=== f2i_converter_flat ===
**f2i_converter_flat: drive-strength map**

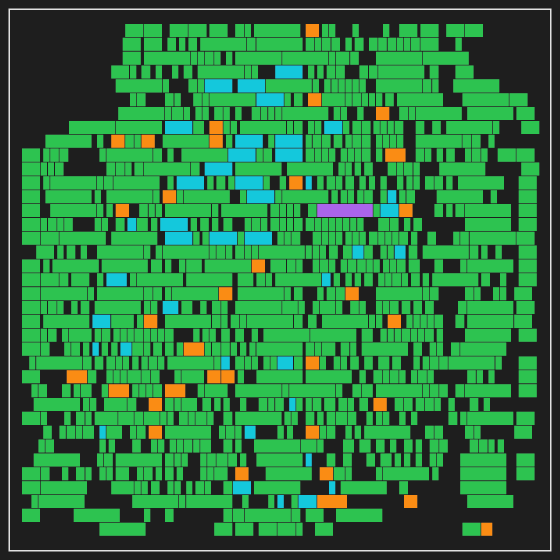

**src/rtl/f2i_if.sv**
```systemverilog
// Handshake/result bundle for the float-to-integer converter.
interface f2i_if #(
  parameter int OUT_W = 32
);
  logic             start;
  logic [31:0]      x;
  logic [OUT_W-1:0] z;
  logic [1:0]       overflow;
  logic             busy;
  logic             done;

  modport master (
    output start, x,
    input  z, overflow, busy, done
  );

  modport slave (
    input  start, x,
    output z, overflow, busy, done
  );
endinterface

```
**src/rtl/f2i_converter.sv**
```systemverilog
// Multi-cycle IEEE-754 single to signed OUT_W-bit integer converter, one shift bit per cycle.
// Define F2I_ROUND_EN for round-to-nearest-even; otherwise the result truncates toward zero.
module f2i_converter #(
  parameter int OUT_W = 32
) (
  input  logic clk,
  input  logic rst,
  f2i_if.slave bus
);

  typedef enum logic [2:0] {
    IDLE   = 3'd0,
    UNPACK = 3'd1,
    SHIFT  = 3'd2,
    ROUND  = 3'd3,
    DONE   = 3'd4
  } state_t;

  localparam logic [OUT_W-1:0] POS_MAX = {1'b0, {(OUT_W-1){1'b1}}};
  localparam logic [OUT_W-1:0] NEG_MIN = {1'b1, {(OUT_W-1){1'b0}}};
  localparam logic [7:0]       E_SAT   = 8'(126 + OUT_W);
  localparam logic [7:0]       E_UNIT  = 8'd150;
  localparam logic [7:0]       E_HALF  = 8'd126;

  state_t           state_q, state_d;
  logic [31:0]      x_q, x_d;
  logic [OUT_W-1:0] mag_q, mag_d;
  logic             guard_q, guard_d;
  logic             sticky_q, sticky_d;
  logic             left_q, left_d;
  logic [7:0]       cnt_q, cnt_d;
  logic             forced_q, forced_d;
  logic [OUT_W-1:0] res_q, res_d;
  logic [1:0]       code_q, code_d;
  logic [OUT_W-1:0] z_q, z_d;
  logic [1:0]       ovf_q, ovf_d;

  logic             sgn;
  logic [7:0]       exp_f;
  logic [22:0]      frac;
  logic [OUT_W-1:0] sat_val;
  logic             round_inc;
  logic [OUT_W-1:0] rounded;

  assign sgn     = x_q[31];
  assign exp_f   = x_q[30:23];
  assign frac    = x_q[22:0];
  assign sat_val = sgn ? NEG_MIN : POS_MAX;

`ifdef F2I_ROUND_EN
  assign round_inc = guard_q & (sticky_q | mag_q[0]);
`else
  assign round_inc = 1'b0;
`endif

  assign rounded = mag_q + {{(OUT_W-1){1'b0}}, round_inc};

  always_ff @(posedge clk or posedge rst) begin
    if (rst) begin
      state_q  <= IDLE;
      x_q      <= '0;
      mag_q    <= '0;
      guard_q  <= 1'b0;
      sticky_q <= 1'b0;
      left_q   <= 1'b0;
      cnt_q    <= '0;
      forced_q <= 1'b0;
      res_q    <= '0;
      code_q   <= 2'b00;
      z_q      <= '0;
      ovf_q    <= 2'b00;
    end else begin
      state_q  <= state_d;
      x_q      <= x_d;
      mag_q    <= mag_d;
      guard_q  <= guard_d;
      sticky_q <= sticky_d;
      left_q   <= left_d;
      cnt_q    <= cnt_d;
      forced_q <= forced_d;
      res_q    <= res_d;
      code_q   <= code_d;
      z_q      <= z_d;
      ovf_q    <= ovf_d;
    end
  end

  always_comb begin
    state_d  = state_q;
    x_d      = x_q;
    mag_d    = mag_q;
    guard_d  = guard_q;
    sticky_d = sticky_q;
    left_d   = left_q;
    cnt_d    = cnt_q;
    forced_d = forced_q;
    res_d    = res_q;
    code_d   = code_q;
    z_d      = z_q;
    ovf_d    = ovf_q;

    unique case (state_q)
      IDLE: begin
        if (bus.start) begin
          x_d     = bus.x;
          state_d = UNPACK;
        end
      end

      UNPACK: begin
        guard_d  = 1'b0;
        sticky_d = 1'b0;
        forced_d = 1'b1;
        cnt_d    = '0;
        left_d   = 1'b0;
        mag_d    = '0;
        res_d    = '0;
        code_d   = 2'b00;
        state_d  = ROUND;
        if (exp_f == 8'hFF) begin
          res_d  = (frac != 23'd0) ? '0 : sat_val;
          code_d = 2'b11;
        end else if (exp_f == 8'h00) begin
          code_d = (frac != 23'd0) ? 2'b10 : 2'b00;
        end else if (exp_f >= E_SAT) begin
          // -2^(OUT_W-1) itself is representable; everything else this large saturates
          if (sgn && exp_f == E_SAT && frac == 23'd0) begin
            res_d  = NEG_MIN;
            code_d = 2'b00;
          end else begin
            res_d  = sat_val;
            code_d = 2'b01;
          end
        end else if (exp_f < E_HALF) begin
          code_d = 2'b10;
        end else begin
          forced_d = 1'b0;
          mag_d    = {{(OUT_W-24){1'b0}}, 1'b1, frac};
          left_d   = (exp_f > E_UNIT);
          cnt_d    = (exp_f > E_UNIT) ? (exp_f - E_UNIT) : (E_UNIT - exp_f);
          state_d  = (exp_f == E_UNIT) ? ROUND : SHIFT;
        end
      end

      SHIFT: begin
        if (left_q) begin
          mag_d = {mag_q[OUT_W-2:0], 1'b0};
        end else begin
          // guard holds the bit just shifted out; earlier ones fold into sticky
          mag_d    = {1'b0, mag_q[OUT_W-1:1]};
          guard_d  = mag_q[0];
          sticky_d = sticky_q | guard_q;
        end
        cnt_d = cnt_q - 8'd1;
        if (cnt_q == 8'd1) begin
          state_d = ROUND;
        end
      end

      ROUND: begin
        if (forced_q) begin
          z_d   = res_q;
          ovf_d = code_q;
        end else begin
          z_d   = sgn ? (~rounded + {{(OUT_W-1){1'b0}}, 1'b1}) : rounded;
          ovf_d = (rounded == '0) ? 2'b10 : 2'b00;
        end
        state_d = DONE;
      end

      DONE: begin
        state_d = IDLE;
      end

      default: begin
        state_d = IDLE;
      end
    endcase
  end

  assign bus.z        = z_q;
  assign bus.overflow = ovf_q;
  assign bus.busy     = (state_q != IDLE);
  assign bus.done     = (state_q == DONE);

endmodule

```
**src/flat_wrapper.sv**
```systemverilog
// flat-port wrapper written by rule: the top's interface ports become plain ports
module f2i_converter_flat 
#(
  parameter int OUT_W = 32
)
  (clk, rst, bus_start, bus_x, bus_z, bus_overflow, bus_busy, bus_done);
  f2i_if #(.OUT_W(OUT_W)) bus_i ();
  input  logic clk;
  input  logic rst;
  input wire logic [$bits(bus_i.start)-1:0] bus_start;
  input wire logic [$bits(bus_i.x)-1:0] bus_x;
  output wire logic [$bits(bus_i.z)-1:0] bus_z;
  output wire logic [$bits(bus_i.overflow)-1:0] bus_overflow;
  output wire logic [$bits(bus_i.busy)-1:0] bus_busy;
  output wire logic [$bits(bus_i.done)-1:0] bus_done;
  assign bus_i.start = bus_start;
  assign bus_i.x = bus_x;
  assign bus_z = bus_i.z;
  assign bus_overflow = bus_i.overflow;
  assign bus_busy = bus_i.busy;
  assign bus_done = bus_i.done;
  f2i_converter #(.OUT_W(OUT_W)) u_core (.clk(clk), .rst(rst), .bus(bus_i));
endmodule
```
**config.mk**
```make
export PLATFORM = sky130hd
export DESIGN_NAME = f2i_converter_flat
export DESIGN_NICKNAME = d
export VERILOG_FILES = /design/src/rtl/f2i_if.sv /design/src/rtl/f2i_converter.sv /design/src/flat_wrapper.sv
export SDC_FILE = /design/constraint.sdc
export NUM_CORES = 1
export LEC_CHECK = 0
export ABC_AREA = 1
export CORE_MARGIN = 2
export CORE_UTILIZATION = 63
export CTS_BUF_LIST = sky130_fd_sc_hd__clkbuf_4
export CTS_CLUSTER_DIAMETER = 200
export CTS_CLUSTER_SIZE = 20
export DETAILED_ROUTE_END_ITERATION = 7
export PLACE_DENSITY = 0.93
export SYNTH_ARGS = -nofsm -noshare
export SYNTH_HDL_FRONTEND = slang
export SYNTH_SLANG_ARGS = --single-unit
```
**constraint.sdc**
```tcl
create_clock -name clk -period 9.05 [get_ports clk]
set_input_delay 0.905 -clock clk [delete_from_list [all_inputs] [get_ports clk]]
set_output_delay 0.905 -clock clk [all_outputs]
set_load 0.03 [all_outputs]
```
=== atm_bank_responder_flat ===
<file path="src/rtl/atm_bank_pkg.sv">
// Shared encodings for the ATM bank responder: op codes, status codes,
// FSM states and the per-card account record.
package atm_bank_pkg;

    localparam int AMT_W  = 32;
    localparam int PIN_W  = 4;
    localparam int FAIL_W = 4;

    typedef enum logic [2:0] {
        OP_VERIFY   = 3'd0,
        OP_BALANCE  = 3'd1,
        OP_DEPOSIT  = 3'd2,
        OP_WITHDRAW = 3'd3,
        OP_END      = 3'd4
    } op_t;

    typedef enum logic [2:0] {
        STAT_OK           = 3'd0,
        STAT_BAD_PIN      = 3'd1,
        STAT_LOCKED       = 3'd2,
        STAT_INSUFFICIENT = 3'd3,
        STAT_NO_SESSION   = 3'd4,
        STAT_BAD_CARD     = 3'd5,
        STAT_OVERFLOW     = 3'd6,
        STAT_BAD_OP       = 3'd7
    } status_t;

    typedef enum logic [1:0] {
        ST_IDLE = 2'd0,
        ST_EXEC = 2'd1,
        ST_RESP = 2'd2
    } state_t;

    typedef struct packed {
        logic [PIN_W-1:0]  pin;
        logic [AMT_W-1:0]  balance;
        logic [FAIL_W-1:0] fail_cnt;
        logic              locked;
    } acct_t;

endpackage

</file>
<file path="src/rtl/atm_bank_responder_if.sv">
// Request/response channels between the ATM FSM (master) and the bank responder (slave).
// Handshake: a beat transfers on the rising edge where valid and ready are both 1;
// the sender holds valid and its payload stable until that edge.
interface atm_bank_responder_if #(
    parameter int ID_W = 2
);
    import atm_bank_pkg::*;

    logic             req_valid;
    logic             req_ready;
    logic [2:0]       req_op;
    logic [ID_W-1:0]  req_card;
    logic [PIN_W-1:0] req_pin;
    logic [AMT_W-1:0] req_amount;
    logic             rsp_valid;
    logic             rsp_ready;
    logic [2:0]       rsp_status;
    logic [AMT_W-1:0] rsp_balance;
    logic             session_open;

    modport master (
        output req_valid, req_op, req_card, req_pin, req_amount, rsp_ready,
        input  req_ready, rsp_valid, rsp_status, rsp_balance, session_open
    );

    modport slave (
        input  req_valid, req_op, req_card, req_pin, req_amount, rsp_ready,
        output req_ready, rsp_valid, rsp_status, rsp_balance, session_open
    );

endinterface

</file>
<file path="src/rtl/atm_account_table.sv">
// Per-card account storage: one combinational read port, one synchronous write port.
module atm_account_table
    import atm_bank_pkg::*;
#(
    parameter int               NUM_ACCOUNTS = 4,
    parameter int               ID_W         = 2,
    parameter logic [AMT_W-1:0] INIT_BALANCE = 32'h000F4240,
    parameter logic [PIN_W-1:0] DEFAULT_PIN  = 4'b1010
) (
    input  logic            clk,
    input  logic            reset_n,
    input  logic [ID_W-1:0] rd_idx,
    output acct_t           rd_entry,
    input  logic            wr_en,
    input  logic [ID_W-1:0] wr_idx,
    input  acct_t           wr_entry
);

    localparam acct_t INIT_ENTRY = '{
        pin:      DEFAULT_PIN,
        balance:  INIT_BALANCE,
        fail_cnt: '0,
        locked:   1'b0
    };

    acct_t mem [NUM_ACCOUNTS];

    always_ff @(posedge clk or negedge reset_n) begin
        if (!reset_n) begin
            for (int i = 0; i < NUM_ACCOUNTS; i++) begin
                mem[i] <= INIT_ENTRY;
            end
        end else if (wr_en && (int'(wr_idx) < NUM_ACCOUNTS)) begin
            mem[wr_idx] <= wr_entry;
        end
    end

    // Out-of-range ids read as an all-zero record; the top reports them as BAD_CARD.
    assign rd_entry = (int'(rd_idx) < NUM_ACCOUNTS) ? mem[rd_idx] : '0;

endmodule

</file>
<file path="src/rtl/atm_bank_responder.sv">
// Bank-side responder: one request at a time through IDLE -> EXEC -> RESP,
// with session ownership, PIN lockout and an idle-session timeout.
module atm_bank_responder
    import atm_bank_pkg::*;
#(
    parameter int               NUM_ACCOUNTS    = 4,
    parameter int               ID_W            = 2,
    parameter logic [AMT_W-1:0] INIT_BALANCE    = 32'h000F4240,
    parameter logic [PIN_W-1:0] DEFAULT_PIN     = 4'b1010,
    parameter int               MAX_TRIES       = 3,
    parameter int               SESSION_TIMEOUT = 1024
) (
    input  logic                 clk,
    input  logic                 reset_n,
    atm_bank_responder_if.slave  bus,
    output state_t               dbg_state
);

    localparam int              TMR_W    = $clog2(SESSION_TIMEOUT + 1);
    localparam logic [TMR_W-1:0] TMR_LAST = TMR_W'(SESSION_TIMEOUT - 1);

    state_t           state_q, state_d;
    logic             accept, exec;
    logic [2:0]       op_q;
    logic [ID_W-1:0]  card_q;
    logic [PIN_W-1:0] pin_q;
    logic [AMT_W-1:0] amt_q;

    status_t          status_q, status_d;
    logic [AMT_W-1:0] bal_q, bal_d;

    logic             sess_q;
    logic [ID_W-1:0]  owner_q;
    logic             sess_set, sess_clr;
    logic [TMR_W-1:0] timer_q;

    acct_t            rd_entry, wr_entry;
    logic             wr_req;
    logic [AMT_W:0]   sum;
    logic [FAIL_W-1:0] fail_next;
    logic             card_ok, owner_match;

    assign accept    = bus.req_valid && (state_q == ST_IDLE);
    assign exec      = (state_q == ST_EXEC);
    assign dbg_state = state_q;

    assign bus.req_ready    = (state_q == ST_IDLE);
    assign bus.rsp_valid    = (state_q == ST_RESP);
    assign bus.rsp_status   = status_q;
    assign bus.rsp_balance  = bal_q;
    assign bus.session_open = sess_q;

    always_ff @(posedge clk or negedge reset_n) begin
        if (!reset_n) begin
            state_q <= ST_IDLE;
        end else begin
            state_q <= state_d;
        end
    end

    always_comb begin
        state_d = state_q;
        case (state_q)
            ST_IDLE: if (accept) state_d = ST_EXEC;
            ST_EXEC: state_d = ST_RESP;
            ST_RESP: if (bus.rsp_ready) state_d = ST_IDLE;
            default: state_d = ST_IDLE;
        endcase
    end

    always_ff @(posedge clk or negedge reset_n) begin
        if (!reset_n) begin
            op_q   <= '0;
            card_q <= '0;
            pin_q  <= '0;
            amt_q  <= '0;
        end else if (accept) begin
            op_q   <= bus.req_op;
            card_q <= bus.req_card;
            pin_q  <= bus.req_pin;
            amt_q  <= bus.req_amount;
        end
    end

    atm_account_table #(
        .NUM_ACCOUNTS (NUM_ACCOUNTS),
        .ID_W         (ID_W),
        .INIT_BALANCE (INIT_BALANCE),
        .DEFAULT_PIN  (DEFAULT_PIN)
    ) u_table (
        .clk      (clk),
        .reset_n  (reset_n),
        .rd_idx   (card_q),
        .rd_entry (rd_entry),
        .wr_en    (wr_req && exec),
        .wr_idx   (card_q),
        .wr_entry (wr_entry)
    );

    // Status decode in priority order; the first matching check decides the response.
    always_comb begin
        status_d    = STAT_OK;
        bal_d       = rd_entry.balance;
        wr_req      = 1'b0;
        wr_entry    = rd_entry;
        sess_set    = 1'b0;
        sess_clr    = 1'b0;
        sum         = {1'b0, rd_entry.balance} + {1'b0, amt_q};
        fail_next   = rd_entry.fail_cnt + FAIL_W'(1);
        card_ok     = (int'(card_q) < NUM_ACCOUNTS);
        owner_match = sess_q && (owner_q == card_q);

        if (op_q > 3'd4) begin
            status_d = STAT_BAD_OP;
        end else if (!card_ok) begin
            status_d = STAT_BAD_CARD;
            bal_d    = '0;
        end else if (rd_entry.locked) begin
            status_d = STAT_LOCKED;
            bal_d    = '0;
        end else if ((op_q != OP_VERIFY) && !owner_match) begin
            status_d = STAT_NO_SESSION;
            bal_d    = '0;
        end else begin
            case (op_q)
                OP_VERIFY: begin
                    wr_req = 1'b1;
                    if (pin_q == rd_entry.pin) begin
                        wr_entry.fail_cnt = '0;
                        sess_set          = 1'b1;
                    end else begin
                        status_d          = STAT_BAD_PIN;
                        wr_entry.fail_cnt = fail_next;
                        if (int'(fail_next) >= MAX_TRIES) begin
                            wr_entry.locked = 1'b1;
                            sess_clr        = 1'b1;
                        end
                    end
                end
                OP_DEPOSIT: begin
                    if (sum[AMT_W]) begin
                        status_d = STAT_OVERFLOW;
                    end else begin
                        wr_req           = 1'b1;
                        wr_entry.balance = sum[AMT_W-1:0];
                        bal_d            = sum[AMT_W-1:0];
                    end
                end
                OP_WITHDRAW: begin
                    if (amt_q > rd_entry.balance) begin
                        status_d = STAT_INSUFFICIENT;
                    end else begin
                        wr_req           = 1'b1;
                        wr_entry.balance = rd_entry.balance - amt_q;
                        bal_d            = rd_entry.balance - amt_q;
                    end
                end
                OP_END:  sess_clr = 1'b1;
                default: ;
            endcase
        end
    end

    always_ff @(posedge clk or negedge reset_n) begin
        if (!reset_n) begin
            status_q <= STAT_OK;
            bal_q    <= '0;
        end else if (exec) begin
            status_q <= status_d;
            bal_q    <= bal_d;
        end
    end

    // An accepted request restarts the idle timer, so it beats a same-edge timeout.
    always_ff @(posedge clk or negedge reset_n) begin
        if (!reset_n) begin
            sess_q  <= 1'b0;
            owner_q <= '0;
            timer_q <= '0;
        end else begin
            if (accept) begin
                timer_q <= '0;
            end else if ((state_q == ST_IDLE) && sess_q) begin
                if (timer_q == TMR_LAST) begin
                    timer_q <= '0;
                    sess_q  <= 1'b0;
                end else begin
                    timer_q <= timer_q + TMR_W'(1);
                end
            end
            if (exec && sess_set) begin
                sess_q  <= 1'b1;
                owner_q <= card_q;
            end else if (exec && sess_clr) begin
                sess_q  <= 1'b0;
            end
        end
    end

endmodule

</file>
<file path="src/flat_wrapper.sv">
// flat-port wrapper written by rule: the top's interface ports become plain ports
module atm_bank_responder_flat import atm_bank_pkg::*;
#(
    parameter int               NUM_ACCOUNTS    = 4,
    parameter int               ID_W            = 2,
    parameter logic [AMT_W-1:0] INIT_BALANCE    = 32'h000F4240,
    parameter logic [PIN_W-1:0] DEFAULT_PIN     = 4'b1010,
    parameter int               MAX_TRIES       = 3,
    parameter int               SESSION_TIMEOUT = 1024
)
  (clk, reset_n, dbg_state, bus_req_valid, bus_req_op, bus_req_card, bus_req_pin, bus_req_amount, bus_rsp_ready, bus_req_ready, bus_rsp_valid, bus_rsp_status, bus_rsp_balance, bus_session_open);
  atm_bank_responder_if #(.ID_W(ID_W)) bus_i ();
  input  logic clk;
  input  logic reset_n;
  output state_t dbg_state;
  input wire logic [$bits(bus_i.req_valid)-1:0] bus_req_valid;
  input wire logic [$bits(bus_i.req_op)-1:0] bus_req_op;
  input wire logic [$bits(bus_i.req_card)-1:0] bus_req_card;
  input wire logic [$bits(bus_i.req_pin)-1:0] bus_req_pin;
  input wire logic [$bits(bus_i.req_amount)-1:0] bus_req_amount;
  input wire logic [$bits(bus_i.rsp_ready)-1:0] bus_rsp_ready;
  output wire logic [$bits(bus_i.req_ready)-1:0] bus_req_ready;
  output wire logic [$bits(bus_i.rsp_valid)-1:0] bus_rsp_valid;
  output wire logic [$bits(bus_i.rsp_status)-1:0] bus_rsp_status;
  output wire logic [$bits(bus_i.rsp_balance)-1:0] bus_rsp_balance;
  output wire logic [$bits(bus_i.session_open)-1:0] bus_session_open;
  assign bus_i.req_valid = bus_req_valid;
  assign bus_i.req_op = bus_req_op;
  assign bus_i.req_card = bus_req_card;
  assign bus_i.req_pin = bus_req_pin;
  assign bus_i.req_amount = bus_req_amount;
  assign bus_i.rsp_ready = bus_rsp_ready;
  assign bus_req_ready = bus_i.req_ready;
  assign bus_rsp_valid = bus_i.rsp_valid;
  assign bus_rsp_status = bus_i.rsp_status;
  assign bus_rsp_balance = bus_i.rsp_balance;
  assign bus_session_open = bus_i.session_open;
  atm_bank_responder #(.NUM_ACCOUNTS(NUM_ACCOUNTS), .ID_W(ID_W), .INIT_BALANCE(INIT_BALANCE), .DEFAULT_PIN(DEFAULT_PIN), .MAX_TRIES(MAX_TRIES), .SESSION_TIMEOUT(SESSION_TIMEOUT)) u_core (.clk(clk), .reset_n(reset_n), .bus(bus_i), .dbg_state(dbg_state));
endmodule
</file>
<file path="config.mk">
export PLATFORM = sky130hd
export DESIGN_NAME = atm_bank_responder_flat
export DESIGN_NICKNAME = d
export VERILOG_FILES = /design/src/rtl/atm_bank_pkg.sv /design/src/rtl/atm_bank_responder_if.sv /design/src/rtl/atm_account_table.sv /design/src/rtl/atm_bank_responder.sv /design/src/flat_wrapper.sv
export SDC_FILE = /design/constraint.sdc
export NUM_CORES = 1
export LEC_CHECK = 0
export ABC_AREA = 1
export CAP_MARGIN = 10
export CORE_UTILIZATION = 60
export CTS_BUF_LIST = sky130_fd_sc_hd__clkbuf_8
export DETAILED_ROUTE_END_ITERATION = 8
export GPL_TIMING_DRIVEN = 0
export PLACE_DENSITY = 0.81
export SLEW_MARGIN = 15
export SYNTH_ARGS = -nofsm -noshare
export SYNTH_HDL_FRONTEND = slang
export SYNTH_HIERARCHICAL = 1
export SYNTH_SLANG_ARGS = --single-unit
</file>
<file path="constraint.sdc">
create_clock -name clk -period 9.9 [get_ports clk]
set_input_delay 1.98 -clock clk [delete_from_list [all_inputs] [get_ports clk]]
set_output_delay 1.98 -clock clk [all_outputs]
set_load 0.03 [all_outputs]
</file>
**f2i_converter_flat: routed metal per tile**

Bar = 20 µm. 21 x 21 tiles, from dark blue (low) to red (high), scaled to the fullest tile. Values are wire area over tile area, all layers added.
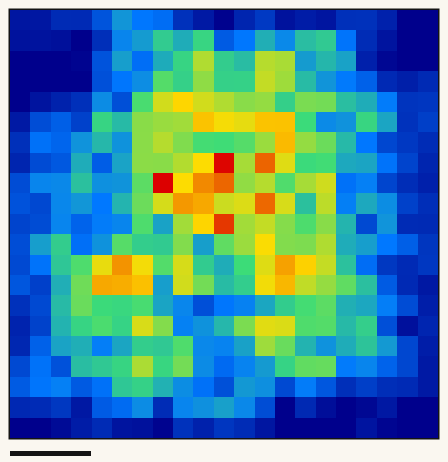
fullest tile: 0.68
densest ninth of the die: center
mean over tiles: 0.23
emptiest ninth of the die: upper left

## Picture notes: 'drive-strength map' of f2i_converter_flat
| size | color | cells | share | most used |
|---|---|---|---|---|
| _6 and larger | purple | 1 | 0.11% | bufinv_16 |
| _2 cells | cyan | 40 | 4.3% | o221ai_2 |
| _3 and _4 cells | orange | 33 | 3.5% | clkbuf_4 |
| _0 and _1 cells | green | 866 | 92% | nand2_1 |
Signal buffers: 76
post-route cell area: 7505 µm²
setup ws final: 6227 ps

==> ci_impl_report.md, f2i_converter_flat <==
## PnR job results

| Metric | Value |
|---|---|
| Outcome | `completed` |
| Cells after Synth | `just under 900` |
| Io pins | `a little over 70` |
| R2R Path End | `u_core.cnt_q[5]` |
| Place WS | `around 6400 ps` |
| Most frequent cell after synthesis | `nand2_1` |
| CTS Buffer Depth | `2` |
| H-tree depth | `4` |
| Die W | `roughly 110 µm` |
| Tool warnings | `30` |
| Dpl cell area | `7286 µm²` |
| YS warnings | `0` |
| # port buffers | `70` |
| Fmax achieved | `0.3542 GHz` |
| Final setup viols | `0` |
| Vias | `between 6000 and 7000` |
| Adder Area Share | `roughly 1.5%` |
| Final core occ | `roughly 73%` |
| CP startpoint kind | `register` |
| Most frequent cells in the layout | `nand2_1, nor2_1, dfrtp_1, nand3_1, inv_1` |
| Yosys simple share | `28.74%` |
| Synth logic family | `simple AND/OR/NAND/NOR gates` |
| Yosys Chip Area | `approximately 6600 µm²` |
| GRT busiest layer | `met2` |
==> f2i_converter_flat: metal layers <==
metal  routed length [µm]  part of all wire, %
met5                    0                    0
met4                  254                  1.6
met3                 1351                  8.7
met2                 7199                   46
met1                 6707                   43
==> f2i_converter_flat: cell type report <==
type	instances	area, µm²	share of cell area [%]
Sequential cell	115	2878	38.35
Multi-Input combinational cell	621	3122	41.60
Clock buffer	20	150.1	2.001
Timing Repair Buffer	76	745.7	9.937
Inverter	98	370.4	4.935
Clock inverter	10	68.82	0.9170
Tap cell	136	170.2	2.267
**atm_bank_responder_flat: cells colored by class**

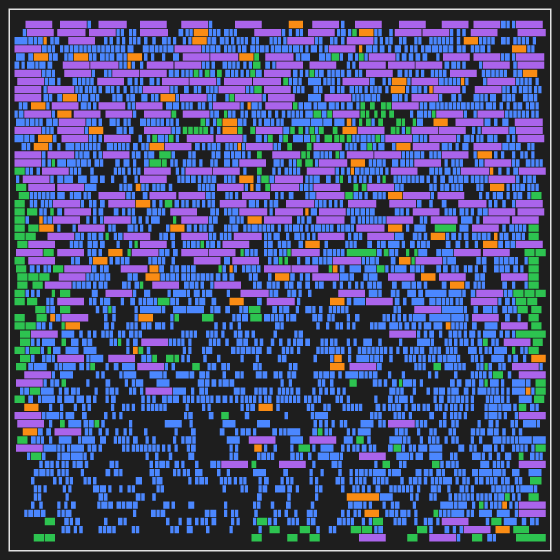
| class | color | cells |
|---|---|---|
| other buffers and delay cells | green | 230 |
| flops | purple | 256 |
| combinational and other logic | blue | 2584 |
| clock drivers and dummy loads | orange | 83 |

==> ci_impl_report.md, atm_bank_responder_flat <==
## PnR job results

| Metric | Value |
|---|---|
| Layout cells sized above 1 | `under 10%` |
| Outcome | `completed` |
| Drt drc | `0` |
| Crit-path max FO | `10` |
| XORs/XNORs by Area | `1.424%` |
| Crit path time final | `~5100 ps` |
| CORE AREA | `30910 µm²` |
| Slowest stage delay, CP | `between 400 and 500 ps` |
| Tapcell Cnt | `396` |
| Vias | `about 20000` |
| Final clock-cell share | `under 10%` |
| Skew-Pair Late Insertion Delay | `600 ps` |
| Io pins | `85` |
| Largest area contributor in the netlist | `dfrtp_1` |
| Global-route wire length before repair | `~100 mm` |
| Max-area cell class | `multi-input combinational cells` |
| Die Footprint | `between 30000 and 40000 µm²` |
| Yosys cell count | `just under 3000` |
atm_bank_responder_flat: layout by cell type (no fill, tap or decap), types with 75 or more instances in the layout:
master / instances
nor2_1: 165
nand2_1: 1040
nand3_1: 228
inv_1: 564
buf_2: 75
nand4_1: 117
clkdlybuf4s50_1: 83
dfrtp_1: 220
o21ai_0: 114
a21oi_1: 94
atm_bank_responder_flat: per-stage QoR:
stage                     std cells  hold WS, ps
after global routing           3549        475.5
after floorplan                2983        441.9
after global placement         3463        449.1
after detailed placement       3466        452.5
after CTS                      3549        461.7
final                          3549        461.6

==> screenshots <==
Congestion heat map.
shot_01.png
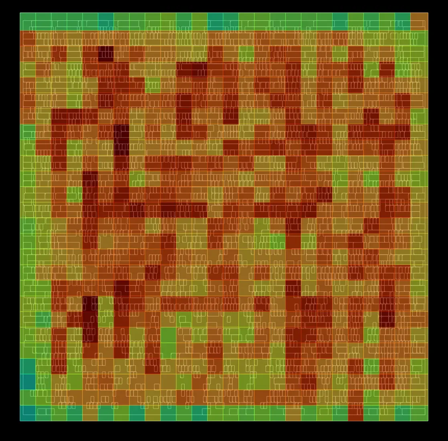
shot_02.png
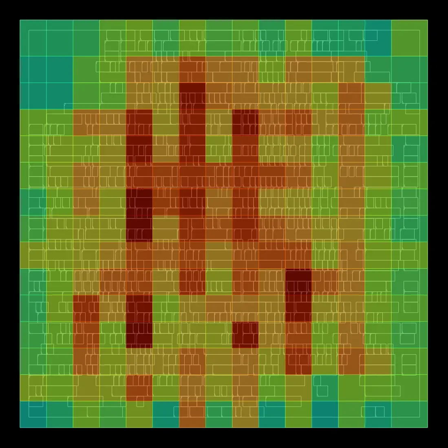
atm_bank_responder_flat is shot_01.png.
f2i_converter_flat is shot_02.png.
Of these, highest track usage: shot_01.png


=== pipelined_datapath_fwd ===
**pipelined_datapath_fwd: cells colored by class**

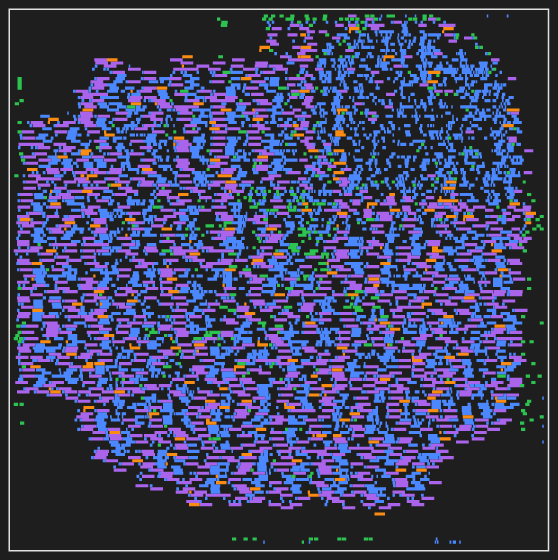

**src/rtl/pipelined_datapath_fwd_pkg.sv**
```systemverilog
// Shared definitions for the pipelined datapath: opcodes, ALU op encodings,
// and instruction field slices.
package pipelined_datapath_fwd_pkg;

    localparam logic [5:0] OP_RTYPE = 6'h00;
    localparam logic [5:0] OP_ADDI  = 6'h08;

    typedef enum logic [2:0] {
        ALU_ADD  = 3'd0,
        ALU_SUB  = 3'd1,
        ALU_AND  = 3'd2,
        ALU_OR   = 3'd3,
        ALU_XOR  = 3'd4,
        ALU_SLT  = 3'd5,
        ALU_SLL  = 3'd6,
        ALU_PASS = 3'd7
    } alu_op_e;

    function automatic logic [5:0] f_opcode(input logic [31:0] inst);
        return inst[31:26];
    endfunction

    function automatic logic [4:0] f_rs(input logic [31:0] inst);
        return inst[25:21];
    endfunction

    function automatic logic [4:0] f_rt(input logic [31:0] inst);
        return inst[20:16];
    endfunction

    function automatic logic [4:0] f_rd(input logic [31:0] inst);
        return inst[15:11];
    endfunction

    function automatic logic [15:0] f_imm(input logic [31:0] inst);
        return inst[15:0];
    endfunction

    function automatic alu_op_e f_aluop(input logic [31:0] inst);
        return alu_op_e'(inst[2:0]);
    endfunction

endpackage

```
**src/rtl/pipelined_datapath_fwd_regfile_wt.sv**
```systemverilog
// 2-read/1-write register file with write-through reads, r0 hard-wired to
// zero, and a third (debug) read port that shows the stored contents.
module regfile_wt #(
    parameter int DSIZE = 32,
    parameter int ASIZE = 5
) (
    input  logic             clk,
    input  logic             rst,
    input  logic             we,
    input  logic [ASIZE-1:0] waddr,
    input  logic [DSIZE-1:0] wdata,
    input  logic [ASIZE-1:0] raddr_a,
    input  logic [ASIZE-1:0] raddr_b,
    input  logic [ASIZE-1:0] dbg_raddr,
    output logic [DSIZE-1:0] rdata_a,
    output logic [DSIZE-1:0] rdata_b,
    output logic [DSIZE-1:0] dbg_rdata
);

    localparam int unsigned NREG = 2 ** ASIZE;

    logic [DSIZE-1:0] mem_q [NREG];

    // Storage: cleared on reset, r0 never written.
    always_ff @(posedge clk) begin
        if (rst) begin
            for (int unsigned i = 0; i < NREG; i++) begin
                mem_q[i] <= '0;
            end
        end else if (we && waddr != '0) begin
            mem_q[waddr] <= wdata;
        end
    end

    assign rdata_a   = (raddr_a == '0) ? '0 :
                       (we && raddr_a == waddr) ? wdata : mem_q[raddr_a];
    assign rdata_b   = (raddr_b == '0) ? '0 :
                       (we && raddr_b == waddr) ? wdata : mem_q[raddr_b];
    assign dbg_rdata = (dbg_raddr == '0) ? '0 : mem_q[dbg_raddr];

endmodule

```
**src/rtl/pipelined_datapath_fwd.sv**
```systemverilog
// 4-stage IF/ID/EXE/WB integer datapath. A distance-1 dependence is either
// forwarded from EXE_WB into the EXE operands (FWD_EN=1) or resolved with a
// one-cycle interlock (FWD_EN=0); distance-2 is covered by regfile write-through.
module pipelined_datapath_fwd
    import pipelined_datapath_fwd_pkg::*;
#(
    parameter int DSIZE    = 32,
    parameter int ASIZE    = 5,
    parameter bit FWD_EN   = 1'b1,
    parameter bit IMM_SEXT = 1'b0
) (
    input  logic             clk,
    input  logic             rst,
    input  logic [31:0]      instr_in,
    input  logic             instr_valid,
    output logic             instr_ready,
    output logic             wb_valid,
    output logic [ASIZE-1:0] wb_addr,
    output logic [DSIZE-1:0] wb_data,
    input  logic [ASIZE-1:0] dbg_raddr,
    output logic [DSIZE-1:0] dbg_rdata,
    output logic [15:0]      stall_cnt
);

    logic             ifid_valid_q, ifid_valid_d;
    logic [31:0]      ifid_instr_q, ifid_instr_d;

    logic             idex_valid_q, idex_valid_d;
    logic [ASIZE-1:0] idex_dst_q, idex_dst_d;
    logic [ASIZE-1:0] idex_src_a_q, idex_src_a_d;
    logic [ASIZE-1:0] idex_src_b_q, idex_src_b_d;
    alu_op_e          idex_op_q, idex_op_d;
    logic [DSIZE-1:0] idex_a_q, idex_a_d;
    logic [DSIZE-1:0] idex_b_q, idex_b_d;

    logic             exwb_valid_q, exwb_valid_d;
    logic [ASIZE-1:0] exwb_dst_q, exwb_dst_d;
    logic [DSIZE-1:0] exwb_data_q, exwb_data_d;

    logic [15:0]      stall_cnt_q, stall_cnt_d;

    logic             is_r, is_i, id_wen, hazard, stall;
    logic [ASIZE-1:0] id_rs, id_rt, id_dst;
    alu_op_e          id_op;
    logic [15:0]      imm16;
    logic [DSIZE-1:0] id_imm, rf_a, rf_b, ex_a, ex_b;
    logic             unused_bits;

    function automatic logic [DSIZE-1:0] alu(input alu_op_e op,
                                             input logic [DSIZE-1:0] a,
                                             input logic [DSIZE-1:0] b);
        logic [DSIZE-1:0] r;
        case (op)
            ALU_ADD:  r = a + b;
            ALU_SUB:  r = a - b;
            ALU_AND:  r = a & b;
            ALU_OR:   r = a | b;
            ALU_XOR:  r = a ^ b;
            ALU_SLT:  r = {{(DSIZE-1){1'b0}}, ($signed(a) < $signed(b))};
            ALU_SLL:  r = a << b[4:0];
            ALU_PASS: r = b;
            default:  r = '0;
        endcase
        return r;
    endfunction

    regfile_wt #(
        .DSIZE(DSIZE),
        .ASIZE(ASIZE)
    ) u_rf (
        .clk      (clk),
        .rst      (rst),
        .we       (exwb_valid_q),
        .waddr    (exwb_dst_q),
        .wdata    (exwb_data_q),
        .raddr_a  (id_rs),
        .raddr_b  (id_rt),
        .dbg_raddr(dbg_raddr),
        .rdata_a  (rf_a),
        .rdata_b  (rf_b),
        .dbg_rdata(dbg_rdata)
    );

    // Decode of the IF_ID instruction and distance-1 hazard detection.
    always_comb begin
        is_r   = ifid_valid_q && f_opcode(ifid_instr_q) == OP_RTYPE;
        is_i   = ifid_valid_q && f_opcode(ifid_instr_q) == OP_ADDI;
        id_wen = is_r || is_i;
        id_rs  = ASIZE'(f_rs(ifid_instr_q));
        id_rt  = ASIZE'(f_rt(ifid_instr_q));
        id_dst = is_r ? ASIZE'(f_rd(ifid_instr_q)) : id_rt;
        id_op  = is_r ? f_aluop(ifid_instr_q) : ALU_ADD;
        imm16  = f_imm(ifid_instr_q);
        id_imm = IMM_SEXT ? DSIZE'($signed(imm16)) : DSIZE'(imm16);
        hazard = idex_valid_q && idex_dst_q != '0 &&
                 ((id_wen && id_rs == idex_dst_q) || (is_r && id_rt == idex_dst_q));
        stall  = !FWD_EN && hazard;
    end

    // Next-state for all stage registers; non-writing slots carry an all-zero record.
    always_comb begin
        ifid_valid_d = ifid_valid_q;
        ifid_instr_d = ifid_instr_q;
        if (!stall) begin
            ifid_valid_d = instr_valid;
            ifid_instr_d = instr_valid ? instr_in : '0;
        end

        idex_valid_d = 1'b0;
        idex_dst_d   = '0;
        idex_src_a_d = '0;
        idex_src_b_d = '0;
        idex_op_d    = ALU_ADD;
        idex_a_d     = '0;
        idex_b_d     = '0;
        if (id_wen && !stall) begin
            idex_valid_d = 1'b1;
            idex_dst_d   = id_dst;
            idex_src_a_d = id_rs;
            idex_src_b_d = is_r ? id_rt : '0;
            idex_op_d    = id_op;
            idex_a_d     = rf_a;
            idex_b_d     = is_r ? rf_b : id_imm;
        end

        // Operands read in ID are stale for the instruction now in EXE_WB.
        ex_a = (FWD_EN && exwb_valid_q && exwb_dst_q != '0 && exwb_dst_q == idex_src_a_q)
               ? exwb_data_q : idex_a_q;
        ex_b = (FWD_EN && exwb_valid_q && exwb_dst_q != '0 && exwb_dst_q == idex_src_b_q)
               ? exwb_data_q : idex_b_q;

        exwb_valid_d = idex_valid_q;
        exwb_dst_d   = idex_dst_q;
        exwb_data_d  = alu(idex_op_q, ex_a, ex_b);

        stall_cnt_d  = (stall && stall_cnt_q != 16'hFFFF) ? stall_cnt_q + 16'd1 : stall_cnt_q;
    end

    // Pipeline and counter registers with synchronous reset.
    always_ff @(posedge clk) begin
        if (rst) begin
            ifid_valid_q <= 1'b0;
            ifid_instr_q <= '0;
            idex_valid_q <= 1'b0;
            idex_dst_q   <= '0;
            idex_src_a_q <= '0;
            idex_src_b_q <= '0;
            idex_op_q    <= ALU_ADD;
            idex_a_q     <= '0;
            idex_b_q     <= '0;
            exwb_valid_q <= 1'b0;
            exwb_dst_q   <= '0;
            exwb_data_q  <= '0;
            stall_cnt_q  <= '0;
        end else begin
            ifid_valid_q <= ifid_valid_d;
            ifid_instr_q <= ifid_instr_d;
            idex_valid_q <= idex_valid_d;
            idex_dst_q   <= idex_dst_d;
            idex_src_a_q <= idex_src_a_d;
            idex_src_b_q <= idex_src_b_d;
            idex_op_q    <= idex_op_d;
            idex_a_q     <= idex_a_d;
            idex_b_q     <= idex_b_d;
            exwb_valid_q <= exwb_valid_d;
            exwb_dst_q   <= exwb_dst_d;
            exwb_data_q  <= exwb_data_d;
            stall_cnt_q  <= stall_cnt_d;
        end
    end

    assign instr_ready = !stall;
    assign wb_valid    = exwb_valid_q;
    assign wb_addr     = exwb_dst_q;
    assign wb_data     = exwb_data_q;
    assign stall_cnt   = stall_cnt_q;
    assign unused_bits = ^ifid_instr_q[10:3];

endmodule

```
**config.mk**
```make
export PLATFORM = sky130hd
export DESIGN_NAME = pipelined_datapath_fwd
export DESIGN_NICKNAME = d
export VERILOG_FILES = /design/src/rtl/pipelined_datapath_fwd_pkg.sv /design/src/rtl/pipelined_datapath_fwd_regfile_wt.sv /design/src/rtl/pipelined_datapath_fwd.sv
export SDC_FILE = /design/constraint.sdc
export NUM_CORES = 2
export LEC_CHECK = 0
export CAP_MARGIN = 20
export CORE_AREA = 3 3 464 466
export CTS_CLUSTER_SIZE = 10
export DETAILED_ROUTE_END_ITERATION = 8
export DIE_AREA = 0 0 467 469
export PLACE_DENSITY = 0.52
export SYNTH_ARGS = -nofsm -noshare
export SYNTH_HDL_FRONTEND = slang
export SYNTH_HIERARCHICAL = 1
export SYNTH_SLANG_ARGS = --single-unit
```
**constraint.sdc**
```tcl
create_clock -name clk -period 5.9 [get_ports clk]
set_input_delay 1.18 -clock clk [delete_from_list [all_inputs] [get_ports clk]]
set_output_delay 1.18 -clock clk [all_outputs]
set_load 0.02 [all_outputs]
```
=== cond_branch_unit_flat ===
--- src/rtl/cond_branch_if.sv ---
// Branch-resolution bus between EX/ID and the conditional branch unit.
// The pipeline side uses the master modport; the unit uses the slave modport.
interface cond_branch_if #(
  parameter int PC_W  = 64,
  parameter int CNT_W = 32
);
  logic              stall;
  logic              flush;
  logic              alu_negative;
  logic              alu_zero;
  logic              alu_overflow;
  logic              alu_carry_out;
  logic              set_flags;
  logic              br_valid;
  logic [1:0]        br_type;
  logic [3:0]        cond;
  logic [PC_W-1:0]   br_pc;
  logic [25:0]       br_imm;
  logic [63:0]       cb_val;
  logic              res_valid;
  logic              taken;
  logic [PC_W-1:0]   target;
  logic [3:0]        flags;
  logic [CNT_W-1:0]  cnt_resolved;
  logic [CNT_W-1:0]  cnt_taken;

  modport master (
    output stall, flush, alu_negative, alu_zero, alu_overflow, alu_carry_out,
           set_flags, br_valid, br_type, cond, br_pc, br_imm, cb_val,
    input  res_valid, taken, target, flags, cnt_resolved, cnt_taken
  );

  modport slave (
    input  stall, flush, alu_negative, alu_zero, alu_overflow, alu_carry_out,
           set_flags, br_valid, br_type, cond, br_pc, br_imm, cb_val,
    output res_valid, taken, target, flags, cnt_resolved, cnt_taken
  );
endinterface

--- src/rtl/cond_branch_unit.sv ---
// LEGv8 branch resolver: NZVC flag register, B/B.cond/CBZ/CBNZ decision,
// target adder, one-cycle registered result and saturating branch counters.
module cond_branch_unit #(
  parameter int PC_W  = 64,
  parameter int CNT_W = 32
) (
  input logic         clk,
  input logic         reset,
  cond_branch_if.slave bus
);
  localparam logic [1:0] BR_B    = 2'b00;
  localparam logic [1:0] BR_COND = 2'b01;
  localparam logic [1:0] BR_CBZ  = 2'b10;
  localparam logic [1:0] BR_CBNZ = 2'b11;
  localparam logic [CNT_W-1:0] CNT_ONE = {{(CNT_W-1){1'b0}}, 1'b1};

  logic [3:0]       flags_q;
  logic             res_valid_q;
  logic             taken_q;
  logic [PC_W-1:0]  target_q;
  logic [CNT_W-1:0] cnt_res_q;
  logic [CNT_W-1:0] cnt_tak_q;

  logic [3:0]       live_flags;
  logic [3:0]       eff;
  logic             eff_n, eff_z, eff_v, eff_c;
  logic             cond_true;
  logic             decision;
  logic [25:0]      offset;
  logic [PC_W-1:0]  target_calc;
  logic             accept;

  // Handshake: br_valid is a one-cycle strobe with no ready; every unflushed,
  // unstalled strobe is resolved and shows as a res_valid pulse one cycle later.
  assign accept = bus.br_valid & ~bus.flush;

  // A flag-setting instruction in EX this cycle bypasses the flag register.
  assign live_flags = {bus.alu_negative, bus.alu_zero, bus.alu_overflow, bus.alu_carry_out};
  assign eff        = bus.set_flags ? live_flags : flags_q;
  assign eff_n      = eff[3];
  assign eff_z      = eff[2];
  assign eff_v      = eff[1];
  assign eff_c      = eff[0];

  always_comb begin
    cond_true = 1'b1;
    case (bus.cond)
      4'h0:    cond_true = eff_z;
      4'h1:    cond_true = ~eff_z;
      4'h2:    cond_true = eff_c;
      4'h3:    cond_true = ~eff_c;
      4'h4:    cond_true = eff_n;
      4'h5:    cond_true = ~eff_n;
      4'h6:    cond_true = eff_v;
      4'h7:    cond_true = ~eff_v;
      4'h8:    cond_true = eff_c & ~eff_z;
      4'h9:    cond_true = ~(eff_c & ~eff_z);
      4'hA:    cond_true = (eff_n == eff_v);
      4'hB:    cond_true = (eff_n != eff_v);
      4'hC:    cond_true = ~eff_z & (eff_n == eff_v);
      4'hD:    cond_true = ~(~eff_z & (eff_n == eff_v));
      default: cond_true = 1'b1;
    endcase
  end

  always_comb begin
    decision = 1'b1;
    case (bus.br_type)
      BR_B:    decision = 1'b1;
      BR_COND: decision = cond_true;
      BR_CBZ:  decision = (bus.cb_val == 64'd0);
      BR_CBNZ: decision = (bus.cb_val != 64'd0);
      default: decision = 1'b1;
    endcase
  end

  // B carries a 26-bit word offset; conditional forms carry 19 bits.
  always_comb begin
    if (bus.br_type == BR_B) offset = bus.br_imm;
    else                     offset = {{7{bus.br_imm[18]}}, bus.br_imm[18:0]};
  end

  assign target_calc = bus.br_pc + {{(PC_W-28){offset[25]}}, offset, 2'b00};

  always_ff @(posedge clk) begin
    if (reset) begin
      flags_q     <= 4'b0000;
      res_valid_q <= 1'b0;
      taken_q     <= 1'b0;
      target_q    <= '0;
      cnt_res_q   <= '0;
      cnt_tak_q   <= '0;
    end else if (!bus.stall) begin
      if (bus.set_flags) flags_q <= live_flags;
      res_valid_q <= accept;
      taken_q     <= accept & decision;
      if (accept) begin
        target_q <= target_calc;
        if (cnt_res_q != '1) cnt_res_q <= cnt_res_q + CNT_ONE;
        if (decision && (cnt_tak_q != '1)) cnt_tak_q <= cnt_tak_q + CNT_ONE;
      end
    end
  end

  assign bus.res_valid    = res_valid_q;
  assign bus.taken        = taken_q;
  assign bus.target       = target_q;
  assign bus.flags        = flags_q;
  assign bus.cnt_resolved = cnt_res_q;
  assign bus.cnt_taken    = cnt_tak_q;
endmodule

--- src/flat_wrapper.sv ---
// flat-port wrapper written by rule: the top's interface ports become plain ports
module cond_branch_unit_flat 
#(
  parameter int PC_W  = 64,
  parameter int CNT_W = 32
)
  (clk, reset, bus_stall, bus_flush, bus_alu_negative, bus_alu_zero, bus_alu_overflow, bus_alu_carry_out, bus_set_flags, bus_br_valid, bus_br_type, bus_cond, bus_br_pc, bus_br_imm, bus_cb_val, bus_res_valid, bus_taken, bus_target, bus_flags, bus_cnt_resolved, bus_cnt_taken);
  cond_branch_if #(.PC_W(PC_W), .CNT_W(CNT_W)) bus_i ();
  input logic clk;
  input logic reset;
  input wire logic [$bits(bus_i.stall)-1:0] bus_stall;
  input wire logic [$bits(bus_i.flush)-1:0] bus_flush;
  input wire logic [$bits(bus_i.alu_negative)-1:0] bus_alu_negative;
  input wire logic [$bits(bus_i.alu_zero)-1:0] bus_alu_zero;
  input wire logic [$bits(bus_i.alu_overflow)-1:0] bus_alu_overflow;
  input wire logic [$bits(bus_i.alu_carry_out)-1:0] bus_alu_carry_out;
  input wire logic [$bits(bus_i.set_flags)-1:0] bus_set_flags;
  input wire logic [$bits(bus_i.br_valid)-1:0] bus_br_valid;
  input wire logic [$bits(bus_i.br_type)-1:0] bus_br_type;
  input wire logic [$bits(bus_i.cond)-1:0] bus_cond;
  input wire logic [$bits(bus_i.br_pc)-1:0] bus_br_pc;
  input wire logic [$bits(bus_i.br_imm)-1:0] bus_br_imm;
  input wire logic [$bits(bus_i.cb_val)-1:0] bus_cb_val;
  output wire logic [$bits(bus_i.res_valid)-1:0] bus_res_valid;
  output wire logic [$bits(bus_i.taken)-1:0] bus_taken;
  output wire logic [$bits(bus_i.target)-1:0] bus_target;
  output wire logic [$bits(bus_i.flags)-1:0] bus_flags;
  output wire logic [$bits(bus_i.cnt_resolved)-1:0] bus_cnt_resolved;
  output wire logic [$bits(bus_i.cnt_taken)-1:0] bus_cnt_taken;
  assign bus_i.stall = bus_stall;
  assign bus_i.flush = bus_flush;
  assign bus_i.alu_negative = bus_alu_negative;
  assign bus_i.alu_zero = bus_alu_zero;
  assign bus_i.alu_overflow = bus_alu_overflow;
  assign bus_i.alu_carry_out = bus_alu_carry_out;
  assign bus_i.set_flags = bus_set_flags;
  assign bus_i.br_valid = bus_br_valid;
  assign bus_i.br_type = bus_br_type;
  assign bus_i.cond = bus_cond;
  assign bus_i.br_pc = bus_br_pc;
  assign bus_i.br_imm = bus_br_imm;
  assign bus_i.cb_val = bus_cb_val;
  assign bus_res_valid = bus_i.res_valid;
  assign bus_taken = bus_i.taken;
  assign bus_target = bus_i.target;
  assign bus_flags = bus_i.flags;
  assign bus_cnt_resolved = bus_i.cnt_resolved;
  assign bus_cnt_taken = bus_i.cnt_taken;
  cond_branch_unit #(.PC_W(PC_W), .CNT_W(CNT_W)) u_core (.clk(clk), .reset(reset), .bus(bus_i));
endmodule
--- config.mk ---
export PLATFORM = sky130hd
export DESIGN_NAME = cond_branch_unit_flat
export DESIGN_NICKNAME = d
export VERILOG_FILES = /design/src/rtl/cond_branch_if.sv /design/src/rtl/cond_branch_unit.sv /design/src/flat_wrapper.sv
export SDC_FILE = /design/constraint.sdc
export NUM_CORES = 1
export LEC_CHECK = 0
export CAP_MARGIN = 15
export CELL_PAD_IN_SITES_DETAIL_PLACEMENT = 1
export CELL_PAD_IN_SITES_GLOBAL_PLACEMENT = 2
export CORE_ASPECT_RATIO = 0.9
export CORE_UTILIZATION = 23
export DETAILED_ROUTE_END_ITERATION = 8
export GPL_TIMING_DRIVEN = 0
export PLACE_DENSITY_LB_ADDON = 0.05
export SYNTH_ARGS = -nofsm -noshare
export SYNTH_HDL_FRONTEND = slang
export SYNTH_SLANG_ARGS = --single-unit
--- constraint.sdc ---
create_clock -name clk -period 4.6 [get_ports clk]
set_clock_uncertainty 0.15 [all_clocks]
set_input_delay 0.92 -clock clk [delete_from_list [all_inputs] [get_ports clk]]
set_output_delay 0.92 -clock clk [all_outputs]
set_load 0.02 [all_outputs]
=== mem_arbiter ===
<file path="config.mk">
export PLATFORM = sky130hd
export DESIGN_NAME = mem_arbiter
export DESIGN_NICKNAME = d
export VERILOG_FILES = /design/src/rtl/mem_arbiter_pkg.sv /design/src/rtl/mem_arb_timeout.sv /design/src/rtl/mem_arbiter.sv
export SDC_FILE = /design/constraint.sdc
export NUM_CORES = 1
export LEC_CHECK = 0
export ABC_AREA = 1
export CORE_MARGIN = 2
export CORE_UTILIZATION = 30
export DETAILED_ROUTE_END_ITERATION = 10
export GPL_ROUTABILITY_DRIVEN = 0
export PLACE_DENSITY = 0.71
export SETUP_SLACK_MARGIN = 0.1
export SYNTH_ARGS = -nofsm -noshare
export SYNTH_HDL_FRONTEND = slang
export SYNTH_SLANG_ARGS = --single-unit
</file>
<file path="constraint.sdc">
create_clock -name clk -period 2.13 [get_ports clk]
set_input_delay 0.213 -clock clk [delete_from_list [all_inputs] [get_ports clk]]
set_output_delay 0.213 -clock clk [all_outputs]
set_load 0.005 [all_outputs]
</file>
<file path="src/rtl/mem_arbiter_pkg.sv">
// Shared definitions for the instruction/data memory arbiter.
// Holds the FSM state encodings, datapath widths and the default bus timeout.
package mem_arbiter_pkg;

    localparam int unsigned DATA_W          = 16;
    localparam int unsigned CNT_W           = 8;
    localparam int unsigned TIMEOUT_DEFAULT = 255;

    typedef enum logic [1:0] {
        IDLE = 2'd0,
        DATA = 2'd1,
        INST = 2'd2
    } arb_state_e;

    // True while a bus access is outstanding.
    function automatic logic is_busy(input arb_state_e st);
        return (st == DATA) || (st == INST);
    endfunction

endpackage

</file>
<file path="src/rtl/mem_arb_timeout.sv">
// Bus wait counter for the memory arbiter.
// It flags expiry on the wait cycle that brings the count up to LIMIT.
module mem_arb_timeout
    import mem_arbiter_pkg::*;
#(
    parameter int unsigned LIMIT = TIMEOUT_DEFAULT
) (
    input  logic             clk,
    input  logic             rst,
    input  logic             clear,
    input  logic             count_en,
    output logic             expired,
    output logic [CNT_W-1:0] count
);

    localparam logic [CNT_W-1:0] CNT_ZERO = {CNT_W{1'b0}};
    localparam logic [CNT_W-1:0] CNT_ONE  = {{(CNT_W-1){1'b0}}, 1'b1};
    localparam logic [CNT_W-1:0] CNT_MAX  = {CNT_W{1'b1}};
    localparam logic [CNT_W-1:0] CNT_LAST = CNT_W'(LIMIT - 32'd1);

    logic [CNT_W-1:0] count_q;
    logic [CNT_W-1:0] count_d;

    // Next count: clear on grant, otherwise saturating increment while waiting.
    always_comb begin
        count_d = count_q;
        if (clear) begin
            count_d = CNT_ZERO;
        end else if (count_en && (count_q != CNT_MAX)) begin
            count_d = count_q + CNT_ONE;
        end else begin
            count_d = count_q;
        end
    end

    // Counter register.
    always_ff @(posedge clk or posedge rst) begin
        if (rst) begin
            count_q <= CNT_ZERO;
        end else begin
            count_q <= count_d;
        end
    end

    assign expired = count_en && !clear && (count_q == CNT_LAST);
    assign count   = count_q;

endmodule

</file>
<file path="src/rtl/mem_arbiter.sv">
// Arbiter sharing one single-port memory between instruction fetch and the data stage.
// Data wins ties; an access in flight always runs to bus_ack or to the wait timeout.
module mem_arbiter
    import mem_arbiter_pkg::*;
#(
    parameter int unsigned TIMEOUT_CYCLES = TIMEOUT_DEFAULT
) (
    input  logic        clk,
    input  logic        rst,
    input  logic        if_req,
    input  logic [15:0] if_addr,
    output logic [15:0] if_rdata,
    output logic        if_ready,
    input  logic        mem_read,
    input  logic        mem_write,
    input  logic [15:0] mem_addr,
    input  logic [15:0] mem_wdata,
    output logic [15:0] mem_rdata,
    output logic        mem_ready,
    output logic        pipe_stall,
    output logic        bus_req,
    output logic        bus_we,
    output logic [15:0] bus_addr,
    output logic [15:0] bus_wdata,
    input  logic [15:0] bus_rdata,
    input  logic        bus_ack,
    output logic        bus_err
);

    arb_state_e  state_q;
    arb_state_e  state_d;
    logic        bus_req_q;
    logic        bus_req_d;
    logic        bus_we_q;
    logic        bus_we_d;
    logic [15:0] bus_addr_q;
    logic [15:0] bus_addr_d;
    logic [15:0] bus_wdata_q;
    logic [15:0] bus_wdata_d;
    logic [15:0] mem_rdata_q;
    logic [15:0] mem_rdata_d;
    logic [15:0] if_rdata_q;
    logic [15:0] if_rdata_d;
    logic        mem_ready_q;
    logic        mem_ready_d;
    logic        if_ready_q;
    logic        if_ready_d;
    logic        bus_err_q;
    logic        bus_err_d;

    logic             data_req_s;
    logic             cnt_clear_s;
    logic             cnt_en_s;
    logic             cnt_expired_s;
    logic [CNT_W-1:0] wait_cnt_unused;

    assign data_req_s = mem_read || mem_write;
    assign cnt_en_s   = is_busy(state_q) && !bus_ack;

    mem_arb_timeout #(
        .LIMIT    (TIMEOUT_CYCLES)
    ) u_timeout (
        .clk      (clk),
        .rst      (rst),
        .clear    (cnt_clear_s),
        .count_en (cnt_en_s),
        .expired  (cnt_expired_s),
        .count    (wait_cnt_unused)
    );

    // Next-state and registered-output logic; a ready pulse blocks re-grant of its own request.
    always_comb begin
        state_d     = state_q;
        bus_req_d   = bus_req_q;
        bus_we_d    = bus_we_q;
        bus_addr_d  = bus_addr_q;
        bus_wdata_d = bus_wdata_q;
        mem_rdata_d = mem_rdata_q;
        if_rdata_d  = if_rdata_q;
        mem_ready_d = 1'b0;
        if_ready_d  = 1'b0;
        bus_err_d   = bus_err_q;
        cnt_clear_s = 1'b0;

        case (state_q)
            IDLE: begin
                if (data_req_s && !mem_ready_q) begin
                    state_d     = DATA;
                    bus_req_d   = 1'b1;
                    bus_we_d    = mem_write;
                    bus_addr_d  = mem_addr;
                    bus_wdata_d = mem_wdata;
                    cnt_clear_s = 1'b1;
                end else if (if_req && !if_ready_q) begin
                    state_d     = INST;
                    bus_req_d   = 1'b1;
                    bus_we_d    = 1'b0;
                    bus_addr_d  = if_addr;
                    cnt_clear_s = 1'b1;
                end else begin
                    state_d = IDLE;
                end
            end

            DATA: begin
                if (bus_ack) begin
                    state_d     = IDLE;
                    bus_req_d   = 1'b0;
                    bus_we_d    = 1'b0;
                    mem_ready_d = 1'b1;
                    if (!bus_we_q) begin
                        mem_rdata_d = bus_rdata;
                    end else begin
                        mem_rdata_d = mem_rdata_q;
                    end
                end else if (cnt_expired_s) begin
                    state_d     = IDLE;
                    bus_req_d   = 1'b0;
                    bus_we_d    = 1'b0;
                    mem_ready_d = 1'b1;
                    bus_err_d   = 1'b1;
                    if (!bus_we_q) begin
                        mem_rdata_d = 16'h0000;
                    end else begin
                        mem_rdata_d = mem_rdata_q;
                    end
                end else begin
                    state_d = DATA;
                end
            end

            INST: begin
                if (bus_ack) begin
                    state_d    = IDLE;
                    bus_req_d  = 1'b0;
                    if_ready_d = 1'b1;
                    if_rdata_d = bus_rdata;
                end else if (cnt_expired_s) begin
                    state_d    = IDLE;
                    bus_req_d  = 1'b0;
                    if_ready_d = 1'b1;
                    if_rdata_d = 16'h0000;
                    bus_err_d  = 1'b1;
                end else begin
                    state_d = INST;
                end
            end

            default: begin
                state_d   = IDLE;
                bus_req_d = 1'b0;
                bus_we_d  = 1'b0;
            end
        endcase
    end

    // State and output registers; reset abandons any access without a ready pulse.
    always_ff @(posedge clk or posedge rst) begin
        if (rst) begin
            state_q     <= IDLE;
            bus_req_q   <= 1'b0;
            bus_we_q    <= 1'b0;
            bus_addr_q  <= 16'h0000;
            bus_wdata_q <= 16'h0000;
            mem_rdata_q <= 16'h0000;
            if_rdata_q  <= 16'h0000;
            mem_ready_q <= 1'b0;
            if_ready_q  <= 1'b0;
            bus_err_q   <= 1'b0;
        end else begin
            state_q     <= state_d;
            bus_req_q   <= bus_req_d;
            bus_we_q    <= bus_we_d;
            bus_addr_q  <= bus_addr_d;
            bus_wdata_q <= bus_wdata_d;
            mem_rdata_q <= mem_rdata_d;
            if_rdata_q  <= if_rdata_d;
            mem_ready_q <= mem_ready_d;
            if_ready_q  <= if_ready_d;
            bus_err_q   <= bus_err_d;
        end
    end

    assign bus_req    = bus_req_q;
    assign bus_we     = bus_we_q;
    assign bus_addr   = bus_addr_q;
    assign bus_wdata  = bus_wdata_q;
    assign mem_rdata  = mem_rdata_q;
    assign if_rdata   = if_rdata_q;
    assign mem_ready  = mem_ready_q;
    assign if_ready   = if_ready_q;
    assign bus_err    = bus_err_q;
    assign pipe_stall = (data_req_s && !mem_ready_q) || (if_req && !if_ready_q);

endmodule

</file>
=== stack_ctrl ===
File: src/rtl/stack_pkg.sv
// stack_pkg: shared defaults, opcode and FSM state enums for the stack controller
package stack_pkg;
  localparam int DATA_W_DEF = 8;
  localparam int DEPTH_DEF = 256;
  typedef enum logic [2:0] {OP_NOP, OP_PUSH, OP_POP, OP_PEEK, OP_DUP, OP_SWAP, OP_DROP, OP_RSVD} op_e;
  typedef enum logic [2:0] {IDLE, RD0, RD1, WR0, WR1, RESP} state_e;
endpackage

File: src/rtl/stack_ctrl.sv
// stack_ctrl: command-driven stack controller over an external single-port RAM.
// Define STACK_CTRL_GUARD_EN to reject under/overflowing commands; otherwise sp wraps modulo DEPTH.
module stack_ctrl
  import stack_pkg::*;
#(
  parameter int DATA_W = DATA_W_DEF,
  parameter int DEPTH = DEPTH_DEF,
  localparam int ADDR_W = $clog2(DEPTH)
) (
  input  logic              clk,
  input  logic              rst,
  input  logic              cmd_valid,
  output logic              cmd_ready,
  input  logic [2:0]        cmd_op,
  input  logic [DATA_W-1:0] cmd_data,
  output logic              rsp_valid,
  output logic [DATA_W-1:0] rsp_data,
  output logic              rsp_err,
  output logic              mem_we,
  output logic [ADDR_W-1:0] mem_addr,
  output logic [DATA_W-1:0] mem_wdata,
  input  logic [DATA_W-1:0] mem_rdata,
  output logic [ADDR_W:0]   sp,
  output logic              empty,
  output logic              full
);
  state_e state, state_n, st;
  op_e op, cop;
  logic [DATA_W-1:0] a, b;
  logic err, rej, acc;
  logic [ADDR_W:0] sp_inc, sp_dec;
  logic [ADDR_W-1:0] sp_lo, sm1, sm2;
  assign cop = op_e'(cmd_op);
  assign sp_lo = sp[ADDR_W-1:0];
  assign sm1 = sp_lo - ADDR_W'(1);
  assign sm2 = sp_lo - ADDR_W'(2);
  assign empty = sp == '0;
`ifdef STACK_CTRL_GUARD_EN
  assign full = sp[ADDR_W];
  assign sp_inc = sp + (ADDR_W+1)'(1);
  assign sp_dec = sp - (ADDR_W+1)'(1);
  assign rej = cop == OP_RSVD || (cop == OP_PUSH && full) || (cop == OP_DUP && (empty || full)) ||
               ((cop == OP_POP || cop == OP_PEEK || cop == OP_DROP) && empty) ||
               (cop == OP_SWAP && sp < (ADDR_W+1)'(2));
`else
  assign full = 1'b0;
  assign sp_inc = {1'b0, sp_lo + ADDR_W'(1)};
  assign sp_dec = {1'b0, sm1};
  assign rej = cop == OP_RSVD;
`endif
  assign acc = cmd_valid && cmd_ready;
  // outputs see IDLE while rst is high so an aborted operation emits nothing
  assign st = rst ? IDLE : state;
  always_comb begin
    state_n = state;
    case (state)
      IDLE: if (acc) state_n = rej ? RESP : cop == OP_PUSH ? WR0 :
                               (cop == OP_POP || cop == OP_PEEK || cop == OP_DUP || cop == OP_SWAP) ? RD0 : RESP;
      RD0: state_n = op == OP_DUP ? WR0 : op == OP_SWAP ? RD1 : RESP;
      RD1: state_n = WR0;
      WR0: state_n = op == OP_SWAP ? WR1 : RESP;
      WR1: state_n = RESP;
      default: state_n = IDLE;
    endcase
  end
  always_ff @(posedge clk) begin
    if (rst) begin
      state <= IDLE;
      sp <= '0;
      op <= OP_NOP;
      err <= 1'b0;
      a <= '0;
      b <= '0;
    end else begin
      state <= state_n;
      if (acc) begin
        op <= cop;
        b <= cmd_data;
        err <= rej;
      end
      if (state == RD1) a <= mem_rdata;
      if (state == WR0 && op != OP_PUSH) b <= mem_rdata;
      if (state == WR0 && op != OP_SWAP) sp <= sp_inc;
      if ((state == RD0 && op == OP_POP) || (state == RESP && op == OP_DROP && !err)) sp <= sp_dec;
    end
  end
  assign cmd_ready = !rst && state == IDLE;
  assign mem_we = st == WR0 || st == WR1;
  assign mem_addr = st == RD0 ? sm1 : st == RD1 ? sm2 : st == WR0 ? (op == OP_SWAP ? sm1 : sp_lo) :
                    st == WR1 ? sm2 : '0;
  assign mem_wdata = st == WR0 ? (op == OP_PUSH ? b : mem_rdata) : st == WR1 ? a : '0;
  assign rsp_valid = st == RESP;
  assign rsp_err = rsp_valid && err;
  assign rsp_data = (!rsp_valid || err) ? '0 : (op == OP_POP || op == OP_PEEK) ? mem_rdata :
                    (op == OP_PUSH || op == OP_DUP || op == OP_SWAP) ? b : '0;
endmodule

File: config.mk
export PLATFORM = sky130hd
export DESIGN_NAME = stack_ctrl
export DESIGN_NICKNAME = d
export VERILOG_FILES = /design/src/rtl/stack_pkg.sv /design/src/rtl/stack_ctrl.sv
export SDC_FILE = /design/constraint.sdc
export NUM_CORES = 1
export LEC_CHECK = 0
export ABC_AREA = 1
export ABC_CLOCK_PERIOD_IN_PS = 5100
export CAP_MARGIN = 20
export CORE_MARGIN = 8
export CORE_UTILIZATION = 40
export CTS_CLUSTER_DIAMETER = 100
export DETAILED_ROUTE_END_ITERATION = 8
export PLACE_DENSITY_LB_ADDON = 0.15
export REMOVE_ABC_BUFFERS = 1
export SETUP_SLACK_MARGIN = 0.2
export SYNTH_ARGS = -nofsm -noshare
export SYNTH_HDL_FRONTEND = slang
export SYNTH_SLANG_ARGS = --single-unit
File: constraint.sdc
create_clock -name clk -period 5.1 [get_ports clk]
set_clock_uncertainty 0.1 [all_clocks]
set_input_delay 0.51 -clock clk [delete_from_list [all_inputs] [get_ports clk]]
set_output_delay 0.51 -clock clk [all_outputs]
set_load 0.05 [all_outputs]
**pipelined_datapath_fwd: cell area per tile**

Bar = 100 µm. 23 x 23 tiles, from dark blue (low) to red (high), 0 to 100% covered.
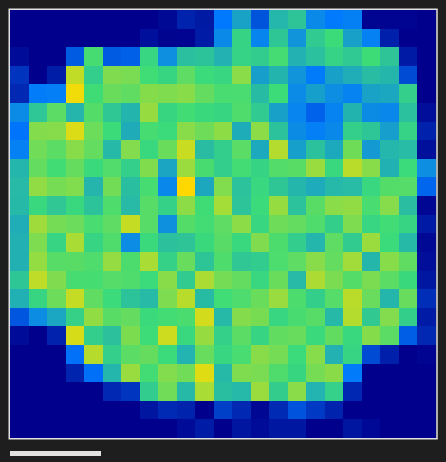
tiles over 75% full: 0.20%
nearly empty tiles: 16%
emptiest ninth of the die: lower left
CORE AREA: 211700 µm²
FP Core Util: 35.98%
final core occ: 40.33%

Notes on 'cells colored by class' of pipelined_datapath_fwd above:
| class | color | cells |
|---|---|---|
| flops | purple | 1178 |
| combinational and other logic | blue | 4269 |
| clock drivers and dummy loads | orange | 233 |
| other buffers and delay cells | green | 383 |

==> ci_impl_report.md, pipelined_datapath_fwd <==
## PnR job results

| Metric | Value |
|---|---|
| Slew Limit Fails | `0` |
| Hold buffers post-CTS | `0` |
| R2R Path End | `wb_data[29]` |
| Routed wl met3 | `approximately 47 mm` |
| Outcome | `completed` |
| Crit. Startpoint | `wb_addr[3]` |
| Switch Pwr | `~0.0060 W` |
| Max-area cell class | `multi-input combinational cells` |
| P_seq | `between 0.009 and 0.01 W` |
| Slew @ Worst Pin | `about 1200 ps` |
| Final non-clock buffer share | `4.445%` |
| Clk slew on worst S/H paths | `around 60 ps` |
| N_diodes | `35` |
| Largest area contributor in the netlist | `edfxtp_1` |
| Post-synth EDFFs | `between 1000 and 1500` |
| Cell repeated most along the worst path | `a2111oi_0` |
| Clock buf count | `201` |
| Top-area cell share | `between 40% and 50%` |
| Sw Share | `between 20 and 30%` |
| Number of fill cells in the layout | `19670` |
| Largest net degree at the start of global routing | `~110` |
| WP data arrival | `a little over 6000 ps` |
| Tool warnings | `around 98` |
| Hpwl dp | `around 230 mm` |
| Total negative setup slack | `0 ps` |
| Die W | `approximately 470 µm` |
| WP depth | `18` |
| Hold Startpoint | `exwb_dst_d[1]` |
| CP max stage cell | `dfxtp_1` |
| Final GP Congestion | `around 0.95` |
[pipelined_datapath_fwd: logic make-up (layout without fill, tap and decap cells)]
group | Yosys count | in the layout | synth area share (%)
AND-OR/OR-AND | 991 | 991 | 9.062
XOR/XNOR | 55 | 55 | 0.6325
adder cells (fa/ha/maj) | 99 | 99 | 1.646
buffers and inverters | 762 | 756 | 4.771
flip-flops | 1178 | 1178 | 44.42
multiplexers | 1038 | 1038 | 25.30
other | 3 | 84 | 0.01479
AND/OR/NAND/NOR | 1897 | 1897 | 14.15
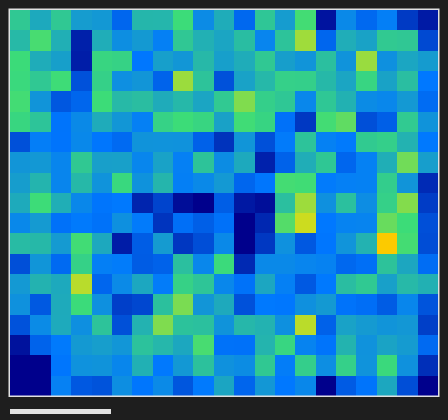
**Above:** cond_branch_unit_flat (cell area per tile).
Bar = 50 µm. 21 x 19 tiles, from dark blue (low) to red (high), 0 to 100% covered.
emptiest ninth of the die: center
fullest tile: 77%
mean over tiles: 32%

**cond_branch_unit_flat: congestion heat map**

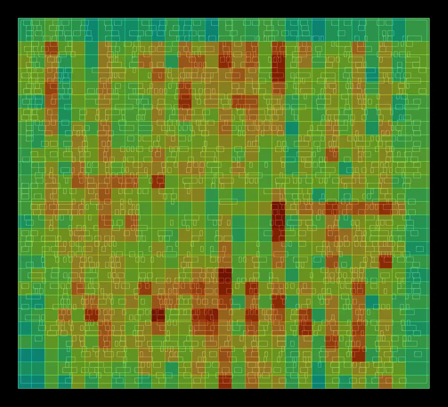
GRT busiest layer: met2
DR WL/cell: 18.72 µm
met3 usage: 4.156%
final core occ: 34.90%

==> ci_impl_report.md, cond_branch_unit_flat <==
## PnR job results

| Metric | Value |
|---|---|
| Outcome | `completed` |
| CP cell instances | `clkdlybuf4s50_1 -> o21ai_4 -> buf_12 -> nand2_8 -> ha_1 -> buf_2 -> a21oi_1 -> o21ai_1 -> nor4_2 -> a21oi_2 -> a221oi_4 -> o21ai_2 -> a41o_4 -> a31oi_4 -> o21ai_0 -> xnor2_1 -> a211oi_1` |
| Grt met2 use | `30.92%` |
| Clk slew on worst S/H paths | `approximately 60 ps` |
| Max-area cell class | `multi-input combinational cells` |
| Io pins | `a little over 300` |
| Final net count | `between 1500 and 2000` |
| Final Hold Fails | `0` |
| Yosys Chip Area | `approximately 9200 µm²` |
| Top cells by count | `nand2_1, a21oi_1, dfxtp_1` |
| P&R area growth vs syn | `49.84%` |
| Highest routed layer | `met4` |
| Total design power | `0.003765 W` |
| Setup ws final | `137.3 ps` |
| Tapcell Cnt | `between 500 and 600` |
| Clock buf count | `18` |
| Dpl cells | `~2000` |
| Comb/total area | `between 40 and 50%` |
| DRT iter0 DRCs | `around 360` |
| Crit. Startpoint | `bus_br_imm[18]` |
| Dpl cell area | `about 13000 µm²` |
| Buf/Inv on CP | `3` |
| Worst Hold Class | `reg -> reg` |
| Place WS | `-2144 ps` |
| H-tree depth | `4` |
| CTS Buffer Depth | `2` |
| Syn Area/Cell | `approximately 7.6 µm²` |
| Hold buffers post-CTS | `0` |
| R2R Path End | `u_core.bus.cnt_resolved[27]` |
| Setup Fix Bufs, Post-CTS | `5` |
| Drt drc | `0` |
| Max-cap viol count | `0` |
-- cond_branch_unit_flat: power breakdown --
| part | internal (W) | total, W | switching [W] | leakage [nW] |
|---|---|---|---|---|
| sequential | 0.00119 | 0.00122 | 0.0000214 | 1.08 |
| combinational | 0.000496 | 0.00114 | 0.000642 | 3.66 |
| clock | 0.000803 | 0.00141 | 0.000608 | 0.274 |
-- cond_branch_unit_flat: cell families after synthesis --
logic type / synth area share (%)
flops: 29.26
compound gates: 21.02
fa+ha+maj: 9.634
mux: 1.460
buf+inv: 3.507
xor+xnor: 10.32
simple gates: 24.81
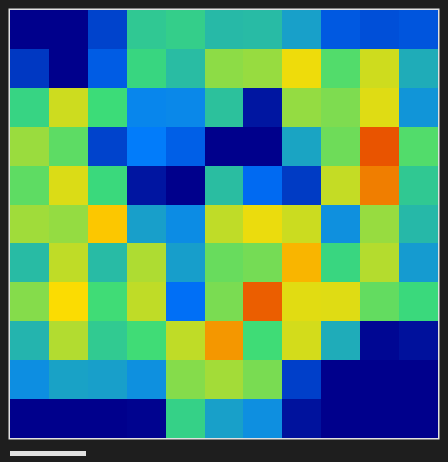
**Above:** mem_arbiter (cell area per tile).
Bar = 20 µm. 11 x 11 tiles, from dark blue (low) to red (high), 0 to 100% covered.
tiles over 75% full: 5.0%
nearly empty tiles: 14%
emptiest ninth of the die: lower right

**mem_arbiter: congestion heat map**

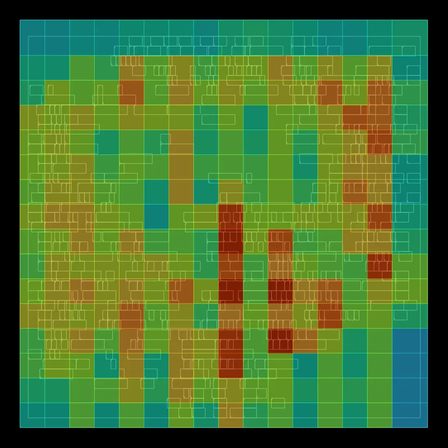
met1 usage: 20.93%
final core occ: 46.84%
met3 usage: 4.606%
gr usage total: 16.11%

==> ci_impl_report.md, mem_arbiter <==
## PnR job results

| Metric | Value |
|---|---|
| Slowest stage delay, CP | `roughly 540 ps` |
| Final Hold Fails | `0` |
| Clk_skew | `12.23 ps` |
| Switch Pwr | `roughly 0.0025 W` |
| N_diodes | `0` |
| Required time of the critical path | `~1900 ps` |
| Most frequent cell after synthesis | `nand2_1` |
| Period Utilization, post-route | `about nine tenths` |
| Clock buf count | `10` |
| XORs/XNORs by Area | `less than 1%` |
| Worst Hold Class | `in -> async` |
| Outcome | `completed` |
| CP max stage cell | `clkdlybuf4s50_1` |
| DRT iter0 DRCs | `between 200 and 300` |
| Asr flop ratio synth | `100.0%` |
| Largest net degree at the start of global routing | `~42` |
| Tool warnings | `30` |
| Clock buffer count from CTS | `9` |
## mem_arbiter: cells in the final DEF, fill, tap and decap left out, types with 6 or more instances in the layout
cell type / Yosys / layout
clkbuf_16: 0 / 9
dfrtp_1: 79 / 79
nor2_1: 25 / 25
nand2_1: 154 / 154
a31oi_1: 16 / 16
o21ai_0: 6 / 6
buf_4: 0 / 8
ha_1: 6 / 6
nand4_1: 23 / 23
nand3_1: 42 / 42
clkdlybuf4s50_1: 0 / 139
inv_1: 20 / 19
**stack_ctrl: cells colored by class**

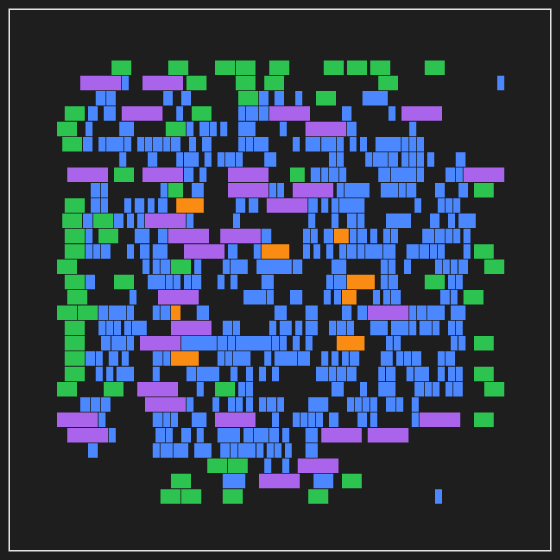
| class | color | cells |
|---|---|---|
| combinational and other logic | blue | 371 |
| flops | purple | 31 |
| clock drivers and dummy loads | orange | 8 |
| other buffers and delay cells | green | 60 |
CORE AREA: 6277 µm²
post-route cell area: 3251 µm²
sequential share of cell area: 19.09%
final core occ: 51.78%
Site Rows: 29

==> ci_impl_report.md, stack_ctrl <==
## PnR job results

| Metric | Value |
|---|---|
| Outcome | `completed` |
| Clk slew on worst S/H paths | `~70 ps` |
| Die Ht | `95.92 µm` |
| M1 WL | `3.462 mm` |
| Non-Filler Instances | `547` |
| Required time of the critical path | `~4500 ps` |
| Initial antenna violation count | `0` |
| YS warnings | `0` |
| Regs by FF count | `a (8), b (8), sp (8)` |
| FFs & Latches | `31` |
| Number of global-route vias before repair | `around 2700` |
| Final clock-cell share | `2.733%` |
| Global-route wire length before repair | `about 12 mm` |
| # port buffers | `about 58` |
| Buf/Inv on CP | `2` |
| WL final | `roughly 7.7 mm` |
| CTS Buffer Depth | `2` |
| Setup ws final | `~1700 ps` |
| Cells after Synth | `slightly above 400` |
| Largest net degree at the start of global routing | `19` |
| TritonCTS clock tree | `done` |
| Mux share | `0%` |
| Largest area contributor in the netlist | `dfxtp_1` |
| Top-area cell share | `24.29%` |
stack_ctrl: power by group through the flow:
| stage | Combinational [W] | Sequential [W] | Clock, W |
|---|---|---|---|
| 2_1_floorplan | 0.000365 | 0.000324 | 0 |
| 3_3_place_gp | 0.000536 | 0.000312 | 0 |
| 3_5_place_dp | 0.000540 | 0.000312 | 0 |
| 4_1_cts | 0.000542 | 0.000308 | 0.000204 |
| 5_1_grt | 0.000589 | 0.000313 | 0.000214 |
| 6_report | 0.000541 | 0.000308 | 0.000201 |

==> notes/layouts.md <==
Pictures saved along the way, in no particular order.

Drive-strength map.
picture 1
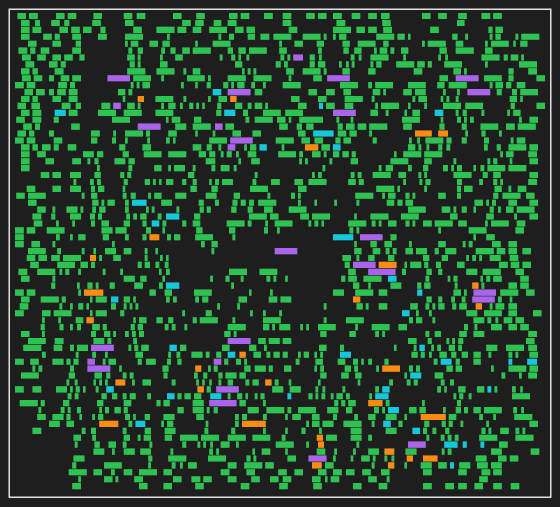
picture 2
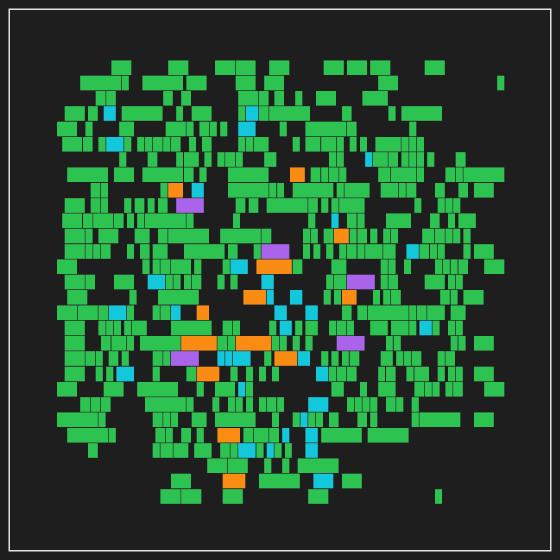
picture 3
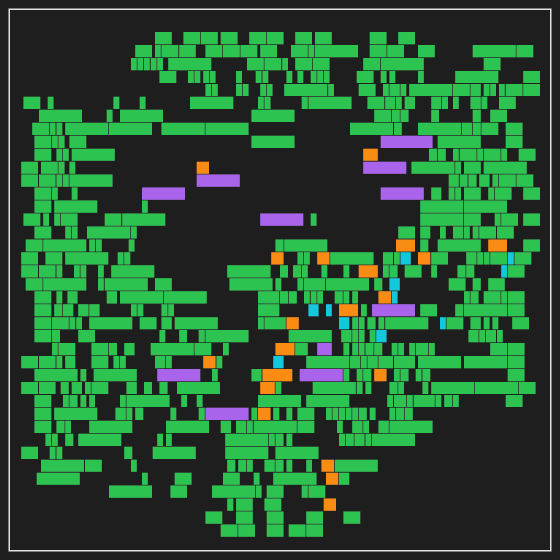
Of these, fewest cells: picture 2
Of these, most cells: picture 1
For mem_arbiter, see picture 3.
For cond_branch_unit_flat, see picture 1.
For stack_ctrl, see picture 2.



==> layout pictures side by side <==
Cells colored by class.
Plate I
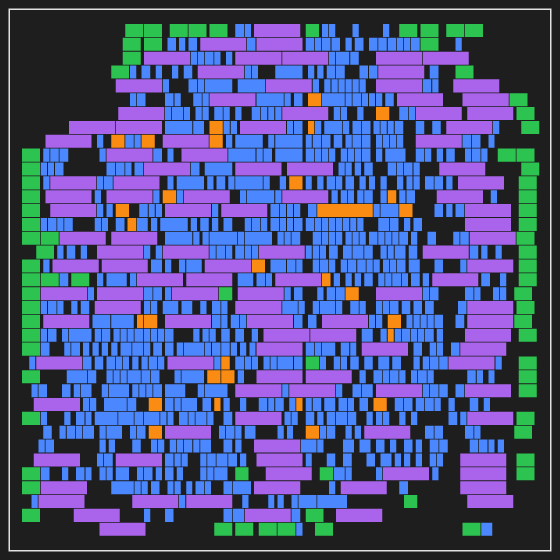
Plate II
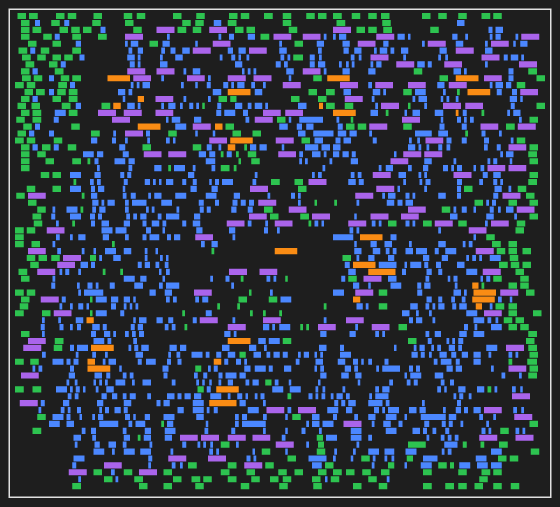
Plate III
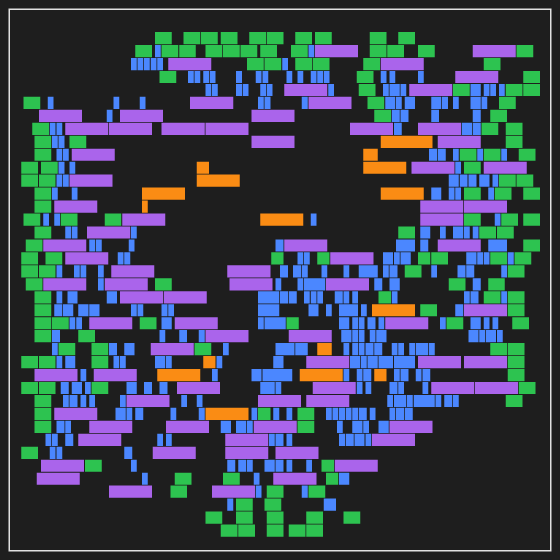
Plate II comes from cond_branch_unit_flat.
Plate I comes from f2i_converter_flat.
Plate III comes from mem_arbiter.
Of these, fewest cells: Plate III
Of these, fewest sequential cells: Plate III

Key to Plate I:
| class | color | cells |
|---|---|---|
| other buffers and delay cells | green | 76 |
| flops | purple | 115 |
| combinational and other logic | blue | 719 |
| clock drivers and dummy loads | orange | 30 |


## Gallery

Cell area per tile.
image #1
Bar = 20 µm. 11 x 11 tiles, from dark blue (low) to red (high), 0 to 100% covered.
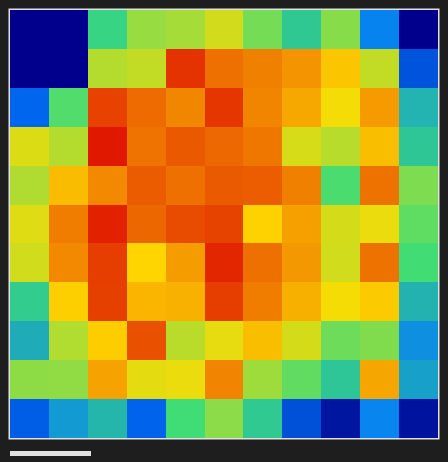
image #2
Bar = 50 µm. 18 x 18 tiles, from dark blue (low) to red (high), 0 to 100% covered.
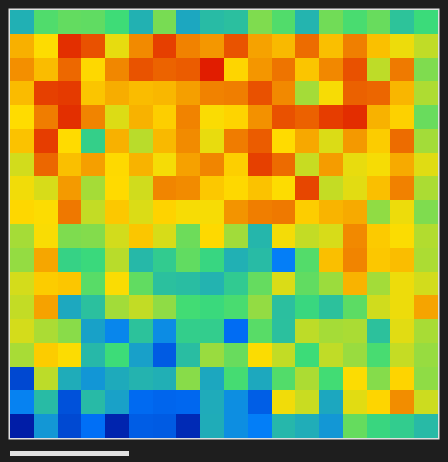
image #3
Bar = 20 µm. 10 x 10 tiles, from dark blue (low) to red (high), 0 to 100% covered.
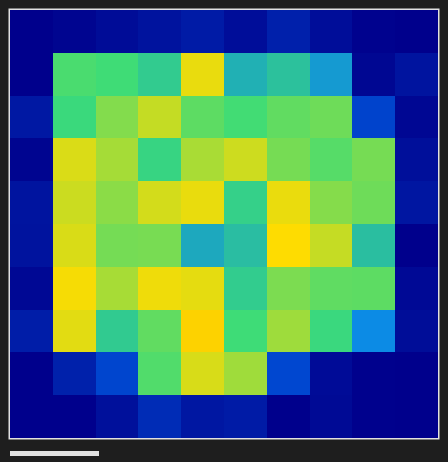
stack_ctrl -> image #3
f2i_converter_flat -> image #1
atm_bank_responder_flat -> image #2
- smallest die: image #3
- lowest utilization: image #3

No activity file was given, so power comes from the tool's default toggle rates.
